==================== block 1
block_1/ff_map.png
The bar under the picture is 10 µm long. Other cells in gray.
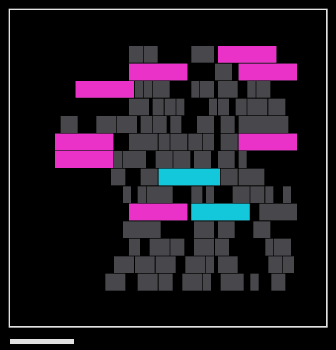

File: src/rtl/pipe_ctrl_pkg.sv
// Shared pipeline-control definitions: hazard FSM state type, the x0 register
// index, and the all-zero control word used to inject NOP bubbles.
package pipe_ctrl_pkg;

    typedef enum logic [1:0] {
        RUN      = 2'd0,
        MEM_WAIT = 2'd1,
        TIMEOUT  = 2'd2
    } hz_state_t;

    localparam logic [4:0] X0 = 5'd0;

    // Control bits carried by ID/EX; a bubble loads all of them as zero.
    typedef struct packed {
        logic       reg_write;
        logic       mem_read;
        logic       mem_write;
        logic       mem_to_reg;
        logic       branch;
        logic       jump;
        logic       alu_src;
        logic [1:0] alu_op;
    } pipe_ctrl_t;

    localparam pipe_ctrl_t NOP_CTRL = '0;

    // A write to x0 is discarded, so it can never create a true dependency.
    function automatic logic reg_dep(input logic [4:0] rd, input logic [4:0] rs);
        return (rd != X0) && (rd == rs);
    endfunction

endpackage

File: src/rtl/load_use_detect.sv
// Raw load-use hazard detection: the load in EX writes a register that the
// instruction in ID reads. Purely combinational; the controller qualifies it.
module load_use_detect
    import pipe_ctrl_pkg::*;
(
    input  logic [4:0] rs1_i,
    input  logic [4:0] rs2_i,
    input  logic       uses_rs2_i,
    input  logic [4:0] ex_rd_i,
    input  logic       ex_mem_read_i,
    output logic       hazard_o
);

    // rs2 only counts when the ID instruction actually reads it.
    always_comb begin
        hazard_o = ex_mem_read_i &&
                   (reg_dep(ex_rd_i, rs1_i) || (uses_rs2_i && reg_dep(ex_rd_i, rs2_i)));
    end

endmodule

File: src/rtl/hazard_stall_ctrl.sv
// Pipeline stall/flush/freeze controller for the 5-stage core.
// Priority: memory freeze, then taken-branch flush, then load-use stall.
// A memory wait longer than MEM_TIMEOUT cycles locks into TIMEOUT until reset.
// Optional build macro: HAZARD_PERF_CNT_EN adds saturating stall/flush/freeze
// performance counters.
module hazard_stall_ctrl
    import pipe_ctrl_pkg::*;
#(
    parameter int unsigned MEM_TIMEOUT = 16,
    parameter int unsigned WAIT_W      = 8,
    parameter int unsigned CNT_W       = 16
) (
    input  logic             clk,
    input  logic             rst_n,
    input  logic [4:0]       IF_ID_Rs1,
    input  logic [4:0]       IF_ID_Rs2,
    input  logic             IF_ID_UsesRs2,
    input  logic [4:0]       ID_EX_Rd,
    input  logic             ID_EX_MemRead,
    input  logic             EX_MEM_BranchTaken,
    input  logic             mem_req,
    input  logic             mem_ready,
    output logic             pc_write,
    output logic             if_id_write,
    output logic             id_ex_write,
    output logic             ex_mem_write,
    output logic             id_ex_bubble,
    output logic             mem_wb_bubble,
    output logic             flush_if_id,
    output logic             flush_id_ex,
    output logic             flush_ex_mem,
    output logic             mem_timeout_err
`ifdef HAZARD_PERF_CNT_EN
    ,
    output logic [CNT_W-1:0] stall_cnt,
    output logic [CNT_W-1:0] flush_cnt,
    output logic [CNT_W-1:0] freeze_cnt
`endif
);

    // Elaboration-time parameter sanity checks.
    if (MEM_TIMEOUT < 2 || MEM_TIMEOUT > 255) begin : g_bad_timeout
        $error("MEM_TIMEOUT must lie in 2..255");
    end
    if (WAIT_W < 2 || WAIT_W > 16 || MEM_TIMEOUT > (2 ** WAIT_W) - 1) begin : g_bad_wait_w
        $error("WAIT_W too narrow for MEM_TIMEOUT");
    end
    if (CNT_W < 1) begin : g_bad_cnt_w
        $error("CNT_W must be at least 1");
    end

    localparam logic [WAIT_W-1:0] WaitLast = WAIT_W'(MEM_TIMEOUT - 1);
    localparam logic [WAIT_W-1:0] WaitOne  = WAIT_W'(1);

    hz_state_t         state_q, state_d;
    logic [WAIT_W-1:0] wait_cnt_q, wait_cnt_d;

    logic raw_hazard;
    logic mem_stall;
    logic freeze;
    logic flush;
    logic load_use;

    load_use_detect u_load_use_detect (
        .rs1_i         (IF_ID_Rs1),
        .rs2_i         (IF_ID_Rs2),
        .uses_rs2_i    (IF_ID_UsesRs2),
        .ex_rd_i       (ID_EX_Rd),
        .ex_mem_read_i (ID_EX_MemRead),
        .hazard_o      (raw_hazard)
    );

    // Qualify the raw hazard and branch against the freeze in priority order.
    always_comb begin
        mem_stall = mem_req && !mem_ready;
        freeze    = (state_q == TIMEOUT) || mem_stall;
        flush     = !freeze && EX_MEM_BranchTaken;
        load_use  = !freeze && !EX_MEM_BranchTaken && raw_hazard;
    end

    // Next-state logic for the memory-wait watchdog.
    always_comb begin
        state_d    = state_q;
        wait_cnt_d = wait_cnt_q;
        unique case (state_q)
            RUN: begin
                if (mem_stall) begin
                    state_d    = MEM_WAIT;
                    wait_cnt_d = WaitOne;
                end
            end
            MEM_WAIT: begin
                // Completion beats the watchdog in the same cycle; a dropped
                // request is an aborted access.
                if (mem_ready || !mem_req) begin
                    state_d    = RUN;
                    wait_cnt_d = '0;
                end else if (wait_cnt_q == WaitLast) begin
                    state_d    = TIMEOUT;
                end else begin
                    wait_cnt_d = wait_cnt_q + WaitOne;
                end
            end
            TIMEOUT: begin
                state_d = TIMEOUT;
            end
            default: begin
                state_d    = RUN;
                wait_cnt_d = '0;
            end
        endcase
    end

    // FSM state and wait counter registers.
    always_ff @(posedge clk or negedge rst_n) begin
        if (!rst_n) begin
            state_q    <= RUN;
            wait_cnt_q <= '0;
        end else begin
            state_q    <= state_d;
            wait_cnt_q <= wait_cnt_d;
        end
    end

    // Mealy outputs for the PC and pipeline-register controls.
    always_comb begin
        pc_write        = 1'b1;
        if_id_write     = 1'b1;
        id_ex_write     = 1'b1;
        ex_mem_write    = 1'b1;
        id_ex_bubble    = 1'b0;
        mem_wb_bubble   = 1'b0;
        flush_if_id     = 1'b0;
        flush_id_ex     = 1'b0;
        flush_ex_mem    = 1'b0;
        mem_timeout_err = (state_q == TIMEOUT);
        if (freeze) begin
            pc_write      = 1'b0;
            if_id_write   = 1'b0;
            id_ex_write   = 1'b0;
            ex_mem_write  = 1'b0;
            mem_wb_bubble = 1'b1;
        end else if (flush) begin
            // PC stays enabled so the redirect target is fetched.
            flush_if_id  = 1'b1;
            flush_id_ex  = 1'b1;
            flush_ex_mem = 1'b1;
        end else if (load_use) begin
            pc_write     = 1'b0;
            if_id_write  = 1'b0;
            id_ex_bubble = 1'b1;
        end
    end

`ifdef HAZARD_PERF_CNT_EN
    localparam logic [CNT_W-1:0] CntMax = {CNT_W{1'b1}};
    localparam logic [CNT_W-1:0] CntOne = CNT_W'(1);

    logic [CNT_W-1:0] stall_cnt_q, flush_cnt_q, freeze_cnt_q;

    // Saturating event counters.
    always_ff @(posedge clk or negedge rst_n) begin
        if (!rst_n) begin
            stall_cnt_q  <= '0;
            flush_cnt_q  <= '0;
            freeze_cnt_q <= '0;
        end else begin
            if (load_use && stall_cnt_q != CntMax) begin
                stall_cnt_q <= stall_cnt_q + CntOne;
            end
            if (flush && flush_cnt_q != CntMax) begin
                flush_cnt_q <= flush_cnt_q + CntOne;
            end
            if (freeze && freeze_cnt_q != CntMax) begin
                freeze_cnt_q <= freeze_cnt_q + CntOne;
            end
        end
    end

    assign stall_cnt  = stall_cnt_q;
    assign flush_cnt  = flush_cnt_q;
    assign freeze_cnt = freeze_cnt_q;
`endif

endmodule

File: config.mk
export PLATFORM = sky130hd
export DESIGN_NAME = hazard_stall_ctrl
export DESIGN_NICKNAME = d
export VERILOG_FILES = /design/src/rtl/pipe_ctrl_pkg.sv /design/src/rtl/load_use_detect.sv /design/src/rtl/hazard_stall_ctrl.sv
export SDC_FILE = /design/constraint.sdc
export NUM_CORES = 1
export LEC_CHECK = 0
export ABC_AREA = 0
export CORE_MARGIN = 4
export CORE_UTILIZATION = 45
export DETAILED_ROUTE_END_ITERATION = 10
export DONT_BUFFER_PORTS = 1
export PLACE_DENSITY = 0.67
export SLEW_MARGIN = 25
export SYNTH_ARGS = -nofsm -noshare
export SYNTH_HDL_FRONTEND = slang
export SYNTH_SLANG_ARGS = --single-unit
File: constraint.sdc
create_clock -name clk -period 1.5 [get_ports clk]
set_input_delay 0.15 -clock clk [delete_from_list [all_inputs] [get_ports clk]]
set_output_delay 0.15 -clock clk [all_outputs]
set_load 0.005 [all_outputs]
==================== block 2
### src/rtl/prog_loader_pkg.sv
// prog_loader_pkg: shared types and constants for the program loader.
//   state_t        loader FSM states
//   SYNC_DEFAULT   default frame header byte
//   LEN_ZERO_BYTES image length encoded by a LEN byte of zero
//   last_index()   last write address for a LEN byte, clipped to the address space
package prog_loader_pkg;

   typedef enum logic [2:0] {S_IDLE, S_LEN, S_DATA, S_CKSUM, S_DONE, S_ERROR} state_t;

   localparam logic [7:0]  SYNC_DEFAULT   = 8'hA5;
   localparam int unsigned LEN_ZERO_BYTES = 256;

   // LEN-1 in 8-bit arithmetic maps LEN=0 onto 255 (256 bytes) for free;
   // the result is then capped so the final write lands on the top address.
   function automatic int unsigned last_index(input logic [7:0] len_byte, input int unsigned addr_w);
      logic [7:0]  m1;
      int unsigned cap;
      m1  = len_byte - 8'd1;
      cap = (addr_w >= 8) ? LEN_ZERO_BYTES - 32'd1 : (32'd1 << addr_w) - 32'd1;
      return (32'(m1) > cap) ? cap : 32'(m1);
   endfunction

endpackage

### src/rtl/prog_loader_cksum.sv
// prog_loader_cksum: mod-256 running sum of the frame payload.
//   clk, reset  clock, asynchronous active-high reset
//   clr         zero the sum (start of payload)
//   acc_en      add byte_in to the sum this cycle
//   byte_in     current host byte
//   sum         accumulated payload sum
//   zero        (sum + byte_in) mod 256 == 0, i.e. byte_in is a valid checksum
module prog_loader_cksum (
   input  logic       clk,
   input  logic       reset,
   input  logic       clr,
   input  logic       acc_en,
   input  logic [7:0] byte_in,
   output logic [7:0] sum,
   output logic       zero
);

   logic [7:0] sum_q, sum_d, total;

   assign total = sum_q + byte_in;
   assign sum   = sum_q;
   assign zero  = total == 8'd0;

   always_comb sum_d = clr ? 8'd0 : acc_en ? total : sum_q;

   always_ff @(posedge clk or posedge reset)
      if (reset) sum_q <= 8'd0;
      else       sum_q <= sum_d;

endmodule

### src/rtl/program_loader.sv
// program_loader: framed byte-stream loader into program memory; holds the CPU in
// reset while a frame is in flight and releases it after a complete frame.
//   clk, reset            clock, asynchronous active-high reset
//   in_valid/in_data      host byte stream, accepted when in_valid && in_ready
//   in_ready              loader can accept a byte
//   pm_wr_en/addr/data    registered program-memory write port
//   cpu_reset             hold-in-reset to the processor
//   busy / done / err     frame in progress / completion pulse / failed checksum
// Build option: define PROG_LOADER_CKSUM_EN to require and verify a trailing checksum byte.
module program_loader
   import prog_loader_pkg::*;
#(
   parameter int         ADDR_W    = 8,
   parameter int         DATA_W    = 8,
   parameter logic [7:0] SYNC_BYTE = SYNC_DEFAULT
) (
   input  logic              clk,
   input  logic              reset,
   input  logic              in_valid,
   input  logic [7:0]        in_data,
   output logic              in_ready,
   output logic              pm_wr_en,
   output logic [ADDR_W-1:0] pm_wr_addr,
   output logic [DATA_W-1:0] pm_wr_data,
   output logic              cpu_reset,
   output logic              busy,
   output logic              done,
   output logic              err
);

   state_t            state_q, state_d;
   logic [ADDR_W-1:0] idx_q, idx_d, last_q, last_d, pm_wr_addr_q, pm_wr_addr_d;
   logic [DATA_W-1:0] pm_wr_data_q, pm_wr_data_d;
   logic              pm_wr_en_q, pm_wr_en_d, cpu_reset_q, cpu_reset_d, in_ready_q, in_ready_d;
   logic              acc, wr, sum_ok;

   assign acc = in_valid && in_ready_q;
   assign wr  = state_q == S_DATA && acc;

`ifdef PROG_LOADER_CKSUM_EN
   localparam state_t AFTER_DATA = S_CKSUM;
   logic [7:0] unused_sum;
   prog_loader_cksum u_cksum (
      .clk     (clk),
      .reset   (reset),
      .clr     (state_q == S_LEN && acc),
      .acc_en  (wr),
      .byte_in (in_data),
      .sum     (unused_sum),
      .zero    (sum_ok)
   );
   assign err = state_q == S_ERROR;
`else
   localparam state_t AFTER_DATA = S_DONE;
   assign sum_ok = 1'b0;
   assign err    = 1'b0;
`endif

   always_ff @(posedge clk or posedge reset)
      if (reset) begin
         state_q      <= S_IDLE;
         idx_q        <= '0;
         last_q       <= '0;
         pm_wr_en_q   <= 1'b0;
         pm_wr_addr_q <= '0;
         pm_wr_data_q <= '0;
         cpu_reset_q  <= 1'b0;
         in_ready_q   <= 1'b0;
      end else begin
         state_q      <= state_d;
         idx_q        <= idx_d;
         last_q       <= last_d;
         pm_wr_en_q   <= pm_wr_en_d;
         pm_wr_addr_q <= pm_wr_addr_d;
         pm_wr_data_q <= pm_wr_data_d;
         cpu_reset_q  <= cpu_reset_d;
         in_ready_q   <= in_ready_d;
      end

   // A sync byte is only a header in IDLE/ERROR; mid-frame it is plain data.
   always_comb begin
      state_d = state_q;
      case (state_q)
         S_IDLE, S_ERROR: if (acc && in_data == SYNC_BYTE) state_d = S_LEN;
         S_LEN:           if (acc) state_d = S_DATA;
         S_DATA:          if (acc && idx_q == last_q) state_d = AFTER_DATA;
         S_CKSUM:         if (acc) state_d = sum_ok ? S_DONE : S_ERROR;
         default:         state_d = S_IDLE;
      endcase
   end

   always_comb begin
      idx_d        = state_q == S_LEN ? '0 : wr ? idx_q + 1'b1 : idx_q;
      last_d       = (state_q == S_LEN && acc) ? ADDR_W'(last_index(in_data, ADDR_W)) : last_q;
      pm_wr_en_d   = wr;
      pm_wr_addr_d = wr ? idx_q : pm_wr_addr_q;
      pm_wr_data_d = wr ? DATA_W'(in_data) : pm_wr_data_q;
      cpu_reset_d  = state_d == S_LEN ? 1'b1 : state_d == S_DONE ? 1'b0 : cpu_reset_q;
      in_ready_d   = state_d != S_DONE;
   end

   assign in_ready   = in_ready_q;
   assign pm_wr_en   = pm_wr_en_q;
   assign pm_wr_addr = pm_wr_addr_q;
   assign pm_wr_data = pm_wr_data_q;
   assign cpu_reset  = cpu_reset_q;
   assign busy       = state_q inside {S_LEN, S_DATA, S_CKSUM};
   assign done       = state_q == S_DONE;

endmodule
### config.mk
export PLATFORM = sky130hd
export DESIGN_NAME = program_loader
export DESIGN_NICKNAME = d
export VERILOG_FILES = /design/src/rtl/prog_loader_pkg.sv /design/src/rtl/prog_loader_cksum.sv /design/src/rtl/program_loader.sv
export SDC_FILE = /design/constraint.sdc
export NUM_CORES = 1
export LEC_CHECK = 0
export CAP_MARGIN = 25
export CORE_MARGIN = 10
export CORE_UTILIZATION = 28
export CTS_CLUSTER_SIZE = 8
export DETAILED_ROUTE_END_ITERATION = 7
export PLACE_DENSITY = 0.47
export SYNTH_ARGS = -nofsm -noshare
export SYNTH_HDL_FRONTEND = slang
export SYNTH_HIERARCHICAL = 1
export SYNTH_SLANG_ARGS = --single-unit
### constraint.sdc
create_clock -name clk -period 5.7 [get_ports clk]
set_clock_uncertainty 0.2 [all_clocks]
set_input_delay 0.855 -clock clk [delete_from_list [all_inputs] [get_ports clk]]
set_output_delay 0.855 -clock clk [all_outputs]
set_load 0.01 [all_outputs]
==================== block 3
==> src/rtl/arr_feeder.sv <==
// rtl/arr_feeder.sv - operand store and skewed stream feeder for a 2x2 systolic array
module arr_feeder #(
    parameter int DW        = 8,
    parameter int FLUSH_CYC = 3
) (
    input  logic          clk,
    input  logic          rst_n,
    input  logic          load_valid,
    output logic          load_ready,
    input  logic [2:0]    load_addr,
    input  logic [DW-1:0] load_data,
    input  logic          start,
    input  logic          stall,
    output logic          busy,
    output logic          done,
    output logic [DW-1:0] w1_out,
    output logic [DW-1:0] w2_out,
    output logic [DW-1:0] a1_out,
    output logic [DW-1:0] a2_out,
    output logic          arr_hold
);

    localparam int CMAX = (FLUSH_CYC > 3) ? FLUSH_CYC : 3;
    localparam int CW   = $clog2(CMAX + 1);

    typedef enum logic [1:0] {IDLE, FEED, FLUSH, DONE} state_t;

    state_t        state;
    logic [CW-1:0] cnt;
    logic [DW-1:0] opr [0:7];
    logic          load_fire;

    assign load_ready = (state == IDLE);
    assign load_fire  = load_valid & load_ready;
    assign arr_hold   = stall & busy;

    // opr[0..3] = W11,W12,W21,W22 ; opr[4..7] = A11,A12,A21,A22
    always_ff @(posedge clk or negedge rst_n) begin
        if (!rst_n) begin
            for (int i = 0; i < 8; i++) begin
                opr[i] <= '0;
            end
        end else if (load_fire) begin
            opr[load_addr] <= load_data;
        end
    end

    always_ff @(posedge clk or negedge rst_n) begin
        if (!rst_n) begin
            state  <= IDLE;
            cnt    <= '0;
            busy   <= 1'b0;
            done   <= 1'b0;
            w1_out <= '0;
            w2_out <= '0;
            a1_out <= '0;
            a2_out <= '0;
        end else begin
            case (state)
                IDLE: begin
                    // a simultaneous load takes priority over start
                    if (start && !load_valid) begin
                        state  <= FEED;
                        cnt    <= '0;
                        busy   <= 1'b1;
                        w1_out <= opr[0];
                        w2_out <= '0;
                        a1_out <= opr[4];
                        a2_out <= '0;
                    end
                end
                FEED: begin
                    if (!stall) begin
                        if (cnt == CW'(2)) begin
                            state  <= FLUSH;
                            cnt    <= '0;
                            w1_out <= '0;
                            w2_out <= '0;
                            a1_out <= '0;
                            a2_out <= '0;
                        end else if (cnt == CW'(0)) begin
                            cnt    <= cnt + CW'(1);
                            w1_out <= opr[1];
                            w2_out <= opr[2];
                            a1_out <= opr[6];
                            a2_out <= opr[5];
                        end else begin
                            cnt    <= cnt + CW'(1);
                            w1_out <= '0;
                            w2_out <= opr[3];
                            a1_out <= '0;
                            a2_out <= opr[7];
                        end
                    end
                end
                FLUSH: begin
                    if (!stall) begin
                        if (cnt == CW'(FLUSH_CYC - 1)) begin
                            state <= DONE;
                            cnt   <= '0;
                            busy  <= 1'b0;
                            done  <= 1'b1;
                        end else begin
                            cnt <= cnt + CW'(1);
                        end
                    end
                end
                default: begin
                    state <= IDLE;
                    done  <= 1'b0;
                end
            endcase
        end
    end

endmodule

==> config.mk <==
export PLATFORM = sky130hd
export DESIGN_NAME = arr_feeder
export DESIGN_NICKNAME = d
export VERILOG_FILES = /design/src/rtl/arr_feeder.sv
export SDC_FILE = /design/constraint.sdc
export NUM_CORES = 1
export LEC_CHECK = 0
export CORE_MARGIN = 1.5
export CORE_UTILIZATION = 52
export CTS_BUF_LIST = sky130_fd_sc_hd__clkbuf_4 sky130_fd_sc_hd__clkbuf_8
export CTS_CLUSTER_DIAMETER = 60
export DETAILED_ROUTE_END_ITERATION = 8
export PLACE_DENSITY = 0.78
export SLEW_MARGIN = 20
export SYNTH_ARGS = -nofsm -noshare
export SYNTH_HDL_FRONTEND = slang
export SYNTH_SLANG_ARGS = --single-unit
==> constraint.sdc <==
create_clock -name clk -period 1.85 [get_ports clk]
set_clock_uncertainty 0.1 [all_clocks]
set_input_delay 0.2775 -clock clk [delete_from_list [all_inputs] [get_ports clk]]
set_output_delay 0.2775 -clock clk [all_outputs]
set_load 0.02 [all_outputs]

## Gallery

Gate-type map.
panel A
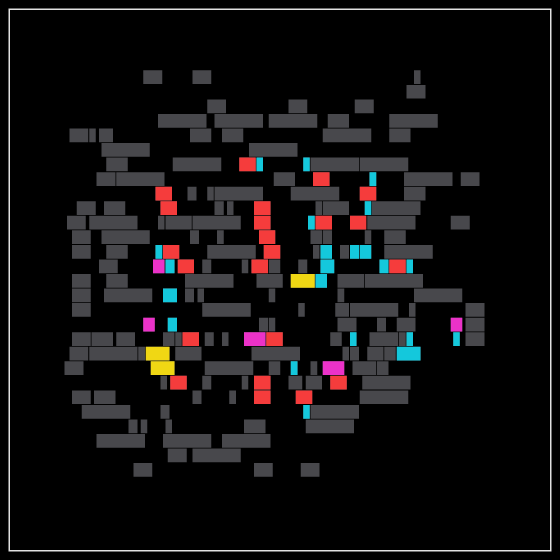
panel B
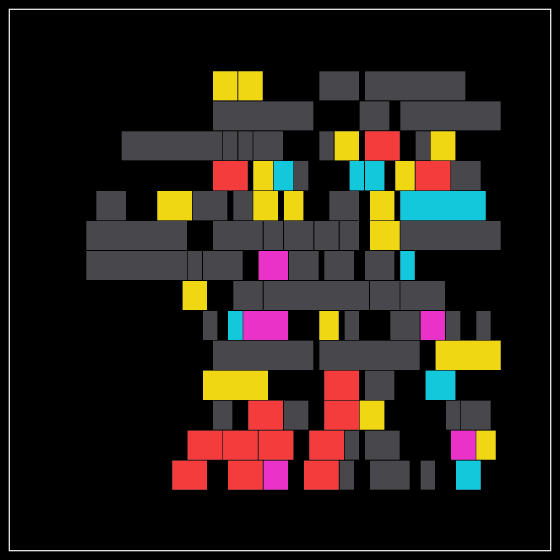
panel C
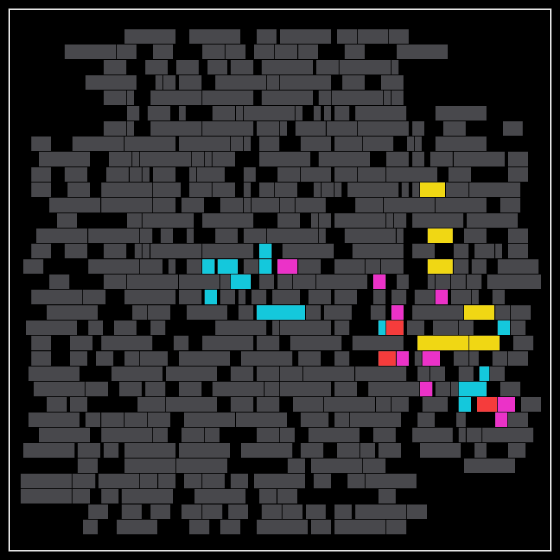
The one with the fewest cells is panel B.
| from | picture |
|---|---|
| block 1 | panel B |
| block 2 | panel A |
| block 3 | panel C |

Key to panel C:
fa/ha/maj cells -> yellow  # cells 6, most used ha_1, where east
nor cells -> cyan  # cells 12, most used nor2_2
and/or cells -> magenta  # cells 9, most used and3_1
non-inverting ao/oa cells -> red  # cells 3, most used a211o_1

block_3/congestion_map.png
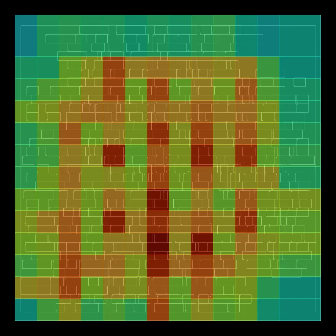
global routing usage on met2: 34.7%
combined global-route utilization of all metal layers: 22.4%
met3 Resource Use GR: 3.87%
GRT met1 Usage: 31.4%

==> flow_metrics.env, block 3 <==
# source this file to load flow results
export IMPL_achievable_frequency_ghz=0.540
export IMPL_crit_reg2reg_launch="state[0]$_DFFE_PN0P_"
export IMPL_yosys_stat_seqShare_pct=57.0
export IMPL_place_detailed_instances=509
export IMPL_max_clock_path_buffers=2
export IMPL_worst_slack_ps=-3.18
export IMPL_seqPwrFrac_pct=40.0
export IMPL_edf_count=0
export IMPL_grt_pass1_vias=3033
export IMPL_numCtsBuffers=9
export IMPL_netlist_area_before_placement_mm2=0.00448
export IMPL_cts_hold_repair_buffers=1
export IMPL_worst_hold_path_type="in2async"
export IMPL_synthFlopType="sky130_fd_sc_hd__dfrtp_1"
export IMPL_run_status="complete, but fails checks"
export IMPL_drtIter0Drc=171
export IMPL_post_layout_total_power_mw=9.34
export IMPL_yosys_cell_types_count=41
export IMPL_grt_first_pass_wirelength_um=15300
export IMPL_setup_total_negative_slack_ps=-6.28
export IMPL_layout_top_cell_excl_fill_tap="sky130_fd_sc_hd__dfrtp_1"
export IMPL_cp_start_kind="flop"
export IMPL_clock_buffer_count=11
export IMPL_fillerInstances=603
export IMPL_powerDensity_mw_per_mm2=1650
export IMPL_yosys_stat_cells=335
export IMPL_kind_of_cell_adding_the_most_delay_to_the_critical_path="simple AND/OR/NAND/NOR gates"
export IMPL_failing_checks="negative setup slack"
export IMPL_nMultiInputCombCells=195
export IMPL_postCtsSetupBuffers=1
export IMPL_mux_share_pct=21.4
export IMPL_finalSetupViolCount=2
export IMPL_highest_layer="met4"
==> block 3: worst max path at each step <==
stage	from	end	slack, ps
4_1_cts	state[1]$_DFFE_PN0P_	opr[60]$_DFFE_PN0P_	5
5_1_grt	state[0]$_DFFE_PN0P_	opr[8]$_DFFE_PN0P_	-60
3_5_place_dp	load_valid	opr[63]$_DFFE_PN0P_	-330
2_1_floorplan	state[1]$_DFFE_PN0P_	a1_out[0]$_DFFE_PN0P_	-30
3_3_place_gp	load_valid	opr[62]$_DFFE_PN0P_	-310
6_report	state[0]$_DFFE_PN0P_	opr[60]$_DFFE_PN0P_	-3
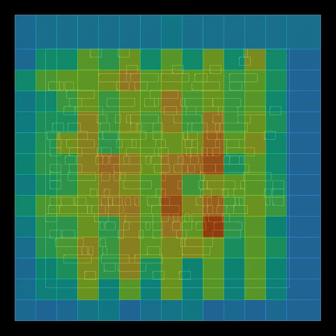
block_2/congestion_map.png
detailed-route wire length per cell: 14.2 µm
combined global-route utilization of all metal layers: 8.21%
most congested layer reported by global routing: met2
GRT met1 Usage: 10.2%

==> flow_metrics.env, block 2 <==
# source this file to load flow results
export IMPL_run_status="complete, no violations"
export IMPL_yosys_area_share_aoi_pct=6.27
export IMPL_finalCriticalPeriod_ps=2770
export IMPL_register_fraction_of_the_total_cell_area_pct=41.3
export IMPL_netlist_area_before_placement_mm2=0.00184
export IMPL_most_common_layout_cells="sky130_fd_sc_hd__dfrtp_1, sky130_fd_sc_hd__clkdlybuf4s50_1, sky130_fd_sc_hd__xnor2_1, sky130_fd_sc_hd__nand2_1, sky130_fd_sc_hd__mux2_2"
export IMPL_seqPwrFrac_pct=43.5
export IMPL_power_top_group="registers"
export IMPL_top_area_cell="sky130_fd_sc_hd__dfrtp_1"
export IMPL_maximum_number_of_pins_on_one_net_before_global_route_repair=39
export IMPL_grt_first_pass_wirelength_um=6720
export IMPL_initCoreUtil_pct=28.9
export IMPL_place_hpwl_um=2890
export IMPL_fillerInstances=668
export IMPL_mux_share_pct=8.59
export IMPL_drv_cap=0
export IMPL_design_seq_count=38
export IMPL_initial_drt_pass_iterations=4
export IMPL_met2_length_um=1760
export IMPL_antenna_found_initial=0
export IMPL_rsz0062_at_grt="false"
export IMPL_yosys_stat_seqShare_pct=51.8
export IMPL_synthFlopType="sky130_fd_sc_hd__dfrtp_1"
export IMPL_cp_data_arrival_time_ps=2740
export IMPL_yosys_area_share_simple_pct=16.3
export IMPL_number_of_instances_in_the_synthesized_netlist=168
export IMPL_buffer_area_share_pct=13.8
export IMPL_min_from="pm_wr_data[1]$_DFFE_PP0P_"
export IMPL_synth_async_reset_ratio_pct=100
export IMPL_holdPathStages=2
export IMPL_whs_ps=293
==> block 2: stage by stage <==
stage	area (µm²)	std cells
global placement	2190	268
floorplan	1840	168
CTS	2300	276
global route	2300	276
finish	2300	276
detailed placement	2190	268
==> block 2: critical path, cell delays in order <==
cell	delay, ps
sky130_fd_sc_hd__clkdlybuf4s50_1	520
sky130_fd_sc_hd__nand4b_2	220
sky130_fd_sc_hd__nand2b_1	400
sky130_fd_sc_hd__inv_2	360
sky130_fd_sc_hd__mux2_2	380
block_1/m2.png
The bar under the picture is 10 µm long.
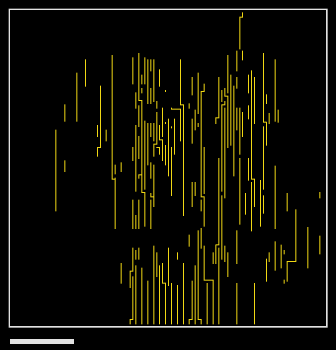
main direction = vertical
wire length on this layer = 818 µm
longest straight run = 19.2 µm
nets with wire on the layer = 102
via count: 629
global routing usage on met2: 20.2%
total length of routed wires: 1630 µm

Notes on block_1/ff_map.png above:
`state_q` -> cyan  # sequential cells 2
`wait_cnt_q` -> magenta  # sequential cells 8
Seq. cell area: 251 µm²
final core occ: 56.1%
register fraction of the total cell area: 29.1%
Seq group: 0.286 mW

==> flow_metrics.env, block 1 <==
# source this file to load flow results
export IMPL_r2r_slack_ps=90
export IMPL_fillerInstances=140
export IMPL_drtIter0Drc=13
export IMPL_postCtsSetupBuffers=0
export IMPL_yosys_cell_types_count=30
export IMPL_run_status="complete, no violations"
export IMPL_setup_total_negative_slack_ps=0
export IMPL_synth_async_reset_ratio_pct=100
export IMPL_worst_hold_path_type="in2reg"
export IMPL_initial_drt_pass_iterations=4
export IMPL_max_clock_path_buffers=2
export IMPL_worst_path_largest_cell_delay_ps=430
export IMPL_number_of_instances_in_the_synthesized_netlist=86
export IMPL_ys_sh_xor_pct=15.0
export IMPL_max_h_tree_level=1
export IMPL_pre_cts_ws_ps=32.1
export IMPL_most_common_layout_cells="sky130_fd_sc_hd__xnor2_1, sky130_fd_sc_hd__buf_4, sky130_fd_sc_hd__nand2_1, sky130_fd_sc_hd__dfrtp_1, sky130_fd_sc_hd__o22ai_1"
block 1: final cells by class:
cell class / instances / area, µm² / area share (%)
repair buffers: 12 / 92.6 / 10.7
inverters: 4 / 15.0 / 1.74
flip-flops and latches: 10 / 251 / 29.1
well taps: 16 / 20.0 / 2.32
clock buffers: 3 / 22.5 / 2.60
multi-input cells: 65 / 463 / 53.5
block 1: worst reg2reg max path: cells and delay by family, from the launching register on:
kind             cells  cell delay (ps)
flip-flops           1              430
AND/OR/NAND/NOR      3              670
AND-OR/OR-AND        1              220
block 1: flip-flops by register name, summed over array words and instances, names as in the netlist:
register / flops
wait_cnt_q: 8
state_q: 2

==================== block 4
block_4/gates.png
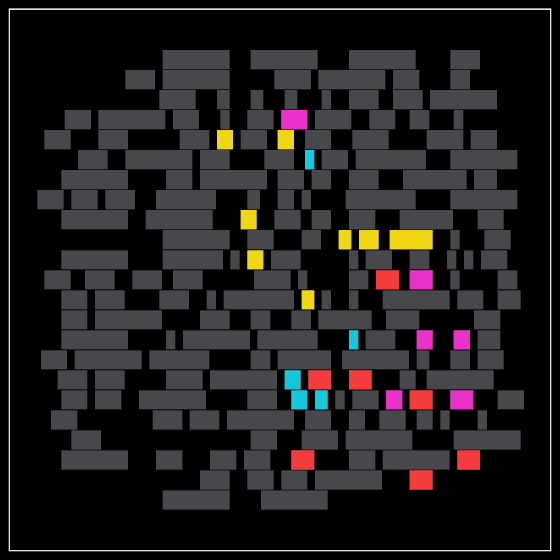

[src/rtl/serializator_sieci.sv]
// serializator_sieci: back-end for the 6-input sorting network.
// It captures six sorted words in one load and streams them out one word per
// cycle under a valid/ready handshake. Each word carries its rank and a
// last-word flag. Back-to-back frames run without an idle cycle.
// Optional feature (macro SORT_CHECK_EN): flags loads whose words are not in
// non-decreasing order through the registered output blad_kolejnosci.
module serializator_sieci #(
  parameter int SZER      = 4,
  parameter int LICZ_SZER = 8
) (
  input  logic                 zegar,
  input  logic                 reset_n,
  input  logic [SZER-1:0]      wejscie_0,
  input  logic [SZER-1:0]      wejscie_1,
  input  logic [SZER-1:0]      wejscie_2,
  input  logic [SZER-1:0]      wejscie_3,
  input  logic [SZER-1:0]      wejscie_4,
  input  logic [SZER-1:0]      wejscie_5,
  input  logic                 wejscie_wazne,
  output logic                 wejscie_gotowe,
  output logic [SZER-1:0]      wyjscie_dane,
  output logic [2:0]           wyjscie_indeks,
  output logic                 wyjscie_ostatni,
  output logic                 wyjscie_wazne,
  input  logic                 wyjscie_gotowe_odb,
`ifdef SORT_CHECK_EN
  output logic                 blad_kolejnosci,
`endif
  output logic [LICZ_SZER-1:0] licznik_ramek
);

  typedef enum logic {
    IDLE = 1'b0,
    SEND = 1'b1
  } stan_t;

  localparam logic [2:0] OSTATNI_INDEKS = 3'd5;

  stan_t           stan, stan_nast;
  logic [SZER-1:0] bufor [6];
  logic [SZER-1:0] wej   [6];
  logic [2:0]      indeks, indeks_nast;
  logic            zaladuj;
  logic            transfer;
  logic            koniec_ramki;

  // Gather the six network outputs so the buffer can be loaded in one loop.
  assign wej[0] = wejscie_0;
  assign wej[1] = wejscie_1;
  assign wej[2] = wejscie_2;
  assign wej[3] = wejscie_3;
  assign wej[4] = wejscie_4;
  assign wej[5] = wejscie_5;

  // Output view of the current word: everything derives from registered state,
  // so dane/indeks/ostatni cannot move while downstream stalls.
  assign wyjscie_wazne   = (stan == SEND);
  assign wyjscie_dane    = bufor[indeks];
  assign wyjscie_indeks  = indeks;
  assign wyjscie_ostatni = wyjscie_wazne && (indeks == OSTATNI_INDEKS);

  assign transfer = wyjscie_wazne && wyjscie_gotowe_odb;
  assign zaladuj  = wejscie_wazne && wejscie_gotowe;

  // Load acceptance: always free in IDLE; in SEND only when the last word is
  // leaving this very cycle (combinational path from wyjscie_gotowe_odb).
  always_comb begin
    // NOTE: every signal assigned in always_comb gets a default first so no
    // path leaves it unassigned and no latch is inferred.
    wejscie_gotowe = 1'b0;
    if (reset_n) begin
      case (stan)
        IDLE:    wejscie_gotowe = 1'b1;
        SEND:    wejscie_gotowe = (indeks == OSTATNI_INDEKS) && wyjscie_gotowe_odb;
        default: wejscie_gotowe = 1'b0;
      endcase
    end
  end

  // Next-state and next-index decision for the streaming FSM.
  always_comb begin
    stan_nast    = stan;
    indeks_nast  = indeks;
    koniec_ramki = 1'b0;
    case (stan)
      IDLE: begin
        if (zaladuj) begin
          stan_nast   = SEND;
          indeks_nast = 3'd0;
        end
      end
      SEND: begin
        if (transfer) begin
          if (indeks == OSTATNI_INDEKS) begin
            koniec_ramki = 1'b1;
            indeks_nast  = 3'd0;
            stan_nast    = zaladuj ? SEND : IDLE;
          end else begin
            indeks_nast = indeks + 3'd1;
          end
        end
      end
      default: begin
        stan_nast   = IDLE;
        indeks_nast = 3'd0;
      end
    endcase
  end

  // State, index and frame counter registers.
  always_ff @(posedge zegar or negedge reset_n) begin
    if (!reset_n) begin
      stan          <= IDLE;
      indeks        <= 3'd0;
      licznik_ramek <= '0;
    end else begin
      // NOTE: sequential state uses non-blocking assignments so every register
      // samples the pre-edge values regardless of statement order.
      stan   <= stan_nast;
      indeks <= indeks_nast;
      if (koniec_ramki) begin
        licznik_ramek <= licznik_ramek + 1'b1;
      end
    end
  end

  // Six-entry frame buffer, written as a whole on every accepted load.
  always_ff @(posedge zegar or negedge reset_n) begin
    if (!reset_n) begin
      // NOTE: the buffer is small and its contents are visible on wyjscie_dane,
      // so it is cleared on reset rather than left as an unreset memory.
      for (int k = 0; k < 6; k++) begin
        bufor[k] <= '0;
      end
    end else if (zaladuj) begin
      for (int k = 0; k < 6; k++) begin
        bufor[k] <= wej[k];
      end
    end
  end

`ifdef SORT_CHECK_EN
  logic       naruszenie;
  logic [2:0] blad_licz;

  // Order check on the incoming words: any adjacent pair descending is a fault.
  always_comb begin
    naruszenie = 1'b0;
    for (int k = 0; k < 5; k++) begin
      if (wej[k] > wej[k+1]) begin
        naruszenie = 1'b1;
      end
    end
  end

  // Error flag follows the most recent load; the counter saturates at 7.
  always_ff @(posedge zegar or negedge reset_n) begin
    if (!reset_n) begin
      blad_kolejnosci <= 1'b0;
      blad_licz       <= 3'd0;
    end else if (zaladuj) begin
      blad_kolejnosci <= naruszenie;
      if (naruszenie && (blad_licz != 3'd7)) begin
        blad_licz <= blad_licz + 3'd1;
      end
    end
  end
`endif

endmodule

[config.mk]
export PLATFORM = sky130hd
export DESIGN_NAME = serializator_sieci
export DESIGN_NICKNAME = d
export VERILOG_FILES = /design/src/rtl/serializator_sieci.sv
export SDC_FILE = /design/constraint.sdc
export NUM_CORES = 1
export LEC_CHECK = 0
export CAP_MARGIN = 10
export CELL_PAD_IN_SITES_DETAIL_PLACEMENT = 1
export CELL_PAD_IN_SITES_GLOBAL_PLACEMENT = 1
export CORE_MARGIN = 3
export CORE_UTILIZATION = 38
export DETAILED_ROUTE_END_ITERATION = 10
export PLACE_DENSITY_LB_ADDON = 0.3
export RECOVER_POWER = 25
export SLEW_MARGIN = 20
export SYNTH_ARGS = -nofsm -noshare
export SYNTH_HDL_FRONTEND = slang
export SYNTH_SLANG_ARGS = --single-unit
[constraint.sdc]
create_clock -name zegar -period 2.05 [get_ports zegar]
set_input_delay 0.41 -clock zegar [delete_from_list [all_inputs] [get_ports zegar]]
set_output_delay 0.41 -clock zegar [all_outputs]
set_load 0.005 [all_outputs]
==================== block 5
[src/rtl/thermo_lock_monitor.sv]
// Streaming thermometer-code monitor: legality check, popcount level,
// lock/miss state machine and a saturating illegal-sample counter, 1-cycle latency.
module thermo_lock_monitor #(
  parameter int DATA_WIDTH  = 8,
  parameter int ALLOW_EDGES = 0,
  parameter int LOCK_CNT    = 4,
  parameter int MISS_CNT    = 2,
  parameter int CNT_WIDTH   = 8,
  localparam int LVL_W      = $clog2(DATA_WIDTH + 1)
) (
  input  logic                  clk,
  input  logic                  reset,
  input  logic                  in_valid,
  input  logic [DATA_WIDTH-1:0] codeIn,
  input  logic                  err_clr,
  output logic                  out_valid,
  output logic                  isThermometer,
  output logic [LVL_W-1:0]      level,
  output logic                  locked,
  output logic [CNT_WIDTH-1:0]  err_count
);

  // One counter serves both the lock run and the miss run; it is zeroed on every state change.
  localparam int RUN_MAX = (LOCK_CNT > MISS_CNT) ? LOCK_CNT : MISS_CNT;
  localparam int RUN_W   = (RUN_MAX < 2) ? 1 : $clog2(RUN_MAX);

  typedef enum logic [0:0] {
    SEARCH = 1'b0,
    LOCKED = 1'b1
  } state_t;

  function automatic logic is_legal(input logic [DATA_WIDTH-1:0] code);
    logic [DATA_WIDTH-1:0] inc;
    logic                  contiguous;
    logic                  edge_code;
    inc        = code + {{(DATA_WIDTH-1){1'b0}}, 1'b1};
    contiguous = ((code & inc) == {DATA_WIDTH{1'b0}});
    edge_code  = (code == {DATA_WIDTH{1'b0}}) || (code == {DATA_WIDTH{1'b1}});
    if (!contiguous) begin
      return 1'b0;
    end else if (edge_code && (ALLOW_EDGES == 0)) begin
      return 1'b0;
    end else begin
      return 1'b1;
    end
  endfunction

  function automatic logic [LVL_W-1:0] popcount(input logic [DATA_WIDTH-1:0] code);
    logic [LVL_W-1:0] acc;
    acc = {LVL_W{1'b0}};
    for (int i = 0; i < DATA_WIDTH; i++) begin
      acc = acc + LVL_W'(code[i]);
    end
    return acc;
  endfunction

  state_t               state_r, state_nxt_s;
  logic [RUN_W-1:0]     run_cnt_r, run_cnt_nxt_s;
  logic                 legal_s;
  logic [LVL_W-1:0]     pop_s;
  logic [CNT_WIDTH-1:0] err_r, err_nxt_s;
  logic                 out_valid_r, thermo_r, locked_r;
  logic [LVL_W-1:0]     level_r;

  assign legal_s = is_legal(codeIn);
  assign pop_s   = popcount(codeIn);

  // Lock state machine: next state and run counter.
  always_comb begin
    state_nxt_s   = state_r;
    run_cnt_nxt_s = run_cnt_r;
    if (in_valid) begin
      case (state_r)
        SEARCH: begin
          if (!legal_s) begin
            run_cnt_nxt_s = {RUN_W{1'b0}};
          end else if (run_cnt_r == RUN_W'(LOCK_CNT - 1)) begin
            state_nxt_s   = LOCKED;
            run_cnt_nxt_s = {RUN_W{1'b0}};
          end else begin
            run_cnt_nxt_s = run_cnt_r + RUN_W'(1);
          end
        end
        LOCKED: begin
          if (legal_s) begin
            run_cnt_nxt_s = {RUN_W{1'b0}};
          end else if (run_cnt_r == RUN_W'(MISS_CNT - 1)) begin
            state_nxt_s   = SEARCH;
            run_cnt_nxt_s = {RUN_W{1'b0}};
          end else begin
            run_cnt_nxt_s = run_cnt_r + RUN_W'(1);
          end
        end
        default: begin
          state_nxt_s   = SEARCH;
          run_cnt_nxt_s = {RUN_W{1'b0}};
        end
      endcase
    end else begin
      state_nxt_s   = state_r;
      run_cnt_nxt_s = run_cnt_r;
    end
  end

  // Error counter: clear wins over a same-cycle illegal sample; saturates at all-ones.
  always_comb begin
    err_nxt_s = err_r;
    if (err_clr) begin
      err_nxt_s = {CNT_WIDTH{1'b0}};
    end else if (in_valid && !legal_s && (err_r != {CNT_WIDTH{1'b1}})) begin
      err_nxt_s = err_r + CNT_WIDTH'(1);
    end else begin
      err_nxt_s = err_r;
    end
  end

  // State and output registers.
  always_ff @(posedge clk) begin
    if (reset) begin
      state_r     <= SEARCH;
      run_cnt_r   <= {RUN_W{1'b0}};
      err_r       <= {CNT_WIDTH{1'b0}};
      out_valid_r <= 1'b0;
      thermo_r    <= 1'b0;
      level_r     <= {LVL_W{1'b0}};
      locked_r    <= 1'b0;
    end else begin
      state_r     <= state_nxt_s;
      run_cnt_r   <= run_cnt_nxt_s;
      err_r       <= err_nxt_s;
      out_valid_r <= in_valid;
      locked_r    <= (state_nxt_s == LOCKED);
      if (in_valid) begin
        thermo_r <= legal_s;
        level_r  <= pop_s;
      end
    end
  end

  assign out_valid     = out_valid_r;
  assign isThermometer = thermo_r;
  assign level         = level_r;
  assign locked        = locked_r;
  assign err_count     = err_r;

endmodule

[config.mk]
export PLATFORM = sky130hd
export DESIGN_NAME = thermo_lock_monitor
export DESIGN_NICKNAME = d
export VERILOG_FILES = /design/src/rtl/thermo_lock_monitor.sv
export SDC_FILE = /design/constraint.sdc
export NUM_CORES = 1
export LEC_CHECK = 0
export ABC_CLOCK_PERIOD_IN_PS = 3300
export CORE_MARGIN = 3
export CORE_UTILIZATION = 48
export DETAILED_ROUTE_END_ITERATION = 8
export PLACE_DENSITY = 0.81
export SYNTH_ARGS = -nofsm -noshare
export SYNTH_HDL_FRONTEND = slang
export SYNTH_SLANG_ARGS = --single-unit
[constraint.sdc]
create_clock -name clk -period 3.3 [get_ports clk]
set_input_delay 0.495 -clock clk [delete_from_list [all_inputs] [get_ports clk]]
set_output_delay 0.495 -clock clk [all_outputs]
set_load 0.005 [all_outputs]
==================== block 6
## src/rtl/random_delay_gen_if.sv

```systemverilog
`default_nettype none
// ============================================================================
// Module  : random_delay_gen_if
// Brief   : Control/status bundle for the pseudo-random delay generator.
//           The master drives start/abort/seed loading and observes the
//           busy/done handshake and the chosen delay.
// Revision: 1.0 - initial release
// ============================================================================
interface random_delay_gen_if #(
  parameter int LFSR_WIDTH = 8,
  parameter int UNIT_W     = 4
);
  logic                  start;
  logic                  abort;
  logic                  seed_load;
  logic [LFSR_WIDTH-1:0] seed_in;
  logic                  busy;
  logic                  done;
  logic [UNIT_W-1:0]     delay_units;

  modport master (
    output start, abort, seed_load, seed_in,
    input  busy, done, delay_units
  );

  modport slave (
    input  start, abort, seed_load, seed_in,
    output busy, done, delay_units
  );
endinterface
`default_nettype wire

```

## src/rtl/random_delay_gen.sv

```systemverilog
`default_nettype none
// ============================================================================
// Module  : random_delay_gen
// Brief   : Free-running LFSR sampled on start, folded into the range
//           [MIN_UNITS, MAX_UNITS]; the block then counts that many units of
//           TICKS_PER_UNIT clocks and pulses done. Supports seed loading,
//           abort, and one-shot or periodic re-arming.
// Revision: 1.0 - initial release
// ============================================================================
module random_delay_gen #(
  parameter int                    LFSR_WIDTH     = 8,
  parameter logic [LFSR_WIDTH-1:0] TAPS           = 8'b1011_1000,
  parameter logic [LFSR_WIDTH-1:0] SEED           = LFSR_WIDTH'(1),
  parameter int                    MIN_UNITS      = 2,
  parameter int                    MAX_UNITS      = 15,
  parameter int                    TICKS_PER_UNIT = 100_000_000,
  parameter bit                    PERIODIC       = 1'b0
) (
  input  logic               clk,
  input  logic               reset_n,
  random_delay_gen_if.slave  bus
);

  localparam int UNIT_W  = $clog2(MAX_UNITS + 1);
  localparam int c_range = MAX_UNITS - MIN_UNITS + 1;
  // Width of the raw slice taken from the LFSR; raw < 2*c_range by construction.
  localparam int c_rw    = (c_range > 1) ? $clog2(c_range) : 1;
  localparam int c_pw    = (TICKS_PER_UNIT > 1) ? $clog2(TICKS_PER_UNIT) : 1;

  // One extra bit so that c_range itself is representable when it is a power of two.
  localparam logic [c_rw:0]     c_range_v    = (c_rw + 1)'(c_range);
  localparam logic [c_pw-1:0]   c_presc_last = c_pw'(TICKS_PER_UNIT - 1);
  localparam logic [UNIT_W-1:0] c_min_units  = UNIT_W'(MIN_UNITS);

  typedef enum logic [1:0] {
    ST_IDLE  = 2'd0,
    ST_COUNT = 2'd1,
    ST_DONE  = 2'd2
  } state_t;

  state_t                r_state;
  state_t                w_state_next;
  logic [LFSR_WIDTH-1:0] r_lfsr;
  logic [c_pw-1:0]       r_presc;
  logic [UNIT_W-1:0]     r_unit_cnt;
  logic [UNIT_W-1:0]     r_delay_units;

  logic [LFSR_WIDTH-1:0] w_lfsr_step;
  logic [LFSR_WIDTH-1:0] w_seed;
  logic [c_rw:0]         w_raw;
  logic [c_rw:0]         w_mapped;
  logic [UNIT_W-1:0]     w_units;
  logic                  w_wrap;
  logic                  w_last_unit;
  logic                  w_load;
  logic                  w_clear;
  logic                  w_busy;
  logic                  w_done;

  assign w_lfsr_step = {r_lfsr[LFSR_WIDTH-2:0], ^(r_lfsr & TAPS)};
  // A zero seed would lock the LFSR, so it is promoted to 1.
  assign w_seed      = (bus.seed_in == '0) ? LFSR_WIDTH'(1) : bus.seed_in;

  // Fold the raw slice into [0, c_range) with one conditional subtract.
  assign w_raw       = {1'b0, r_lfsr[c_rw-1:0]};
  assign w_mapped    = (w_raw >= c_range_v) ? (w_raw - c_range_v) : w_raw;
  assign w_units     = c_min_units + UNIT_W'(w_mapped);

  assign w_wrap      = (r_presc == c_presc_last);
  assign w_last_unit = (r_unit_cnt == UNIT_W'(1));

  // LFSR free-runs in every state; a seed load takes precedence over stepping.
  always_ff @(posedge clk or negedge reset_n) begin
    if (!reset_n) begin
      r_lfsr <= SEED;
    end else if (bus.seed_load) begin
      r_lfsr <= w_seed;
    end else begin
      r_lfsr <= w_lfsr_step;
    end
  end

  // State register.
  always_ff @(posedge clk or negedge reset_n) begin
    if (!reset_n) begin
      r_state <= ST_IDLE;
    end else begin
      r_state <= w_state_next;
    end
  end

  // Next-state decode plus counter load/clear strobes and status outputs.
  always_comb begin
    w_state_next = r_state;
    w_load       = 1'b0;
    w_clear      = 1'b0;
    w_busy       = 1'b0;
    w_done       = 1'b0;
    case (r_state)
      ST_IDLE: begin
        if (bus.start && !bus.abort) begin
          w_state_next = ST_COUNT;
          w_load       = 1'b1;
        end
      end
      ST_COUNT: begin
        w_busy = 1'b1;
        if (bus.abort) begin
          w_state_next = ST_IDLE;
          w_clear      = 1'b1;
        end else if (w_wrap && w_last_unit) begin
          w_state_next = ST_DONE;
        end
      end
      ST_DONE: begin
        w_done = 1'b1;
        if (bus.abort) begin
          w_state_next = ST_IDLE;
          w_clear      = 1'b1;
        end else if (PERIODIC) begin
          w_state_next = ST_COUNT;
          w_load       = 1'b1;
        end else begin
          w_state_next = ST_IDLE;
        end
      end
      default: begin
        w_state_next = ST_IDLE;
        w_clear      = 1'b1;
      end
    endcase
  end

  // Prescaler, unit counter and captured delay.
  always_ff @(posedge clk or negedge reset_n) begin
    if (!reset_n) begin
      r_presc       <= '0;
      r_unit_cnt    <= '0;
      r_delay_units <= '0;
    end else if (w_load) begin
      r_presc       <= '0;
      r_unit_cnt    <= w_units;
      r_delay_units <= w_units;
    end else if (w_clear) begin
      r_presc       <= '0;
      r_unit_cnt    <= '0;
    end else if (r_state == ST_COUNT) begin
      if (w_wrap) begin
        r_presc    <= '0;
        r_unit_cnt <= r_unit_cnt - UNIT_W'(1);
      end else begin
        r_presc    <= r_presc + c_pw'(1);
      end
    end
  end

  // Status is decoded from the state register so reset drops it at once.
  assign bus.busy        = w_busy;
  assign bus.done        = w_done;
  assign bus.delay_units = r_delay_units;

endmodule
`default_nettype wire
```

## src/flat_wrapper.sv

```systemverilog
// flat-port wrapper written by rule: the top's interface ports become plain ports
module random_delay_gen_flat 
#(
  parameter int                    LFSR_WIDTH     = 8,
  parameter logic [LFSR_WIDTH-1:0] TAPS           = 8'b1011_1000,
  parameter logic [LFSR_WIDTH-1:0] SEED           = LFSR_WIDTH'(1),
  parameter int                    MIN_UNITS      = 2,
  parameter int                    MAX_UNITS      = 15,
  parameter int                    TICKS_PER_UNIT = 100_000_000,
  parameter bit                    PERIODIC       = 1'b0
)
  (clk, reset_n, bus_start, bus_abort, bus_seed_load, bus_seed_in, bus_busy, bus_done, bus_delay_units);
  random_delay_gen_if #(.LFSR_WIDTH(LFSR_WIDTH)) bus_i ();
  input  logic clk;
  input  logic reset_n;
  input wire logic [$bits(bus_i.start)-1:0] bus_start;
  input wire logic [$bits(bus_i.abort)-1:0] bus_abort;
  input wire logic [$bits(bus_i.seed_load)-1:0] bus_seed_load;
  input wire logic [$bits(bus_i.seed_in)-1:0] bus_seed_in;
  output wire logic [$bits(bus_i.busy)-1:0] bus_busy;
  output wire logic [$bits(bus_i.done)-1:0] bus_done;
  output wire logic [$bits(bus_i.delay_units)-1:0] bus_delay_units;
  assign bus_i.start = bus_start;
  assign bus_i.abort = bus_abort;
  assign bus_i.seed_load = bus_seed_load;
  assign bus_i.seed_in = bus_seed_in;
  assign bus_busy = bus_i.busy;
  assign bus_done = bus_i.done;
  assign bus_delay_units = bus_i.delay_units;
  random_delay_gen #(.LFSR_WIDTH(LFSR_WIDTH), .TAPS(TAPS), .SEED(SEED), .MIN_UNITS(MIN_UNITS), .MAX_UNITS(MAX_UNITS), .TICKS_PER_UNIT(TICKS_PER_UNIT), .PERIODIC(PERIODIC)) u_core (.clk(clk), .reset_n(reset_n), .bus(bus_i));
endmodule
```

## config.mk

```make
export PLATFORM = sky130hd
export DESIGN_NAME = random_delay_gen_flat
export DESIGN_NICKNAME = d
export VERILOG_FILES = /design/src/rtl/random_delay_gen_if.sv /design/src/rtl/random_delay_gen.sv /design/src/flat_wrapper.sv
export SDC_FILE = /design/constraint.sdc
export NUM_CORES = 1
export LEC_CHECK = 0
export ABC_AREA = 1
export CORE_MARGIN = 2
export CORE_UTILIZATION = 40
export CTS_CLUSTER_SIZE = 8
export DETAILED_ROUTE_END_ITERATION = 10
export DONT_BUFFER_PORTS = 1
export SYNTH_ARGS = -nofsm -noshare
export SYNTH_HDL_FRONTEND = slang
export SYNTH_SLANG_ARGS = --single-unit
```

## constraint.sdc

```tcl
create_clock -name clk -period 2.2 [get_ports clk]
set_clock_uncertainty 0.1 [all_clocks]
set_input_delay 0.44 -clock clk [delete_from_list [all_inputs] [get_ports clk]]
set_output_delay 0.44 -clock clk [all_outputs]
set_load 0.01 [all_outputs]
```

block_6/m3.png
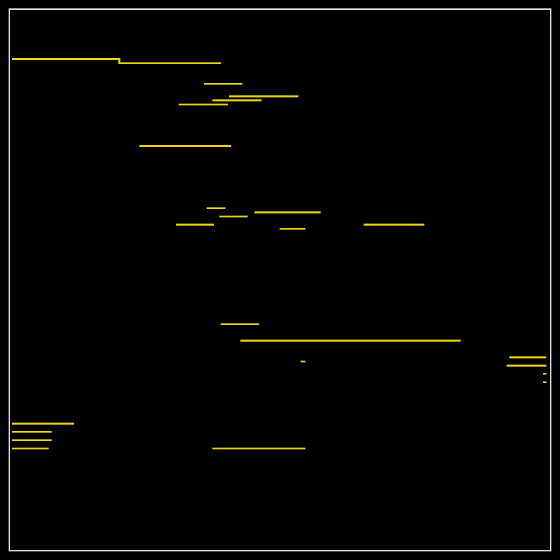
share of all routed wire = 3.4%
nets with wire on the layer = 20
wire length on this layer = 217 µm
longest straight run = 35.9 µm
main direction = horizontal
met3 Resource Use GR: 3.17%
via count: 2,418
total length of routed wires: 6320 µm

block_6/gates.png
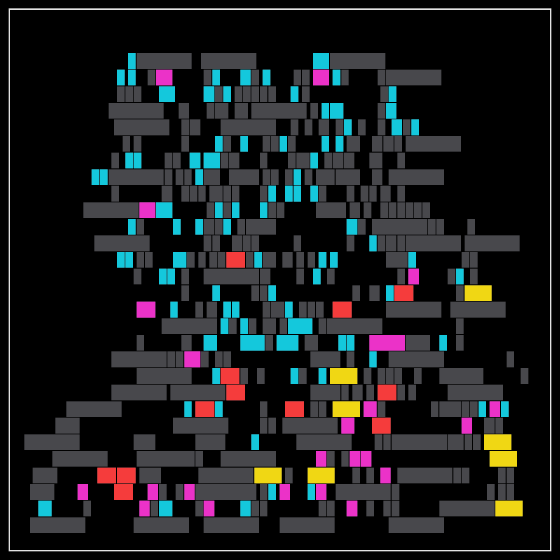
fa/ha/maj cells -> yellow  # cells 8, most used ha_1
nor cells -> cyan  # cells 88, most used nor2_1
aoi and oai cells -> magenta  # cells 23, most used o21ai_0
xor and xnor cells -> red  # cells 12, most used xor2_1
multi-input gate share of the layout cell area: 48.0%
non-filler cells, final: 510
most common library cell in the layout ignoring fill and taps: sky130_fd_sc_hd__nand2_1

==> flow_metrics.env, block 6 <==
# source this file to load flow results
export IMPL_finalCritPeriodShare_pct=87.4
export IMPL_edf_count=0
export IMPL_cellInternalPower_mw=1.61
export IMPL_clock_latency_ps=310
export IMPL_number_of_instances_in_the_synthesized_netlist=408
export IMPL_finalCriticalPeriod_ps=1920
export IMPL_max_clock_path_buffers=2
export IMPL_worst_slack_ps=276
export IMPL_buffers_excl_clock=4
export IMPL_gp_congestion=0.856
export IMPL_overall_overflow_remaining_after_global_route=0
export IMPL_grt_pass1_vias=2410
export IMPL_cts_reportedPaths_clkPinSlew_ps=90
export IMPL_timing_critical_path_to_type="flop"
export IMPL_powerDensity_mw_per_mm2=938
export IMPL_run_status="complete, no violations"
export IMPL_r2r_slack_ps=280
export IMPL_pre_cts_ws_ps=303
export IMPL_crit_reg2reg_capture="u_core.r_unit_cnt[0]$_DFFE_PN0P_"
export IMPL_seqPwrFrac_pct=35.8
export IMPL_critPathCapture="u_core.r_unit_cnt[0]$_DFFE_PN0P_"
export IMPL_flow_area_growth_from_synthesis_pct=8.39
export IMPL_holdPathStages=1
export IMPL_timing_critical_path_cells="inv_1, ha_1, inv_1, nand2_1, o21ai_1, nand2_1, nor2_1, nor2_4, nand2_1, nand2_1"
[block 6: per-stage QoR]
stage               hold WS, ps  instances  cell area (µm²)  util, %
finish                     83.0        510             3100     45.2
global route               79.5        510             3100     45.2
CTS                        75.7        510             3100     45.2
detailed placement         45.0        500             2970     43.2
global placement           45.1        500             2970     43.2
floorplan                  44.4        408             2860        -
[block 6: state kept, by name, summed over array words and instances, names as in the netlist]
name and count:
u_core.r_unit_cnt 4, u_core.r_state 2, u_core.r_presc 27, u_core.r_lfsr 8
u_core.bus.delay_units 4
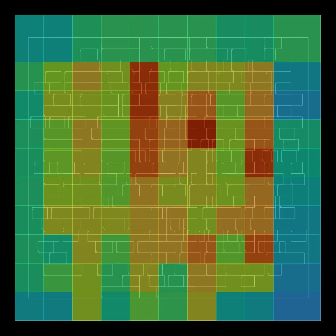
block_4/congestion_map.png
global routing usage on met2: 30.6%
most congested layer reported by global routing: met2
detailed-route wire length per cell: 17.5 µm

## Picture notes: block_4/gates.png
xor and xnor cells -> red  # cells 7, most used xor2_1
aoi and oai cells -> yellow  # cells 8, most used o22ai_1, where center
nor cells -> cyan  # cells 5
and/or cells -> magenta  # cells 6, most used and3_1
non-filler cells, final: 239
multi-input gate share of the layout cell area: 31.7%
most common library cell in the layout ignoring fill and taps: sky130_fd_sc_hd__clkdlybuf4s50_1

==> flow_metrics.env, block 4 <==
# source this file to load flow results
export IMPL_run_status="complete, no violations"
export IMPL_crit_reg2reg_capture="bufor[15]$_DFFE_PN0P_"
export IMPL_powerDensity_mw_per_mm2=1290
export IMPL_yosys_area_share_simple_pct=10.2
export IMPL_place_hpwl_um=2980
export IMPL_clock_buffer_count=8
export IMPL_viasPerCell=5.21
export IMPL_pre_cts_ws_ps=-180
export IMPL_openroad_warnings=27
export IMPL_yosys_stat_seqShare_pct=52.2
export IMPL_tritoncts="done"
export IMPL_fin_area_mm2=0.00240
export IMPL_port_buffer_count=45
export IMPL_drv_cap=0
export IMPL_tightestPinTransition_ps=1340
export IMPL_largest_class="flip-flops and latches"
export IMPL_buffer_area_share_pct=23.7
export IMPL_initCoreUtil_pct=41.1
export IMPL_slew_limit_headroom_pct=10.4
export IMPL_clockNetworkPower_mw=0.521
export IMPL_cp_start_kind="flop"
export IMPL_power_net_switching_mw=0.970
-- block 4: layer usage --
layer	GRT usage (%)	vias to the layer above
met1	21.1	627
met4	6.24	0
li1	-	577
met2	30.6	33
met5	0	-
met3	4.65	7
-- block 4: flip-flops by register name, summed over array words and instances (netlist names) --
name / count
bufor: 24
licznik_ramek: 8
wyjscie_indeks: 3
wyjscie_wazne: 1
-- block 4: repair_timing --
item                       in CTS  in global routing
pin swaps                       0                  4
resized                        26                  4
setup buffers                   7                  1
setup endpoints to repair       6                  4
block_5/m3.png
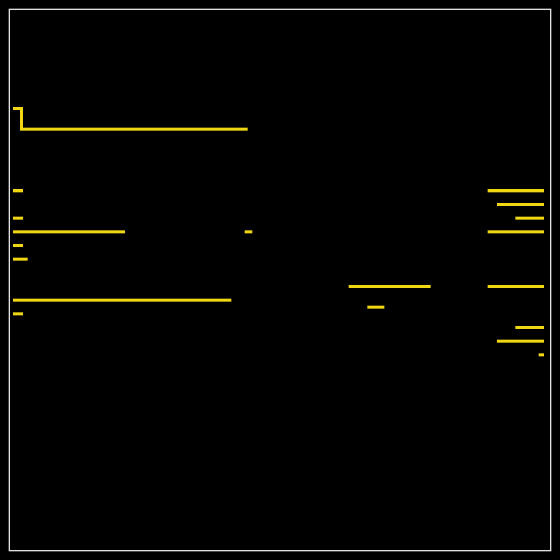
nets with wire on the layer = 18
share of all routed wire = 4.3%
longest straight run = 22.3 µm
wire length on this layer = 101 µm
main direction = horizontal
total length of routed wires: 2360 µm
via count: 991
met3 Resource Use GR: 4.43%

==> flow_metrics.env, block 5 <==
# source this file to load flow results
export IMPL_synthFlopType="sky130_fd_sc_hd__dfxtp_1"
export IMPL_cp_startpoint="codeIn[3]"
export IMPL_numSynthFlops=17
export IMPL_slew_limit_headroom_pct=66.4
export IMPL_achievable_frequency_ghz=0.314
export IMPL_cp_start_kind="primary input"
export IMPL_io_pins=27
export IMPL_crit_reg2reg_launch="err_count[0]$_SDFFE_PP0P_"
export IMPL_met2_length_um=1170
export IMPL_ant_nets=0
export IMPL_r2r_slack_ps=1860
export IMPL_cts_resized_gates=0
export IMPL_cp_max_fo=2
export IMPL_detail_route_wl_per_cell_um=13.0
export IMPL_buffer_area_share_pct=20.8
export IMPL_leakagePower_nw=0.593
export IMPL_clock_root_buffer="sky130_fd_sc_hd__clkbuf_4"
export IMPL_worstHoldEndpoint="level[3]$_SDFFE_PP0P_"
export IMPL_drtIter0Drc=14
export IMPL_gp_congestion=0.783
export IMPL_clockNetworkAreaShare_pct=1.94
export IMPL_worst_path_buf_inv=4
export IMPL_finalCriticalPeriod_ps=3180
export IMPL_cellInternalPower_mw=0.324
export IMPL_tritoncts="done"
export IMPL_chipArea_mm2=0.00288
export IMPL_mappedNetlistNets=153
export IMPL_design_final_nets=182
export IMPL_clock_power_share_pct=24.6
export IMPL_finalHoldViolations=0
export IMPL_viasPerCell=5.45
export IMPL_netSwitchingFraction_pct=28.4
export IMPL_finalCritPeriodShare_pct=96.4
export IMPL_rsz0062_at_grt="false"
export IMPL_p_seq_mw=0.220
export IMPL_share_of_post_route_cells_with_drive_strength_above_1_pct=8.39
export IMPL_run_status="complete, no violations"
export IMPL_number_of_instances_in_the_synthesized_netlist=127
export IMPL_highest_layer="met4"
export IMPL_synth_avg_cell_area_um2=8.58
export IMPL_antenna_found_initial=0
-- block 5: metrics by stage --
| step | utilization [%] | setup WS (ps) | cells | setup TNS [ps] | cell area, µm² |
|---|---|---|---|---|---|
| 2_1_floorplan | - | 333 | 127 | 0 | 1090 |
| 3_3_place_gp | 67.2 | -189 | 178 | -335 | 1390 |
| 3_5_place_dp | 67.2 | -259 | 178 | -428 | 1390 |
| 4_1_cts | 68.6 | 47.0 | 182 | 0 | 1410 |
| 5_1_grt | 68.8 | 18.5 | 182 | 0 | 1420 |
| 6_report | 68.8 | 119 | 182 | 0 | 1420 |

==================== block 7
block_7/m3.png
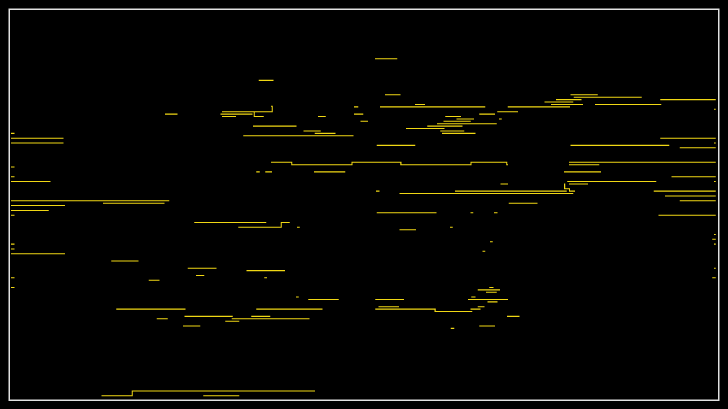

===== config.mk =====
export PLATFORM = sky130hd
export DESIGN_NAME = logic_reduce_unit
export DESIGN_NICKNAME = d
export VERILOG_FILES = /design/src/rtl/logic_reduce_unit.sv
export SDC_FILE = /design/constraint.sdc
export NUM_CORES = 1
export LEC_CHECK = 0
export CORE_ASPECT_RATIO = 0.5
export CORE_MARGIN = 10
export CORE_UTILIZATION = 51
export CTS_BUF_LIST = sky130_fd_sc_hd__clkbuf_16
export DETAILED_ROUTE_END_ITERATION = 7
export PLACE_DENSITY = 0.78
export SETUP_SLACK_MARGIN = 0.1
export SLEW_MARGIN = 10
export SYNTH_ARGS = -nofsm -noshare
export SYNTH_HDL_FRONTEND = slang
export SYNTH_SLANG_ARGS = --single-unit

===== constraint.sdc =====
create_clock -name clk -period 2.48 [get_ports clk]
set_input_delay 0.248 -clock clk [delete_from_list [all_inputs] [get_ports clk]]
set_output_delay 0.248 -clock clk [all_outputs]
set_load 0.05 [all_outputs]

===== src/rtl/logic_reduce_unit.sv =====
// logic_reduce_unit
//   Registered bitwise logic unit. Each accepted beat either produces a
//   two-operand result (AND/OR/XOR/NOR) or folds into a multi-beat
//   reduction (AND/OR/XOR) that is terminated by `last`. Results go to a
//   one-entry output register with a valid/ready handshake.
//
// Ports
//   clk        rising-edge clock
//   reset      asynchronous, active-high reset
//   in_valid   source presents a beat
//   in_ready   unit can accept a beat this cycle
//   a, b       WIDTH-bit operands (b only used by ops 0-3)
//   op         0 AND, 1 OR, 2 XOR, 3 NOR, 4 ACC_AND, 5 ACC_OR, 6 ACC_XOR, 7 reserved
//   last       final beat of an accumulation
//   out_valid  result register holds a result
//   out_ready  consumer takes the result
//   result     registered result
//   beats      number of input beats folded into result (saturating)
//   err        result came from reserved op 7
module logic_reduce_unit #(
  parameter int WIDTH = 32,
  parameter int CNT_W = 8
) (
  input  logic             clk,
  input  logic             reset,
  input  logic             in_valid,
  output logic             in_ready,
  input  logic [WIDTH-1:0] a,
  input  logic [WIDTH-1:0] b,
  input  logic [2:0]       op,
  input  logic             last,
  output logic             out_valid,
  input  logic             out_ready,
  output logic [WIDTH-1:0] result,
  output logic [CNT_W-1:0] beats,
  output logic             err
);

  typedef enum logic {IDLE = 1'b0, ACCUM = 1'b1} state_t;

  state_t           state, state_nxt;
  logic [WIDTH-1:0] acc, acc_nxt;
  logic [1:0]       acc_fn, acc_fn_nxt;
  logic [CNT_W-1:0] count, count_nxt;
  logic             load;
  logic [WIDTH-1:0] result_nxt;
  logic [CNT_W-1:0] beats_nxt;
  logic             err_nxt;
  logic             accept;

  // The low two op bits select the same function for both families:
  // 0/4 AND, 1/5 OR, 2/6 XOR, 3 NOR (NOR is never latched for accumulation).
  function automatic logic [WIDTH-1:0] bit_op(input logic [1:0] fn,
                                               input logic [WIDTH-1:0] x,
                                               input logic [WIDTH-1:0] y);
    case (fn)
      2'd0:    bit_op = x & y;
      2'd1:    bit_op = x | y;
      2'd2:    bit_op = x ^ y;
      default: bit_op = ~(x | y);
    endcase
  endfunction

  // Beat counter increment that sticks at all-ones instead of wrapping.
  function automatic logic [CNT_W-1:0] sat_inc(input logic [CNT_W-1:0] c);
    sat_inc = (&c) ? c : c + CNT_W'(1);
  endfunction

  // A full output register can still accept when it is drained this cycle.
  assign in_ready = ~out_valid | out_ready;
  assign accept   = in_valid & in_ready;

  always_comb begin
    state_nxt  = state;
    acc_nxt    = acc;
    acc_fn_nxt = acc_fn;
    count_nxt  = count;
    load       = 1'b0;
    result_nxt = result;
    beats_nxt  = beats;
    err_nxt    = err;
    if (accept) begin
      case (state)
        IDLE: begin
          if (op == 3'd7) begin
            load       = 1'b1;
            result_nxt = '0;
            beats_nxt  = CNT_W'(1);
            err_nxt    = 1'b1;
          end else if (!op[2]) begin
            load       = 1'b1;
            result_nxt = bit_op(op[1:0], a, b);
            beats_nxt  = CNT_W'(1);
            err_nxt    = 1'b0;
          end else if (last) begin
            // Single-beat reduction: the fold of one operand is itself.
            load       = 1'b1;
            result_nxt = a;
            beats_nxt  = CNT_W'(1);
            err_nxt    = 1'b0;
          end else begin
            state_nxt  = ACCUM;
            acc_nxt    = a;
            acc_fn_nxt = op[1:0];
            count_nxt  = CNT_W'(1);
          end
        end
        ACCUM: begin
          if (last) begin
            load       = 1'b1;
            result_nxt = bit_op(acc_fn, acc, a);
            beats_nxt  = sat_inc(count);
            err_nxt    = 1'b0;
            state_nxt  = IDLE;
            acc_nxt    = '0;
            count_nxt  = '0;
          end else begin
            acc_nxt    = bit_op(acc_fn, acc, a);
            count_nxt  = sat_inc(count);
          end
        end
        default: state_nxt = IDLE;
      endcase
    end
  end

  // Accumulator and control state
  always_ff @(posedge clk or posedge reset) begin
    if (reset) begin
      state  <= IDLE;
      acc    <= '0;
      acc_fn <= 2'd0;
      count  <= '0;
    end else begin
      state  <= state_nxt;
      acc    <= acc_nxt;
      acc_fn <= acc_fn_nxt;
      count  <= count_nxt;
    end
  end

  // Output register: a new load wins over a drain, so no bubble appears.
  always_ff @(posedge clk or posedge reset) begin
    if (reset) begin
      out_valid <= 1'b0;
      result    <= '0;
      beats     <= '0;
      err       <= 1'b0;
    end else if (load) begin
      out_valid <= 1'b1;
      result    <= result_nxt;
      beats     <= beats_nxt;
      err       <= err_nxt;
    end else if (out_ready) begin
      out_valid <= 1'b0;
    end
  end

endmodule


==================== block 8
$ cat config.mk
export PLATFORM = sky130hd
export DESIGN_NAME = keypad_scanner_flat
export DESIGN_NICKNAME = d
export VERILOG_FILES = /design/src/rtl/keypad_pkg.sv /design/src/rtl/keypad_scanner_if.sv /design/src/rtl/keypad_row_driver.sv /design/src/rtl/keypad_scanner.sv /design/src/flat_wrapper.sv
export SDC_FILE = /design/constraint.sdc
export NUM_CORES = 1
export LEC_CHECK = 0
export ABC_AREA = 1
export CORE_ASPECT_RATIO = 0.8
export CORE_MARGIN = 3
export CORE_UTILIZATION = 65
export CTS_BUF_LIST = sky130_fd_sc_hd__clkbuf_8 sky130_fd_sc_hd__clkbuf_16
export DETAILED_ROUTE_END_ITERATION = 16
export GPL_ROUTABILITY_DRIVEN = 0
export PLACE_DENSITY_LB_ADDON = 0.08
export SLEW_MARGIN = 15
export SYNTH_ARGS = -nofsm -noshare
export SYNTH_HDL_FRONTEND = slang
export SYNTH_SLANG_ARGS = --single-unit
export TNS_END_PERCENT = 1
$ cat constraint.sdc
create_clock -name clk -period 26.3 [get_ports clk]
set_input_delay 5.26 -clock clk [delete_from_list [all_inputs] [get_ports clk]]
set_output_delay 5.26 -clock clk [all_outputs]
set_load 0.01 [all_outputs]
$ cat src/rtl/keypad_pkg.sv
// Shared constants and frame classification for the keypad scanner.
// Pure definitions: no latency, no backpressure.
package keypad_pkg;

  localparam int FRAME_ROWS = 4;
  localparam int FRAME_COLS = 4;
  localparam int FRAME_BITS = FRAME_ROWS * FRAME_COLS;

  // Entry r is the active-low drive pattern for row r.
  localparam logic [3:0][3:0] ROW_PATTERN = {4'b0111, 4'b1011, 4'b1101, 4'b1110};

  localparam logic [0:0] ST_IDLE    = 1'b0;
  localparam logic [0:0] ST_PRESSED = 1'b1;

  // Bit 4 set marks "no single key"; a single key is {1'b0, code}.
  typedef logic [4:0] key_class_t;
  localparam key_class_t KEY_NONE  = 5'h10;
  localparam key_class_t KEY_MULTI = 5'h11;

  function automatic key_class_t classify(input logic [FRAME_BITS-1:0] f);
    int         n;
    key_class_t c;
    n = 0;
    c = KEY_NONE;
    for (int i = 0; i < FRAME_BITS; i++) begin
      if (f[i]) begin
        n++;
        c = {1'b0, 4'(i)};
      end
    end
    if (n == 0)
      return KEY_NONE;
    else if (n == 1)
      return c;
    else
      return KEY_MULTI;
  endfunction

endpackage

$ cat src/rtl/keypad_scanner_if.sv
// Keypad matrix pins plus debounced key outputs; master is the scanner side.
// Plain wires: no latency, no backpressure.
interface keypad_scanner_if;
  logic [3:0] keypadCol;
  logic [3:0] keypadRow;
  logic [3:0] key_code;
  logic       key_valid;
  logic       key_held;

  modport master (input keypadCol, output keypadRow, output key_code,
                  output key_valid, output key_held);
  modport slave  (output keypadCol, input keypadRow, input key_code,
                  input key_valid, input key_held);
endinterface

$ cat src/rtl/keypad_row_driver.sv
// Row scan and frame capture; frame/frame_done describe the frame completed on this edge.
// One row per tick, frame every 4 ticks; no backpressure.
module keypad_row_driver
  import keypad_pkg::*;
(
  input  logic                  clk,
  input  logic                  rst,
  input  logic [3:0]            keypadCol,
  output logic [3:0]            keypadRow,
  output logic [FRAME_BITS-1:0] frame,
  output logic                  frame_done
);

  logic [1:0]            row_idx;
  logic [FRAME_BITS-1:0] frame_q;

  assign keypadRow  = ROW_PATTERN[row_idx];
  assign frame_done = (row_idx == 2'd3);

  // Merge the row being sampled now so the consumer sees the full frame on the row-3 edge.
  always_comb begin
    frame = frame_q;
    frame[{row_idx, 2'b00} +: 4] = ~keypadCol;
  end

  always_ff @(posedge clk or posedge rst) begin
    if (rst) begin
      row_idx <= 2'd0;
      frame_q <= '0;
    end else begin
      row_idx <= row_idx + 2'd1;
      frame_q <= frame;
    end
  end

endmodule

$ cat src/rtl/keypad_scanner.sv
// 4x4 keypad scan, frame debounce and press/release FSM with registered outputs.
// key_valid follows the DEBOUNCE_SCANS-th matching frame edge; no backpressure.
module keypad_scanner
  import keypad_pkg::*;
#(
  parameter int DEBOUNCE_SCANS = 3
) (
  input  logic             clk,
  input  logic             rst,
  keypad_scanner_if.master kp
);

  localparam logic [3:0] STABLE_CNT = 4'(DEBOUNCE_SCANS);

  logic [FRAME_BITS-1:0] frame;
  logic                  frame_done;
  logic [3:0]            row_drive;

  key_class_t cls;
  key_class_t prev_cls;
  logic [3:0] stable_cnt;
  logic [3:0] cnt_next;
  logic       stable;
  logic [0:0] state;

  logic [3:0] key_code_q;
  logic       key_valid_q;
  logic       key_held_q;

  keypad_row_driver u_row_driver (
    .clk        (clk),
    .rst        (rst),
    .keypadCol  (kp.keypadCol),
    .keypadRow  (row_drive),
    .frame      (frame),
    .frame_done (frame_done)
  );

  // Ghosted frames debounce as empty so they can never yield a code.
  always_comb begin
    cls = classify(frame);
    if (cls == KEY_MULTI)
      cls = KEY_NONE;
    if (cls != prev_cls)
      cnt_next = 4'd1;
    else if (stable_cnt == STABLE_CNT)
      cnt_next = stable_cnt;
    else
      cnt_next = stable_cnt + 4'd1;
    stable = (cnt_next == STABLE_CNT);
  end

  always_ff @(posedge clk or posedge rst) begin
    if (rst) begin
      prev_cls    <= KEY_NONE;
      stable_cnt  <= 4'd0;
      state       <= ST_IDLE;
      key_code_q  <= 4'h0;
      key_valid_q <= 1'b0;
      key_held_q  <= 1'b0;
    end else begin
      key_valid_q <= 1'b0;
      if (frame_done) begin
        prev_cls   <= cls;
        stable_cnt <= cnt_next;
        if (stable) begin
          case (state)
            ST_IDLE: begin
              if (!cls[4]) begin
                state       <= ST_PRESSED;
                key_code_q  <= cls[3:0];
                key_valid_q <= 1'b1;
                key_held_q  <= 1'b1;
              end
            end
            default: begin
              // A different stable key is ignored until everything is released.
              if (cls[4]) begin
                state      <= ST_IDLE;
                key_held_q <= 1'b0;
              end
            end
          endcase
        end
      end
    end
  end

  assign kp.keypadRow = row_drive;
  assign kp.key_code  = key_code_q;
  assign kp.key_valid = key_valid_q;
  assign kp.key_held  = key_held_q;

endmodule

$ cat src/flat_wrapper.sv
// flat-port wrapper written by rule: the top's interface ports become plain ports
module keypad_scanner_flat import keypad_pkg::*;
#(
  parameter int DEBOUNCE_SCANS = 3
)
  (clk, rst, kp_keypadCol, kp_keypadRow, kp_key_code, kp_key_valid, kp_key_held);
  keypad_scanner_if kp_i ();
  input  logic clk;
  input  logic rst;
  input wire logic [$bits(kp_i.keypadCol)-1:0] kp_keypadCol;
  output wire logic [$bits(kp_i.keypadRow)-1:0] kp_keypadRow;
  output wire logic [$bits(kp_i.key_code)-1:0] kp_key_code;
  output wire logic [$bits(kp_i.key_valid)-1:0] kp_key_valid;
  output wire logic [$bits(kp_i.key_held)-1:0] kp_key_held;
  assign kp_i.keypadCol = kp_keypadCol;
  assign kp_keypadRow = kp_i.keypadRow;
  assign kp_key_code = kp_i.key_code;
  assign kp_key_valid = kp_i.key_valid;
  assign kp_key_held = kp_i.key_held;
  keypad_scanner #(.DEBOUNCE_SCANS(DEBOUNCE_SCANS)) u_core (.clk(clk), .rst(rst), .kp(kp_i));
endmodule
block_7/congestion_map.png
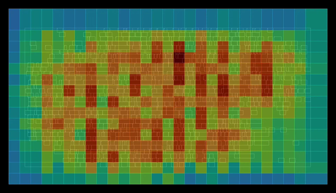
final core occ: 63.7%
global routing usage on met2: 34.7%
detailed-route wire length per cell: 19.3 µm
GRT met1 Usage: 24.7%

block_7/gates.png
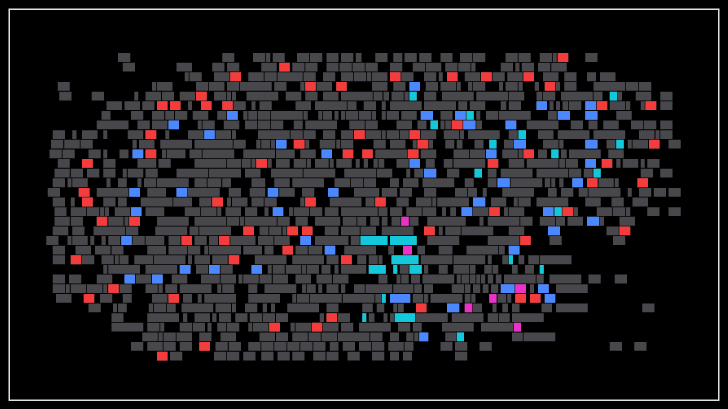
xor and xnor cells -> red  # cells 67, most used xor2_1
and/or cells -> magenta  # cells 6
nor cells -> cyan  # cells 23, most used nor2b_1
non-inverting ao/oa cells -> blue  # cells 49, most used a22o_1
multi-input gate share of the layout cell area: 54.6%
most common library cell in the layout ignoring fill and taps: sky130_fd_sc_hd__ha_1
non-filler cells, final: 1,126

About block_7/m3.png:
main direction = horizontal
share of all routed wire = 5.6%
via count: 6,698
met3 Resource Use GR: 3.30%

==> flow_metrics.env, block 7 <==
# source this file to load flow results
export IMPL_run_status="complete, no violations"
export IMPL_grt_first_pass_wirelength_um=35400
export IMPL_ys_sh_xor_pct=7.11
export IMPL_timing_critical_path_required_ps=2700
export IMPL_maximum_number_of_pins_on_one_net_before_global_route_repair=49
export IMPL_finalMaxSlewViolations=0
export IMPL_cts_sinks=85
export IMPL_numSynthFlops=85
export IMPL_most_common_layout_cells="sky130_fd_sc_hd__ha_1, sky130_fd_sc_hd__clkdlybuf4s50_1, sky130_fd_sc_hd__mux2i_1, sky130_fd_sc_hd__inv_1, sky130_fd_sc_hd__dfrtp_1"
export IMPL_p_seq_mw=2.59
export IMPL_layout_area_seq_mm2=0.00213
export IMPL_fillerInstances=1286
export IMPL_path_class="reg2reg"
export IMPL_cp_max_fo=25
export IMPL_whs_ps=373
export IMPL_max_h_tree_level=3
export IMPL_setup_total_negative_slack_ps=0
export IMPL_achievable_frequency_ghz=0.513
==> block 7: per-layer routing <==
metal | wire, µm | up-vias | track usage, %
li1 | - | 3130 | -
met1 | 9370 | 3323 | 24.7
met2 | 10700 | 216 | 34.7
met3 | 1200 | 29 | 3.30
met4 | 408 | 0 | 6.49
met5 | 0 | - | 0
==> block 7: worst max-delay path: stages, from the launching register on <==
cell and delay, ps:
sky130_fd_sc_hd__dfrtp_4 680, sky130_fd_sc_hd__buf_4 290, sky130_fd_sc_hd__nor2b_1 100, sky130_fd_sc_hd__a211oi_1 400, sky130_fd_sc_hd__a211oi_1 90, sky130_fd_sc_hd__a221o_1 270
block_8/m3.png
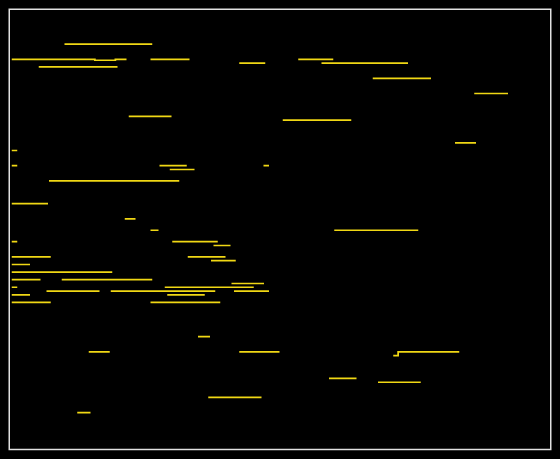
wire length on this layer = 379 µm
nets with wire on the layer = 40
longest straight run = 23.0 µm
share of all routed wire = 4.2%
main direction = horizontal
met3 Resource Use GR: 3.55%
via count: 4,016

block_8/congestion_map.png
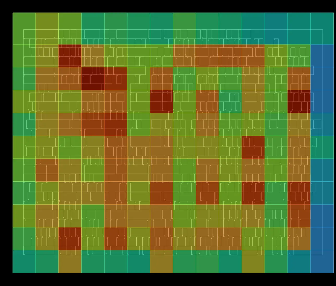
detailed-route wire length per cell: 12.1 µm
final core occ: 76.1%
combined global-route utilization of all metal layers: 25.5%

==> flow_metrics.env, block 8 <==
# source this file to load flow results
export IMPL_detail_route_wirelength_met1_um=4570
export IMPL_number_of_instances_in_the_synthesized_netlist=651
export IMPL_comb_area_share_pct=63.6
export IMPL_placeableCoreArea_mm2=0.00613
export IMPL_worst_path_largest_cell_delay_ps=500
export IMPL_rows=25
export IMPL_numSynthFlops=34
export IMPL_initial_drt_pass_iterations=4
export IMPL_place_hpwl_um=7420
export IMPL_max_clock_path_buffers=2
export IMPL_most_common_layout_cells="sky130_fd_sc_hd__nand2_1, sky130_fd_sc_hd__inv_1, sky130_fd_sc_hd__nand3_1, sky130_fd_sc_hd__nor2_1, sky130_fd_sc_hd__nand2_2"
export IMPL_inv_count=118
export IMPL_largest_class="multi-input combinational cells"
export IMPL_drc_errors=0
export IMPL_finalHoldViolations=0
export IMPL_drtIter0Drc=231
export IMPL_ant_nets=0
export IMPL_largest_register="u_core.u_row_driver.frame_q"
export IMPL_design_seq_count=34
export IMPL_synth_async_reset_ratio_pct=100
export IMPL_diodes=0
export IMPL_critPathMostFrequentCell="sky130_fd_sc_hd__nand2_1"
export IMPL_buffer_area_share_pct=3.38
export IMPL_n_tap_cell=81
export IMPL_finalCritPeriodShare_pct=55.5
export IMPL_maximum_number_of_pins_on_one_net_before_global_route_repair=35
export IMPL_yosys_area_share_aoi_pct=8.14
export IMPL_met3_length_um=379
export IMPL_yosys_area_share_simple_pct=53.3
export IMPL_antenna_found_initial=0
export IMPL_cts_reportedPaths_clkPinSlew_ps=70
export IMPL_design_final_nets=701
export IMPL_cts_resized_gates=0
export IMPL_yosys_top_cells_count="sky130_fd_sc_hd__nand2_1, sky130_fd_sc_hd__inv_1, sky130_fd_sc_hd__nand3_1"
export IMPL_tightestPinTransition_ps=565
export IMPL_cts_sinks=34
export IMPL_run_status="complete, no violations"
export IMPL_edf_count=0
export IMPL_mappedNetlistNets=680
==> block 8: where the power goes <==
group / switching, mW / total [mW] / internal, mW / leakage [nW]
registers: 0.00452 / 0.0627 / 0.0582 / 0.420
clock network: 0.0192 / 0.0596 / 0.0404 / 0.0714
logic: 0.0981 / 0.147 / 0.0490 / 1.96
==> block 8: worst max-delay path, delay by kind of cell <==
kind | cells | cell delay [ps]
xor+xnor | 1 | 150
simple gates | 34 | 3700
fa+ha+maj | 14 | 3810
buf+inv | 9 | 1090
compound gates | 4 | 750

==================== block 9
$ cat config.mk
export PLATFORM = sky130hd
export DESIGN_NAME = pwm_led_fader_flat
export DESIGN_NICKNAME = d
export VERILOG_FILES = /design/src/rtl/pwm_led_pkg.sv /design/src/rtl/pwm_led_if.sv /design/src/rtl/pwm_led_channel.sv /design/src/rtl/pwm_led_fader.sv /design/src/flat_wrapper.sv
export SDC_FILE = /design/constraint.sdc
export NUM_CORES = 1
export LEC_CHECK = 0
export CAP_MARGIN = 20
export CORE_UTILIZATION = 46
export CTS_CLUSTER_SIZE = 25
export DETAILED_ROUTE_END_ITERATION = 8
export PLACE_DENSITY = 0.77
export SYNTH_ARGS = -nofsm -noshare
export SYNTH_HDL_FRONTEND = slang
export SYNTH_SLANG_ARGS = --single-unit
$ cat constraint.sdc
create_clock -name clk -period 2.5 [get_ports clk]
set_clock_uncertainty 0.15 [all_clocks]
set_input_delay 0.625 -clock clk [delete_from_list [all_inputs] [get_ports clk]]
set_output_delay 0.625 -clock clk [all_outputs]
set_load 0.02 [all_outputs]
$ cat src/rtl/pwm_led_pkg.sv
// Shared width helpers and default constants for the multi-channel PWM LED fader.
package pwm_led_pkg;

  // max(1, $clog2(x)): keeps degenerate counters at one bit
  function automatic int wbits(input int x);
    int w;
    w = $clog2(x);
    return (w < 1) ? 1 : w;
  endfunction

  // Level width must hold the value COUNT itself (full-on duty)
  function automatic int lw_of(input int count);
    return wbits(count + 1);
  endfunction

  function automatic int cw_of(input int count);
    return wbits(count);
  endfunction

  localparam int DEF_COUNT = 7;
  localparam int DEF_LW    = lw_of(DEF_COUNT);

endpackage

$ cat src/rtl/pwm_led_if.sv
// Control/LED bundle between the register block (master) and the fader (slave).
interface pwm_led_if import pwm_led_pkg::*; #(
  parameter int CHANNELS = 3,
  parameter int LW       = DEF_LW
);
  logic                         ctrl_on;
  logic                         ctrl_fade;
  logic [CHANNELS-1:0][LW-1:0]  ctrl_level;
  logic [CHANNELS-1:0]          led;

  modport master (output ctrl_on, ctrl_fade, ctrl_level, input led);
  modport slave  (input ctrl_on, ctrl_fade, ctrl_level, output led);
endinterface

$ cat src/rtl/pwm_led_channel.sv
// One LED channel: current duty level, +/-1 fade stepping and the registered pin drive.
module pwm_led_channel import pwm_led_pkg::*; #(
  parameter int COUNT  = 7,
  parameter int INVERT = 1,
  parameter int LW     = lw_of(COUNT),
  parameter int CW     = cw_of(COUNT)
) (
  input  logic          clk,
  input  logic          reset,
  input  logic [CW-1:0] i_pwm_cnt,
  input  logic          i_period_end,
  input  logic          i_step,
  input  logic [LW-1:0] i_target,
  input  logic          i_ctrl_fade,
  input  logic          i_force_off,
  output logic          o_led
);
  localparam int   W   = (LW > CW) ? LW : CW;
  localparam logic INV = INVERT[0];

  logic [LW-1:0] r_level;
  logic          r_led = INV;
  logic [LW-1:0] w_next;
  logic [W-1:0]  w_lvl_x, w_cnt_x;
  logic          w_active;

  assign w_lvl_x  = W'(r_level);
  assign w_cnt_x  = W'(i_pwm_cnt);
  assign w_active = (w_lvl_x > w_cnt_x);

  // Level only moves at a period boundary, except the forced-off path
  always_comb begin
    w_next = r_level;
    if (i_force_off) begin
      w_next = '0;
    end else if (i_period_end) begin
      if (!i_ctrl_fade)
        w_next = i_target;
      else if (i_step) begin
        if (r_level < i_target)      w_next = r_level + LW'(1);
        else if (r_level > i_target) w_next = r_level - LW'(1);
      end
    end
  end

  always_ff @(posedge clk or posedge reset) begin
    if (reset) begin
      r_level <= '0;
      r_led   <= INV;
    end else begin
      r_level <= w_next;
      r_led   <= i_force_off ? INV : (w_active ^ INV);
    end
  end

  assign o_led = r_led;
endmodule

$ cat src/rtl/pwm_led_fader.sv
// Multi-channel PWM LED driver: shared divider/PWM/fade time base, per-channel clamp and level logic.
module pwm_led_fader import pwm_led_pkg::*; #(
  parameter int CHANNELS = 3,
  parameter int DIVISOR  = 1,
  parameter int COUNT    = 7,
  parameter int INVERT   = 1,
  parameter int FADE_DIV = 4
) (
  input logic       clk,
  input logic       reset,
  pwm_led_if.slave  bus
);
  localparam int LW = lw_of(COUNT);
  localparam int CW = cw_of(COUNT);
  localparam int DW = wbits(DIVISOR);
  localparam int FW = wbits(FADE_DIV);

  logic [DW-1:0] r_div_cnt;
  logic [CW-1:0] r_pwm_cnt;
  logic [FW-1:0] r_fade_cnt;
  logic          w_tick, w_period_end, w_step, w_force_off;
  logic [CHANNELS-1:0][LW-1:0] w_target;

  assign w_tick       = (r_div_cnt == DW'(DIVISOR - 1));
  assign w_period_end = w_tick && (r_pwm_cnt == CW'(COUNT - 1));
  assign w_step       = w_period_end && (r_fade_cnt == FW'(FADE_DIV - 1));
  // Jump mode with the enable dropped bypasses the period boundary
  assign w_force_off  = !bus.ctrl_fade && !bus.ctrl_on;

  always_ff @(posedge clk or posedge reset) begin
    if (reset) begin
      r_div_cnt  <= '0;
      r_pwm_cnt  <= '0;
      r_fade_cnt <= '0;
    end else begin
      r_div_cnt <= w_tick ? '0 : r_div_cnt + DW'(1);
      if (w_tick)
        r_pwm_cnt <= w_period_end ? '0 : r_pwm_cnt + CW'(1);
      if (w_period_end)
        r_fade_cnt <= w_step ? '0 : r_fade_cnt + FW'(1);
    end
  end

  for (genvar g = 0; g < CHANNELS; g++) begin : g_ch
    assign w_target[g] = !bus.ctrl_on                         ? '0 :
                         (bus.ctrl_level[g] > LW'(COUNT))     ? LW'(COUNT) :
                                                                bus.ctrl_level[g];

    pwm_led_channel #(
      .COUNT  (COUNT),
      .INVERT (INVERT),
      .LW     (LW),
      .CW     (CW)
    ) u_ch (
      .clk          (clk),
      .reset        (reset),
      .i_pwm_cnt    (r_pwm_cnt),
      .i_period_end (w_period_end),
      .i_step       (w_step),
      .i_target     (w_target[g]),
      .i_ctrl_fade  (bus.ctrl_fade),
      .i_force_off  (w_force_off),
      .o_led        (bus.led[g])
    );
  end
endmodule

$ cat src/flat_wrapper.sv
// flat-port wrapper written by rule: the top's interface ports become plain ports
module pwm_led_fader_flat import pwm_led_pkg::*;
#(
  parameter int CHANNELS = 3,
  parameter int DIVISOR  = 1,
  parameter int COUNT    = 7,
  parameter int INVERT   = 1,
  parameter int FADE_DIV = 4
)
  (clk, reset, bus_ctrl_on, bus_ctrl_fade, bus_ctrl_level, bus_led);
  pwm_led_if #(.CHANNELS(CHANNELS), .LW((3))) bus_i ();
  input logic clk;
  input logic reset;
  input wire logic [$bits(bus_i.ctrl_on)-1:0] bus_ctrl_on;
  input wire logic [$bits(bus_i.ctrl_fade)-1:0] bus_ctrl_fade;
  input wire logic [$bits(bus_i.ctrl_level)-1:0] bus_ctrl_level;
  output wire logic [$bits(bus_i.led)-1:0] bus_led;
  assign bus_i.ctrl_on = bus_ctrl_on;
  assign bus_i.ctrl_fade = bus_ctrl_fade;
  assign bus_i.ctrl_level = bus_ctrl_level;
  assign bus_led = bus_i.led;
  pwm_led_fader #(.CHANNELS(CHANNELS), .DIVISOR(DIVISOR), .COUNT(COUNT), .INVERT(INVERT), .FADE_DIV(FADE_DIV)) u_core (.clk(clk), .reset(reset), .bus(bus_i));
endmodule
==================== block 10
`config.mk`:
```
export PLATFORM = sky130hd
export DESIGN_NAME = clk_health_fsm
export DESIGN_NICKNAME = d
export VERILOG_FILES = /design/src/rtl/clk_health_fsm.sv
export SDC_FILE = /design/constraint.sdc
export NUM_CORES = 1
export LEC_CHECK = 0
export ABC_AREA = 1
export CAP_MARGIN = 20
export CORE_UTILIZATION = 44
export DETAILED_ROUTE_END_ITERATION = 10
export GPL_ROUTABILITY_DRIVEN = 0
export PLACE_DENSITY = 0.87
export SYNTH_ARGS = -nofsm -noshare
export SYNTH_HDL_FRONTEND = slang
export SYNTH_SLANG_ARGS = --single-unit
export TNS_END_PERCENT = 30
```
`constraint.sdc`:
```
create_clock -name clk_ref -period 3 [get_ports clk_ref]
set_input_delay 0.3 -clock clk_ref [delete_from_list [all_inputs] [get_ports clk_ref]]
set_output_delay 0.3 -clock clk_ref [all_outputs]
set_load 0.05 [all_outputs]
```
`src/rtl/clk_health_fsm.sv`:
```
// rtl/clk_health_fsm.sv - frequency-window qualification and debounced clock health state machine
module clk_health_fsm #(
    parameter int RATE_W = 32,
    parameter int CNT_W  = 16,
    parameter int RUN_W  = 8
) (
    input  logic              clk_ref,
    input  logic              reset,
    input  logic [RATE_W-1:0] rate,
    input  logic              rate_valid,
    input  logic              locked,
    input  logic [RATE_W-1:0] cfg_rate_min,
    input  logic [RATE_W-1:0] cfg_rate_max,
    input  logic [RUN_W-1:0]  cfg_n_good,
    input  logic [RUN_W-1:0]  cfg_n_bad,
    input  logic              clear_latch,
    output logic [1:0]        state,
    output logic              alarm,
    output logic              alarm_latched,
    output logic [CNT_W-1:0]  fault_count,
    output logic [RATE_W-1:0] last_bad_rate
);

    typedef enum logic [1:0] {
        ST_UNKNOWN = 2'd0,
        ST_OK      = 2'd1,
        ST_WARN    = 2'd2,
        ST_FAULT   = 2'd3
    } state_t;

    state_t             cur_state, nxt_state;
    logic [RUN_W-1:0]   good_run, bad_run;
    logic [RUN_W-1:0]   nxt_good_run, nxt_bad_run;
    logic [RUN_W-1:0]   good_run_inc, bad_run_inc;
    logic [RUN_W-1:0]   n_good_eff, n_bad_eff;
    logic               locked_d;
    logic               lock_loss;
    logic               sample_good;
    logic               load_bad_rate;
    logic               fault_entry;
    logic               nxt_alarm_latched;
    logic [CNT_W-1:0]   nxt_fault_count;

    // An inverted window (min > max) can never satisfy both bounds, so every sample is bad.
    assign sample_good  = locked && (rate >= cfg_rate_min) && (rate <= cfg_rate_max);
    assign lock_loss    = locked_d && !locked;
    assign n_good_eff   = (cfg_n_good == '0) ? RUN_W'(1) : cfg_n_good;
    assign n_bad_eff    = (cfg_n_bad == '0) ? RUN_W'(1) : cfg_n_bad;
    assign good_run_inc = (good_run == '1) ? good_run : good_run + RUN_W'(1);
    assign bad_run_inc  = (bad_run == '1) ? bad_run : bad_run + RUN_W'(1);

    always_comb begin
        nxt_state     = cur_state;
        nxt_good_run  = good_run;
        nxt_bad_run   = bad_run;
        load_bad_rate = 1'b0;

        if (lock_loss) begin
            nxt_state    = ST_FAULT;
            nxt_good_run = '0;
            nxt_bad_run  = '0;
        end else if (rate_valid) begin
            if (sample_good) begin
                nxt_good_run = good_run_inc;
                nxt_bad_run  = '0;
                case (cur_state)
                    ST_UNKNOWN: if (good_run_inc >= n_good_eff) nxt_state = ST_OK;
                    ST_WARN:    nxt_state = ST_OK;
                    ST_FAULT:   if (good_run_inc >= n_good_eff) nxt_state = ST_OK;
                    default:    nxt_state = cur_state;
                endcase
            end else begin
                nxt_good_run  = '0;
                nxt_bad_run   = bad_run_inc;
                load_bad_rate = 1'b1;
                case (cur_state)
                    ST_UNKNOWN: if (bad_run_inc >= n_bad_eff) nxt_state = ST_FAULT;
                    ST_OK:      nxt_state = (n_bad_eff == RUN_W'(1)) ? ST_FAULT : ST_WARN;
                    ST_WARN:    if (bad_run_inc >= n_bad_eff) nxt_state = ST_FAULT;
                    default:    nxt_state = cur_state;
                endcase
            end
        end
    end

    // Entering FAULT overrides a coincident clear so the new event is never lost.
    always_comb begin
        fault_entry       = (nxt_state == ST_FAULT) && (cur_state != ST_FAULT);
        nxt_alarm_latched = alarm_latched;
        nxt_fault_count   = fault_count;
        if (fault_entry) begin
            nxt_alarm_latched = 1'b1;
            if (clear_latch)
                nxt_fault_count = CNT_W'(1);
            else if (fault_count != '1)
                nxt_fault_count = fault_count + CNT_W'(1);
        end else if (clear_latch) begin
            nxt_alarm_latched = 1'b0;
            nxt_fault_count   = '0;
        end
    end

    always_ff @(posedge clk_ref) begin
        if (reset) begin
            cur_state <= ST_UNKNOWN;
        end else begin
            cur_state <= nxt_state;
        end
    end

    always_ff @(posedge clk_ref) begin
        if (reset) begin
            good_run      <= '0;
            bad_run       <= '0;
            locked_d      <= 1'b0;
            alarm         <= 1'b0;
            alarm_latched <= 1'b0;
            fault_count   <= '0;
            last_bad_rate <= '0;
        end else begin
            good_run      <= nxt_good_run;
            bad_run       <= nxt_bad_run;
            locked_d      <= locked;
            alarm         <= (nxt_state == ST_FAULT);
            alarm_latched <= nxt_alarm_latched;
            fault_count   <= nxt_fault_count;
            if (load_bad_rate)
                last_bad_rate <= rate;
        end
    end

    assign state = cur_state;

endmodule

```
==================== block 11
===== src/rtl/branch_ctrl_pkg.sv =====
// Shared definitions for the branch controller: condition-code encodings,
// FSM state type, BHT reset value and the 2-bit saturating counter update.
package branch_ctrl_pkg;

    // br_type_ID condition codes
    typedef enum logic [2:0] {
        BrNone = 3'b000,
        BrEq   = 3'b001,
        BrNe   = 3'b010,
        BrLt   = 3'b011,
        BrLtu  = 3'b100,
        BrGe   = 3'b101,
        BrGeu  = 3'b110,
        BrRsvd = 3'b111
    } br_type_e;

    typedef enum logic [1:0] {
        StIdle     = 2'b00,
        StWaitOpnd = 2'b01,
        StFlush    = 2'b10
    } br_state_e;

    // Weakly not-taken
    localparam logic [1:0] BhtReset = 2'b01;

    // Saturating 2-bit counter step: up on taken, down otherwise.
    function automatic logic [1:0] bht_next(input logic [1:0] cur, input logic taken);
        logic [1:0] nxt;
        nxt = cur;
        if (taken) begin
            if (cur != 2'b11) nxt = cur + 2'b01;
        end else begin
            if (cur != 2'b00) nxt = cur - 2'b01;
        end
        return nxt;
    endfunction

endpackage


===== src/rtl/branch_ctrl_cmp.sv =====
// cmp_32: 32-bit branch condition comparator.
// Ports:
//   a, b    - operands
//   ctrl    - condition code (br_type_e encoding); none/reserved give 0
//   result  - condition outcome
module cmp_32
    import branch_ctrl_pkg::*;
(
    input  logic [31:0] a,
    input  logic [31:0] b,
    input  logic [2:0]  ctrl,
    output logic        result
);

    always_comb begin
        result = 1'b0;
        case (ctrl)
            BrEq:    result = (a == b);
            BrNe:    result = (a != b);
            BrLt:    result = ($signed(a) < $signed(b));
            BrLtu:   result = (a < b);
            BrGe:    result = ($signed(a) >= $signed(b));
            BrGeu:   result = (a >= b);
            default: result = 1'b0;
        endcase
    end

endmodule


===== src/rtl/branch_ctrl.sv =====
// branch_ctrl: ID-stage branch resolution with a 2-bit-counter BHT predictor.
// Ports:
//   clk, rst              - clock, synchronous active-high reset
//   pc_IF / pred_taken_IF - fetch lookup PC and combinational prediction
//   valid_ID, br_type_ID, is_jal_ID, opnd_ready_ID, rs1_data, rs2_data,
//   pc_ID, imm_ID, pred_taken_ID - ID-stage branch description
//   stall_ID              - hold IF/ID while operands are not final
//   redirect, redirect_pc, flush_IF - registered one-cycle mispredict redirect
//   br_cnt, miss_cnt      - saturating resolved-branch / mispredict counters
module branch_ctrl
    import branch_ctrl_pkg::*;
#(
    parameter int unsigned BHT_IDX_W = 4
) (
    input  logic        clk,
    input  logic        rst,
    input  logic [31:0] pc_IF,
    output logic        pred_taken_IF,
    input  logic        valid_ID,
    input  logic [2:0]  br_type_ID,
    input  logic        is_jal_ID,
    input  logic        opnd_ready_ID,
    input  logic [31:0] rs1_data,
    input  logic [31:0] rs2_data,
    input  logic [31:0] pc_ID,
    input  logic [31:0] imm_ID,
    input  logic        pred_taken_ID,
    output logic        stall_ID,
    output logic        redirect,
    output logic [31:0] redirect_pc,
    output logic        flush_IF,
    output logic [31:0] br_cnt,
    output logic [31:0] miss_cnt
);

    localparam int unsigned NumEntries = 1 << BHT_IDX_W;

    br_state_e   state_q, state_d;
    logic [1:0]  bht_q [NumEntries];
    logic        redirect_q;
    logic [31:0] redirect_pc_q;
    logic [31:0] br_cnt_q;
    logic [31:0] miss_cnt_q;

    logic                 cmp_res;
    logic                 is_cond;
    logic                 is_branch;
    logic                 taken;
    logic                 mispredict;
    logic                 resolve;
    logic [31:0]          target;
    logic [BHT_IDX_W-1:0] rd_idx;
    logic [BHT_IDX_W-1:0] wr_idx;

    cmp_32 u_cmp (
        .a      (rs1_data),
        .b      (rs2_data),
        .ctrl   (br_type_ID),
        .result (cmp_res)
    );

    assign is_cond    = (br_type_ID != BrNone) && (br_type_ID != BrRsvd);
    assign is_branch  = valid_ID && (is_jal_ID || is_cond);
    assign taken      = is_jal_ID | cmp_res;
    assign target     = taken ? (pc_ID + imm_ID) : (pc_ID + 32'd4);
    assign mispredict = taken ^ pred_taken_ID;

    assign rd_idx = pc_IF[BHT_IDX_W+1:2];
    assign wr_idx = pc_ID[BHT_IDX_W+1:2];

    // Plain flop read: a same-cycle update of this index is not yet visible.
    assign pred_taken_IF = bht_q[rd_idx][1];

    logic unused_pc_bits;
    assign unused_pc_bits = ^{pc_IF[31:BHT_IDX_W+2], pc_IF[1:0]};

    always_comb begin
        state_d  = state_q;
        stall_ID = 1'b0;
        resolve  = 1'b0;
        unique case (state_q)
            StIdle, StWaitOpnd: begin
                if (is_branch) begin
                    if (!opnd_ready_ID) begin
                        stall_ID = 1'b1;
                        state_d  = StWaitOpnd;
                    end else begin
                        resolve = 1'b1;
                        state_d = mispredict ? StFlush : StIdle;
                    end
                end else begin
                    state_d = StIdle;
                end
            end
            // The ID slot holds the killed instruction; ignore it.
            StFlush: state_d = StIdle;
            default: state_d = StIdle;
        endcase
        if (rst) begin
            stall_ID = 1'b0;
            resolve  = 1'b0;
        end
    end

    always_ff @(posedge clk) begin
        if (rst) begin
            state_q       <= StIdle;
            redirect_q    <= 1'b0;
            redirect_pc_q <= 32'd0;
            br_cnt_q      <= 32'd0;
            miss_cnt_q    <= 32'd0;
            for (int i = 0; i < NumEntries; i++) begin
                bht_q[i] <= BhtReset;
            end
        end else begin
            state_q    <= state_d;
            redirect_q <= resolve & mispredict;
            if (resolve && mispredict) begin
                redirect_pc_q <= target;
            end
            if (resolve && (br_cnt_q != 32'hFFFF_FFFF)) begin
                br_cnt_q <= br_cnt_q + 32'd1;
            end
            if (resolve && mispredict && (miss_cnt_q != 32'hFFFF_FFFF)) begin
                miss_cnt_q <= miss_cnt_q + 32'd1;
            end
            if (resolve) begin
                bht_q[wr_idx] <= bht_next(bht_q[wr_idx], taken);
            end
        end
    end

    assign redirect    = redirect_q;
    assign flush_IF    = redirect_q;
    assign redirect_pc = redirect_pc_q;
    assign br_cnt      = br_cnt_q;
    assign miss_cnt    = miss_cnt_q;

endmodule


===== config.mk =====
export PLATFORM = sky130hd
export DESIGN_NAME = branch_ctrl
export DESIGN_NICKNAME = d
export VERILOG_FILES = /design/src/rtl/branch_ctrl_pkg.sv /design/src/rtl/branch_ctrl_cmp.sv /design/src/rtl/branch_ctrl.sv
export SDC_FILE = /design/constraint.sdc
export NUM_CORES = 1
export LEC_CHECK = 0
export ABC_CLOCK_PERIOD_IN_PS = 7450
export CORE_ASPECT_RATIO = 0.8
export CORE_MARGIN = 5
export CORE_UTILIZATION = 44
export CTS_BUF_LIST = sky130_fd_sc_hd__clkbuf_4 sky130_fd_sc_hd__clkbuf_8 sky130_fd_sc_hd__clkbuf_16
export DETAILED_ROUTE_END_ITERATION = 8
export PLACE_DENSITY = 0.87
export REMOVE_ABC_BUFFERS = 1
export SYNTH_ARGS = -nofsm -noshare
export SYNTH_HDL_FRONTEND = slang
export SYNTH_SLANG_ARGS = --single-unit

===== constraint.sdc =====
create_clock -name clk -period 7.45 [get_ports clk]
set_input_delay 0.745 -clock clk [delete_from_list [all_inputs] [get_ports clk]]
set_output_delay 0.745 -clock clk [all_outputs]
set_load 0.02 [all_outputs]

==================== block 12
==> src/rtl/divider_pkg.sv <==
// Shared types for the restoring divider and its downstream result collector.
package divider_pkg;

    localparam int RESULT_W = 6;
    localparam int STATS_W  = 8;

    typedef enum logic {
        IDLE,
        GET_Q
    } div_state_t;

    typedef struct packed {
        logic [RESULT_W-1:0] quot;
        logic [RESULT_W-1:0] rem;
        logic                ovf;
        logic                dz;
    } div_entry_t;

endpackage

==> src/rtl/div_result_fifo.sv <==
// Small power-of-two FIFO holding assembled divider results; a full FIFO still
// accepts a push when the head is popped in the same cycle.
module div_result_fifo #(
    parameter int  DEPTH   = 2,
    parameter type entry_t = divider_pkg::div_entry_t
) (
    input  logic   clk,
    input  logic   rst,
    input  logic   push,
    input  entry_t din,
    output logic   full,
    input  logic   pop,
    output logic   empty,
    output entry_t head
);

    localparam int PW = $clog2(DEPTH);

    logic [PW-1:0] wr_ptr;
    logic [PW-1:0] rd_ptr;
    logic [PW:0]   count;
    entry_t        mem [DEPTH];
    logic          do_push;
    logic          do_pop;

    assign full    = (count == (PW+1)'(DEPTH));
    assign empty   = (count == '0);
    assign do_pop  = pop & ~empty;
    assign do_push = push & (~full | do_pop);
    assign head    = mem[rd_ptr];

    always_ff @(posedge clk) begin
        if (!rst) begin
            wr_ptr <= '0;
            rd_ptr <= '0;
            count  <= '0;
            // NOTE: storage is cleared too, so the head fields read as zero after reset.
            for (int i = 0; i < DEPTH; i++) begin
                mem[i] <= '0;
            end
        end else begin
            if (do_push) begin
                mem[wr_ptr] <= din;
                wr_ptr      <= wr_ptr + PW'(1);
            end
            if (do_pop) begin
                rd_ptr <= rd_ptr + PW'(1);
            end
            case ({do_push, do_pop})
                2'b10:   count <= count + (PW+1)'(1);
                2'b01:   count <= count - (PW+1)'(1);
                default: count <= count;
            endcase
        end
    end

endmodule

==> src/rtl/div_result_collector.sv <==
// Collects the divider's remainder/quotient beats into one entry and buffers it.
// Optional DIV_COLLECTOR_STATS_EN adds saturating pushed/dropped counters.
module div_result_collector
    import divider_pkg::*;
#(
    parameter int W     = RESULT_W,
    parameter int DEPTH = 2
) (
    input  logic         clk,
    input  logic         rst,
    input  logic         div_done,
    input  logic [W-1:0] div_result,
    input  logic         div_ovf,
    input  logic         div_dz,
    output logic         out_valid,
    input  logic         out_ready,
    output logic [W-1:0] out_quot,
    output logic [W-1:0] out_rem,
    output logic         out_ovf,
    output logic         out_dz,
    output logic         busy,
    output logic         lost,
    output logic         proto_err
`ifdef DIV_COLLECTOR_STATS_EN
    ,
    output logic [STATS_W-1:0] res_cnt,
    output logic [STATS_W-1:0] drop_cnt
`endif
);

    // Same layout as div_entry_t, sized by W.
    typedef struct packed {
        logic [W-1:0] quot;
        logic [W-1:0] rem;
        logic         ovf;
        logic         dz;
    } entry_t;

    div_state_t   state;
    div_state_t   next_state;
    logic [W-1:0] rem_q;
    logic         ovf_q;
    logic         dz_q;
    logic         push;
    logic         pop;
    logic         full;
    logic         empty;
    entry_t       push_entry;
    entry_t       head;

    always_ff @(posedge clk) begin
        if (!rst) state <= IDLE;
        else      state <= next_state;
    end

    always_comb begin
        // NOTE: defaults first so no path through this block infers a latch.
        next_state = state;
        push       = 1'b0;
        case (state)
            IDLE:    if (div_done) next_state = GET_Q;
            GET_Q: begin
                next_state = IDLE;
                push       = 1'b1;
            end
            default: next_state = IDLE;
        endcase
    end

    always_ff @(posedge clk) begin
        if (!rst) begin
            rem_q <= '0;
            ovf_q <= 1'b0;
            dz_q  <= 1'b0;
        end else if (state == IDLE && div_done) begin
            rem_q <= div_result;
            ovf_q <= div_ovf;
            dz_q  <= div_dz;
        end
    end

    // An overflowed division carries no meaningful quotient or remainder.
    always_comb begin
        push_entry.quot = ovf_q ? '0 : div_result;
        push_entry.rem  = ovf_q ? '0 : rem_q;
        push_entry.ovf  = ovf_q;
        push_entry.dz   = dz_q;
    end

    assign pop = out_valid & out_ready;

    div_result_fifo #(
        .DEPTH   (DEPTH),
        .entry_t (entry_t)
    ) u_fifo (
        .clk   (clk),
        .rst   (rst),
        .push  (push),
        .din   (push_entry),
        .full  (full),
        .pop   (pop),
        .empty (empty),
        .head  (head)
    );

    assign out_valid = ~empty;
    assign out_quot  = head.quot;
    assign out_rem   = head.rem;
    assign out_ovf   = head.ovf;
    assign out_dz    = head.dz;
    assign busy      = (state == GET_Q);

    always_ff @(posedge clk) begin
        if (!rst) begin
            lost      <= 1'b0;
            proto_err <= 1'b0;
        end else begin
            if (push && full && !pop)         lost      <= 1'b1;
            if (state == GET_Q && div_done)   proto_err <= 1'b1;
        end
    end

`ifdef DIV_COLLECTOR_STATS_EN
    always_ff @(posedge clk) begin
        if (!rst) begin
            res_cnt  <= '0;
            drop_cnt <= '0;
        end else if (push) begin
            if (!full || pop) begin
                if (res_cnt != '1) res_cnt <= res_cnt + STATS_W'(1);
            end else if (drop_cnt != '1) begin
                drop_cnt <= drop_cnt + STATS_W'(1);
            end
        end
    end
`endif

endmodule

==> config.mk <==
export PLATFORM = sky130hd
export DESIGN_NAME = div_result_collector
export DESIGN_NICKNAME = d
export VERILOG_FILES = /design/src/rtl/divider_pkg.sv /design/src/rtl/div_result_fifo.sv /design/src/rtl/div_result_collector.sv
export SDC_FILE = /design/constraint.sdc
export NUM_CORES = 1
export LEC_CHECK = 0
export ABC_AREA = 1
export CORE_MARGIN = 1.5
export CORE_UTILIZATION = 40
export DETAILED_ROUTE_END_ITERATION = 7
export HOLD_SLACK_MARGIN = 0.06
export PLACE_DENSITY_LB_ADDON = 0.1
export SYNTH_ARGS = -nofsm -noshare
export SYNTH_HDL_FRONTEND = slang
export SYNTH_SLANG_ARGS = --single-unit
==> constraint.sdc <==
create_clock -name clk -period 4.69 [get_ports clk]
set_input_delay 0.469 -clock clk [delete_from_list [all_inputs] [get_ports clk]]
set_output_delay 0.469 -clock clk [all_outputs]
set_load 0.05 [all_outputs]

==> layout pictures side by side <==
Track usage over the die.
picture 1
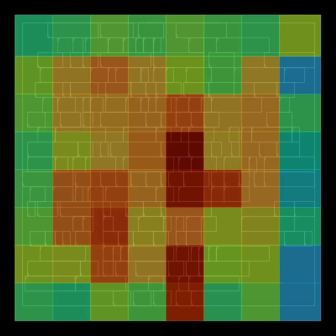
picture 2
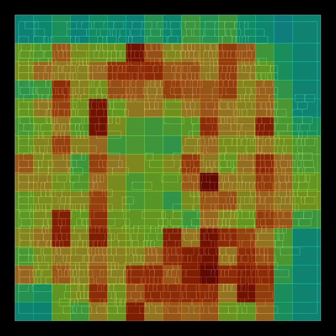
picture 3
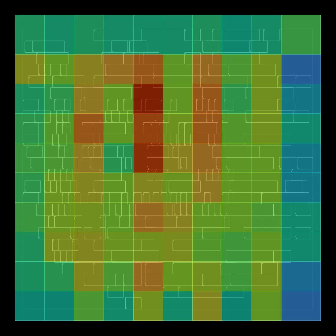
picture 4
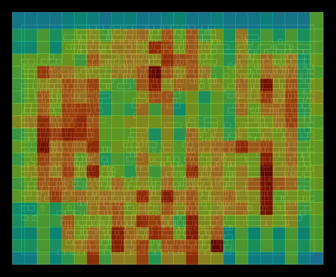
| picture | from |
|---|---|
| picture 3 | block 12 |
| picture 4 | block 11 |
| picture 2 | block 10 |
| picture 1 | block 9 |

block_10/m2.png
The bar under the picture is 20 µm long.
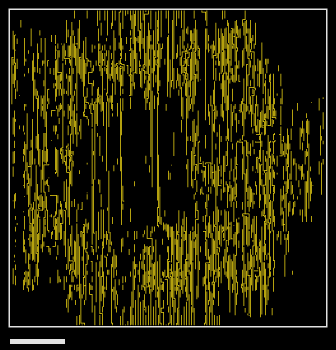
wire length on this layer = 8,000 µm
longest straight run = 40.5 µm
via count: 6,109
global routing usage on met2: 44.3%

==> flow_metrics.env, block 10 <==
# source this file to load flow results
export IMPL_run_status="complete, but fails checks"
export IMPL_failing_checks="negative setup slack"
export IMPL_ir_worst_vdd_mv=0.279
export IMPL_clock_buffer_count=10
export IMPL_cts_reportedPaths_clkPinSlew_ps=60
export IMPL_largest_class="multi-input combinational cells"
export IMPL_finalMaxSlewViolations=0
export IMPL_fin_area_mm2=0.00819
export IMPL_drc_errors=0
export IMPL_place_detailed_instances=1175
export IMPL_design_seq_count=69
export IMPL_placeableCoreArea_mm2=0.0121
export IMPL_drv_cap=0
export IMPL_finalSetupViolCount=17
export IMPL_postCtsSetupBuffers=1
export IMPL_rows=40
export IMPL_number_of_instances_in_the_synthesized_netlist=828
export IMPL_register_fraction_of_the_total_cell_area_pct=16.9
export IMPL_worst_slack_ps=-172
export IMPL_mux_share_pct=0.204
export IMPL_worst_path_largest_cell_delay_ps=350
export IMPL_globalRouteMet1Util_pct=29.8
export IMPL_crit_reg2reg_launch="good_run[1]$_SDFFE_PP0P_"
export IMPL_openroad_warnings=31
export IMPL_rsz0062_at_grt="true"
export IMPL_timing_clock_skew_ps=6.19
export IMPL_max_h_tree_level=3
export IMPL_finalCriticalPeriod_ps=3170
export IMPL_antenna_found_initial=0
export IMPL_buffers_excl_clock=206
export IMPL_die_y_um=114
export IMPL_critPathMostFrequentCell="sky130_fd_sc_hd__nand2_2"
export IMPL_grt_use_met3_pct=5.58
export IMPL_comb_area_share_pct=45.3
export IMPL_tritoncts="done"
export IMPL_min_from="reset"
export IMPL_yosys_cell_types_count=32
## block 10: report_power, final
part,switching (mW),total [mW],internal [mW]
registers,0.0254,0.979,0.954
logic,0.468,0.849,0.382
clock network,0.429,1.18,0.749
## block 10: state kept, by name (all words and copies together) (netlist names)
register / count
state: 2
alarm_latched: 1
alarm: 1
bad_run: 8
last_bad_rate: 32
fault_count: 16
good_run: 8
locked_d: 1
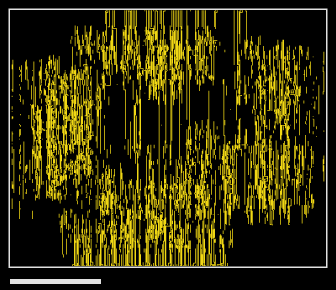
block_11/m2.png
The bar under the picture is 50 µm long.
nets with wire on the layer = 1,348
wire length on this layer = 13,700 µm
longest straight run = 65.3 µm
share of all routed wire = 48%
main direction = vertical
total length of routed wires: 28,700 µm
global routing usage on met2: 38.3%
via count: 9,256

==> flow_metrics.env, block 11 <==
# source this file to load flow results
export IMPL_run_status="complete, no violations"
export IMPL_overall_overflow_remaining_after_global_route=0
export IMPL_cp_startpoint="rs2_data[31]"
export IMPL_kind_of_cell_adding_the_most_delay_to_the_critical_path="simple AND/OR/NAND/NOR gates"
export IMPL_most_common_layout_cells="sky130_fd_sc_hd__clkdlybuf4s50_1, sky130_fd_sc_hd__nor2_1, sky130_fd_sc_hd__nand2_1, sky130_fd_sc_hd__dfxtp_1, sky130_fd_sc_hd__ha_1"
export IMPL_cts_resized_gates=0
export IMPL_finalHoldViolations=0
export IMPL_maximum_number_of_pins_on_one_net_before_global_route_repair=71
export IMPL_finalSetupViolCount=0
export IMPL_worst_path_buf_inv=3
export IMPL_design_seq_count=130
export IMPL_drv_cap=0
export IMPL_design_final_nets=1565
export IMPL_cellInternalPower_mw=1.42
export IMPL_yosys_stat_seqShare_pct=31.3
export IMPL_timing_clock_skew_ps=8.62
export IMPL_finalCritPeriodShare_pct=61.5
export IMPL_yosys_area_share_aoi_pct=17.0
export IMPL_cp_data_arrival_time_ps=4850
export IMPL_detail_route_wl_per_cell_um=17.8
export IMPL_cts_sinks=130
export IMPL_place_detailed_instances=1576
export IMPL_tightestPinTransition_ps=926
export IMPL_achievable_frequency_ghz=0.218
export IMPL_final_comb_area_mm2=0.00593
## block 11: worst paths after layout
| kind | end | slack [ps] | cells past startpoint |
|---|---|---|---|
| worst min register to register | redirect_pc[11]$_SDFFE_PP0P_ | 460 | 2 |
| worst max register to register | redirect_pc[3]$_SDFFE_PP0P_ | 4140 | 10 |
| worst min-delay path | redirect_pc[11]$_SDFFE_PP0P_ | 460 | 2 |
| worst max-delay path | redirect_pc[3]$_SDFFE_PP0P_ | 2870 | 13 |
## block 11: flip-flops by register name, indices dropped and copies added, names as in the netlist
signal	count
flush_IF	1
br_cnt	32
bht_q	32
state_q	1
miss_cnt	32
redirect_pc	32
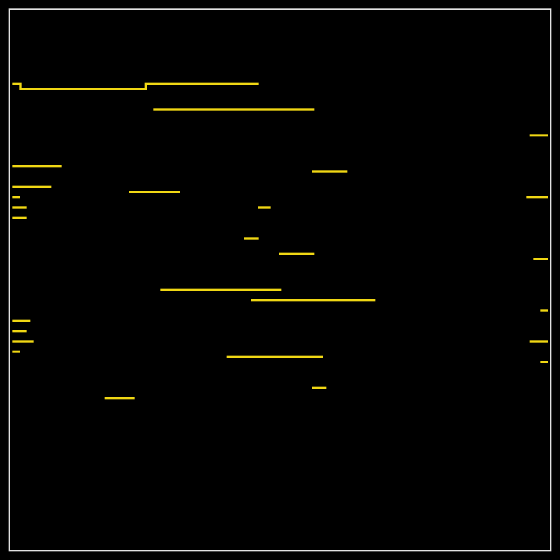
block_12/m3.png
longest straight run = 20.9 µm
nets with wire on the layer = 21
share of all routed wire = 4.4%
total length of routed wires: 3490 µm
met3 Resource Use GR: 5.06%
via count: 1,217

==> flow_metrics.env, block 12 <==
# source this file to load flow results
export IMPL_number_of_instances_in_the_synthesized_netlist=172
export IMPL_synth_async_reset_ratio_pct=0
export IMPL_finalMaxSlewViolations=0
export IMPL_drv_cap=0
export IMPL_edf_count=28
export IMPL_crit_cells=2
export IMPL_crit_reg2reg_capture="u_fifo.mem[0][9]$_SDFFCE_PN0P_"
export IMPL_cts_resized_gates=0
export IMPL_synth_avg_cell_area_um2=10.8
export IMPL_worstHoldEndpoint="dz_q$_SDFFE_PN0P_"
export IMPL_yosys_area_share_simple_pct=19.7
export IMPL_numCtsBuffers=5
export IMPL_postCtsSetupBuffers=0
export IMPL_placeableCoreArea_mm2=0.00441
export IMPL_worst_hold_path_type="reg2reg"
export IMPL_rsz0062_at_grt="false"
export IMPL_yosys_stat_seqShare_pct=62.2
export IMPL_viasPerCell=4.77
export IMPL_finalCritPeriodShare_pct=55.8
export IMPL_clock_latency_ps=300
export IMPL_clockNetworkAreaShare_pct=4.72
export IMPL_cp_data_arrival_time_ps=2150
export IMPL_grt_first_pass_wirelength_um=5820
export IMPL_run_status="complete, no violations"
export IMPL_reg_top3="u_fifo.mem (28), rem_q (6), u_fifo.count (2)"
export IMPL_grtUsageMet2_pct=26.0
export IMPL_timing_critical_path_to_type="primary output"
export IMPL_comb_area_share_pct=26.7
export IMPL_drc_errors=0
export IMPL_holdPathStages=2
export IMPL_place_hpwl_um=2440
export IMPL_cts_reportedPaths_clkPinSlew_ps=80
export IMPL_critical_path_slowest_cell="sky130_fd_sc_hd__dfxtp_1"
export IMPL_rows=24
export IMPL_ir_worst_vdd_mv=0.164
export IMPL_port_buffer_count=29
export IMPL_finalHoldViolations=0
export IMPL_yosys_cell_types_count=20
## block 12: metrics by stage
| stage | hold slack (ps) | util [%] | worst slack (ps) |
|---|---|---|---|
| after floorplan | 450 | - | 2830 |
| after global placement | 466 | 49.2 | 2070 |
| after detailed placement | 471 | 49.2 | 1960 |
| after CTS | 488 | 51.7 | 1990 |
| after global routing | 513 | 51.7 | 1950 |
| final | 488 | 51.7 | 2070 |
## block 12: power by group
| part | switching, mW | internal [mW] | leakage, nW |
|---|---|---|---|
| sequential | 0.0179 | 0.435 | 0.423 |
| clock | 0.125 | 0.158 | 0.0552 |
| combinational | 0.115 | 0.0657 | 0.392 |
block_9/ff_map.png
The bar under the picture is 20 µm long. Other sequential cells in the stronger gray, the rest of the logic in the fainter gray.
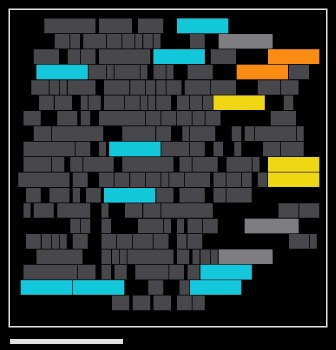
`u_core.r_fade_cnt` -> orange  # sequential cells 2
`u_core.r_pwm_cnt` -> yellow  # sequential cells 3
`u_core.g_ch.u_ch.r_level` -> cyan  # sequential cells 9
Seq. cell area: 429 µm²
register fraction of the total cell area: 22.5%
final core occ: 69.1%
Seq group: 0.474 mW

==> flow_metrics.env, block 9 <==
# source this file to load flow results
export IMPL_comb_area_share_pct=54.9
export IMPL_clockNetworkAreaShare_pct=1.38
export IMPL_ys_chip_area_mm2=0.00133
export IMPL_design_seq_count=17
export IMPL_worst_hold_path_type="reg2reg"
export IMPL_drtIter0Drc=35
export IMPL_detail_route_wl_per_cell_um=16.6
export IMPL_n_tap_cell=31
export IMPL_power_net_switching_mw=0.739
export IMPL_kind_of_cell_adding_the_most_delay_to_the_critical_path="AND-OR/OR-AND gates"
export IMPL_cts_reportedPaths_clkPinSlew_ps=110
export IMPL_clock_root_buffer="sky130_fd_sc_hd__clkbuf_4"
export IMPL_design_final_nets=216
export IMPL_rsz0062_at_grt="true"
export IMPL_global_route_usage_total_pct=23.6
export IMPL_run_status="complete, no violations"
==> block 9: kinds of logic (layout without fill, tap and decap cells) <==
logic type | Yosys count | in the layout | synth area share, %
AND/OR/NAND/NOR | 50 | 50 | 20.5
buffers and inverters | 14 | 52 | 4.88
flip-flops | 17 | 17 | 32.2
XOR/XNOR | 3 | 3 | 1.97
AND-OR/OR-AND | 33 | 33 | 15.7
adder cells (fa/ha/maj) | 22 | 22 | 22.3
multiplexers | 3 | 3 | 2.44


## Gallery

Met2 routing.
The bar under the picture is 20 µm long.
(a)
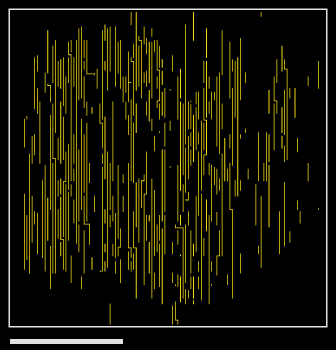
(b)
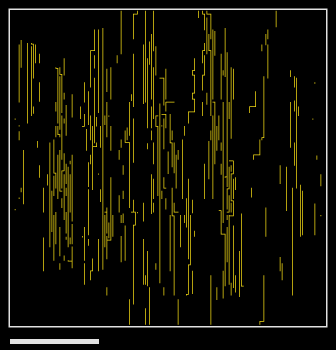
(c)
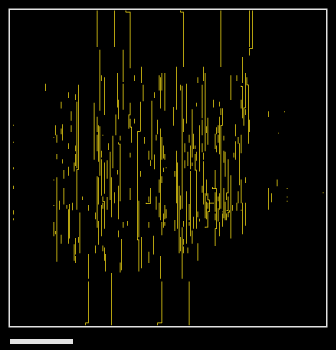
(d)
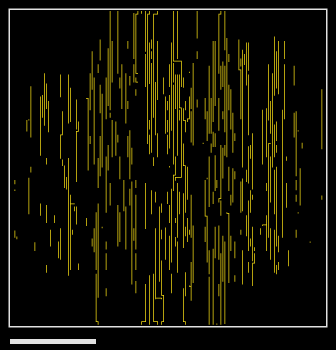
(e)
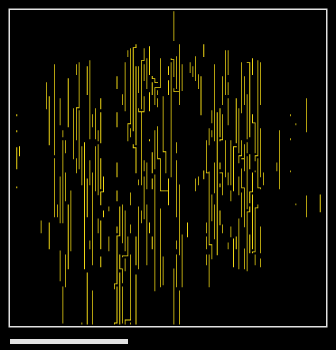
(f)
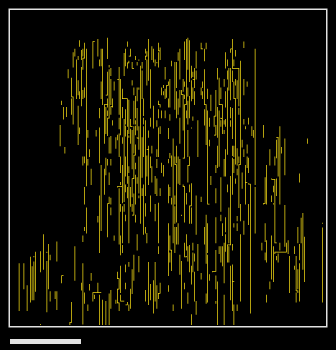
Of these, largest die: (c)
(c): block 2
(a): block 9
(b): block 12
(e): block 5
(d): block 4
(f): block 6

Key to (b):
longest straight run = 54.4 µm
main direction = vertical


==> screenshots <==
Register map, names as in the netlist.
shot_01.png
The bar under the picture is 20 µm long. Other sequential cells in the stronger gray, the rest of the logic in the fainter gray.
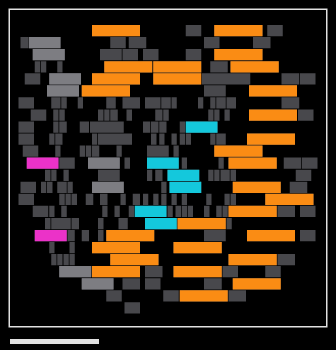
shot_02.png
The bar under the picture is 20 µm long. Other sequential cells in the stronger gray, the rest of the logic in the fainter gray.
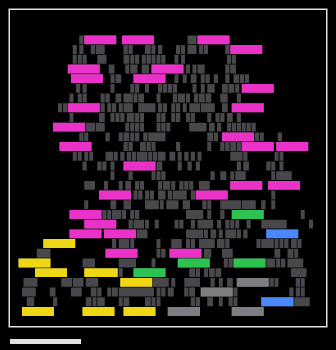
shot_03.png
The bar under the picture is 20 µm long. Other sequential cells in the stronger gray, the rest of the logic in the fainter gray.
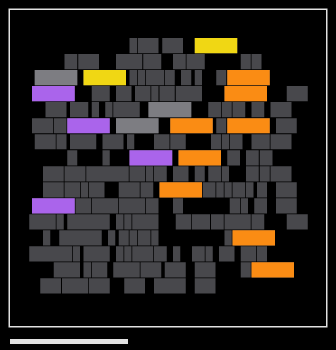
shot_04.png
The bar under the picture is 20 µm long. Other sequential cells in the stronger gray, the rest of the logic in the fainter gray.
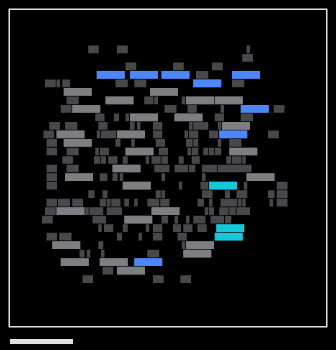
shot_05.png
The bar under the picture is 20 µm long. Other sequential cells in the stronger gray, the rest of the logic in the fainter gray.
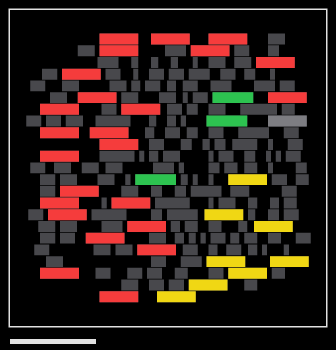
shot_06.png
The bar under the picture is 50 µm long. Other sequential cells in the stronger gray, the rest of the logic in the fainter gray.
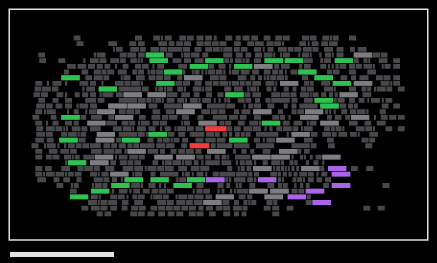
shot_03.png: block 5
shot_01.png: block 12
shot_04.png: block 2
shot_02.png: block 6
shot_05.png: block 4
shot_06.png: block 7
Of these, largest die: shot_06.png
Of these, most cells: shot_06.png

No activity file was given, so power comes from the tool's default toggle rates.
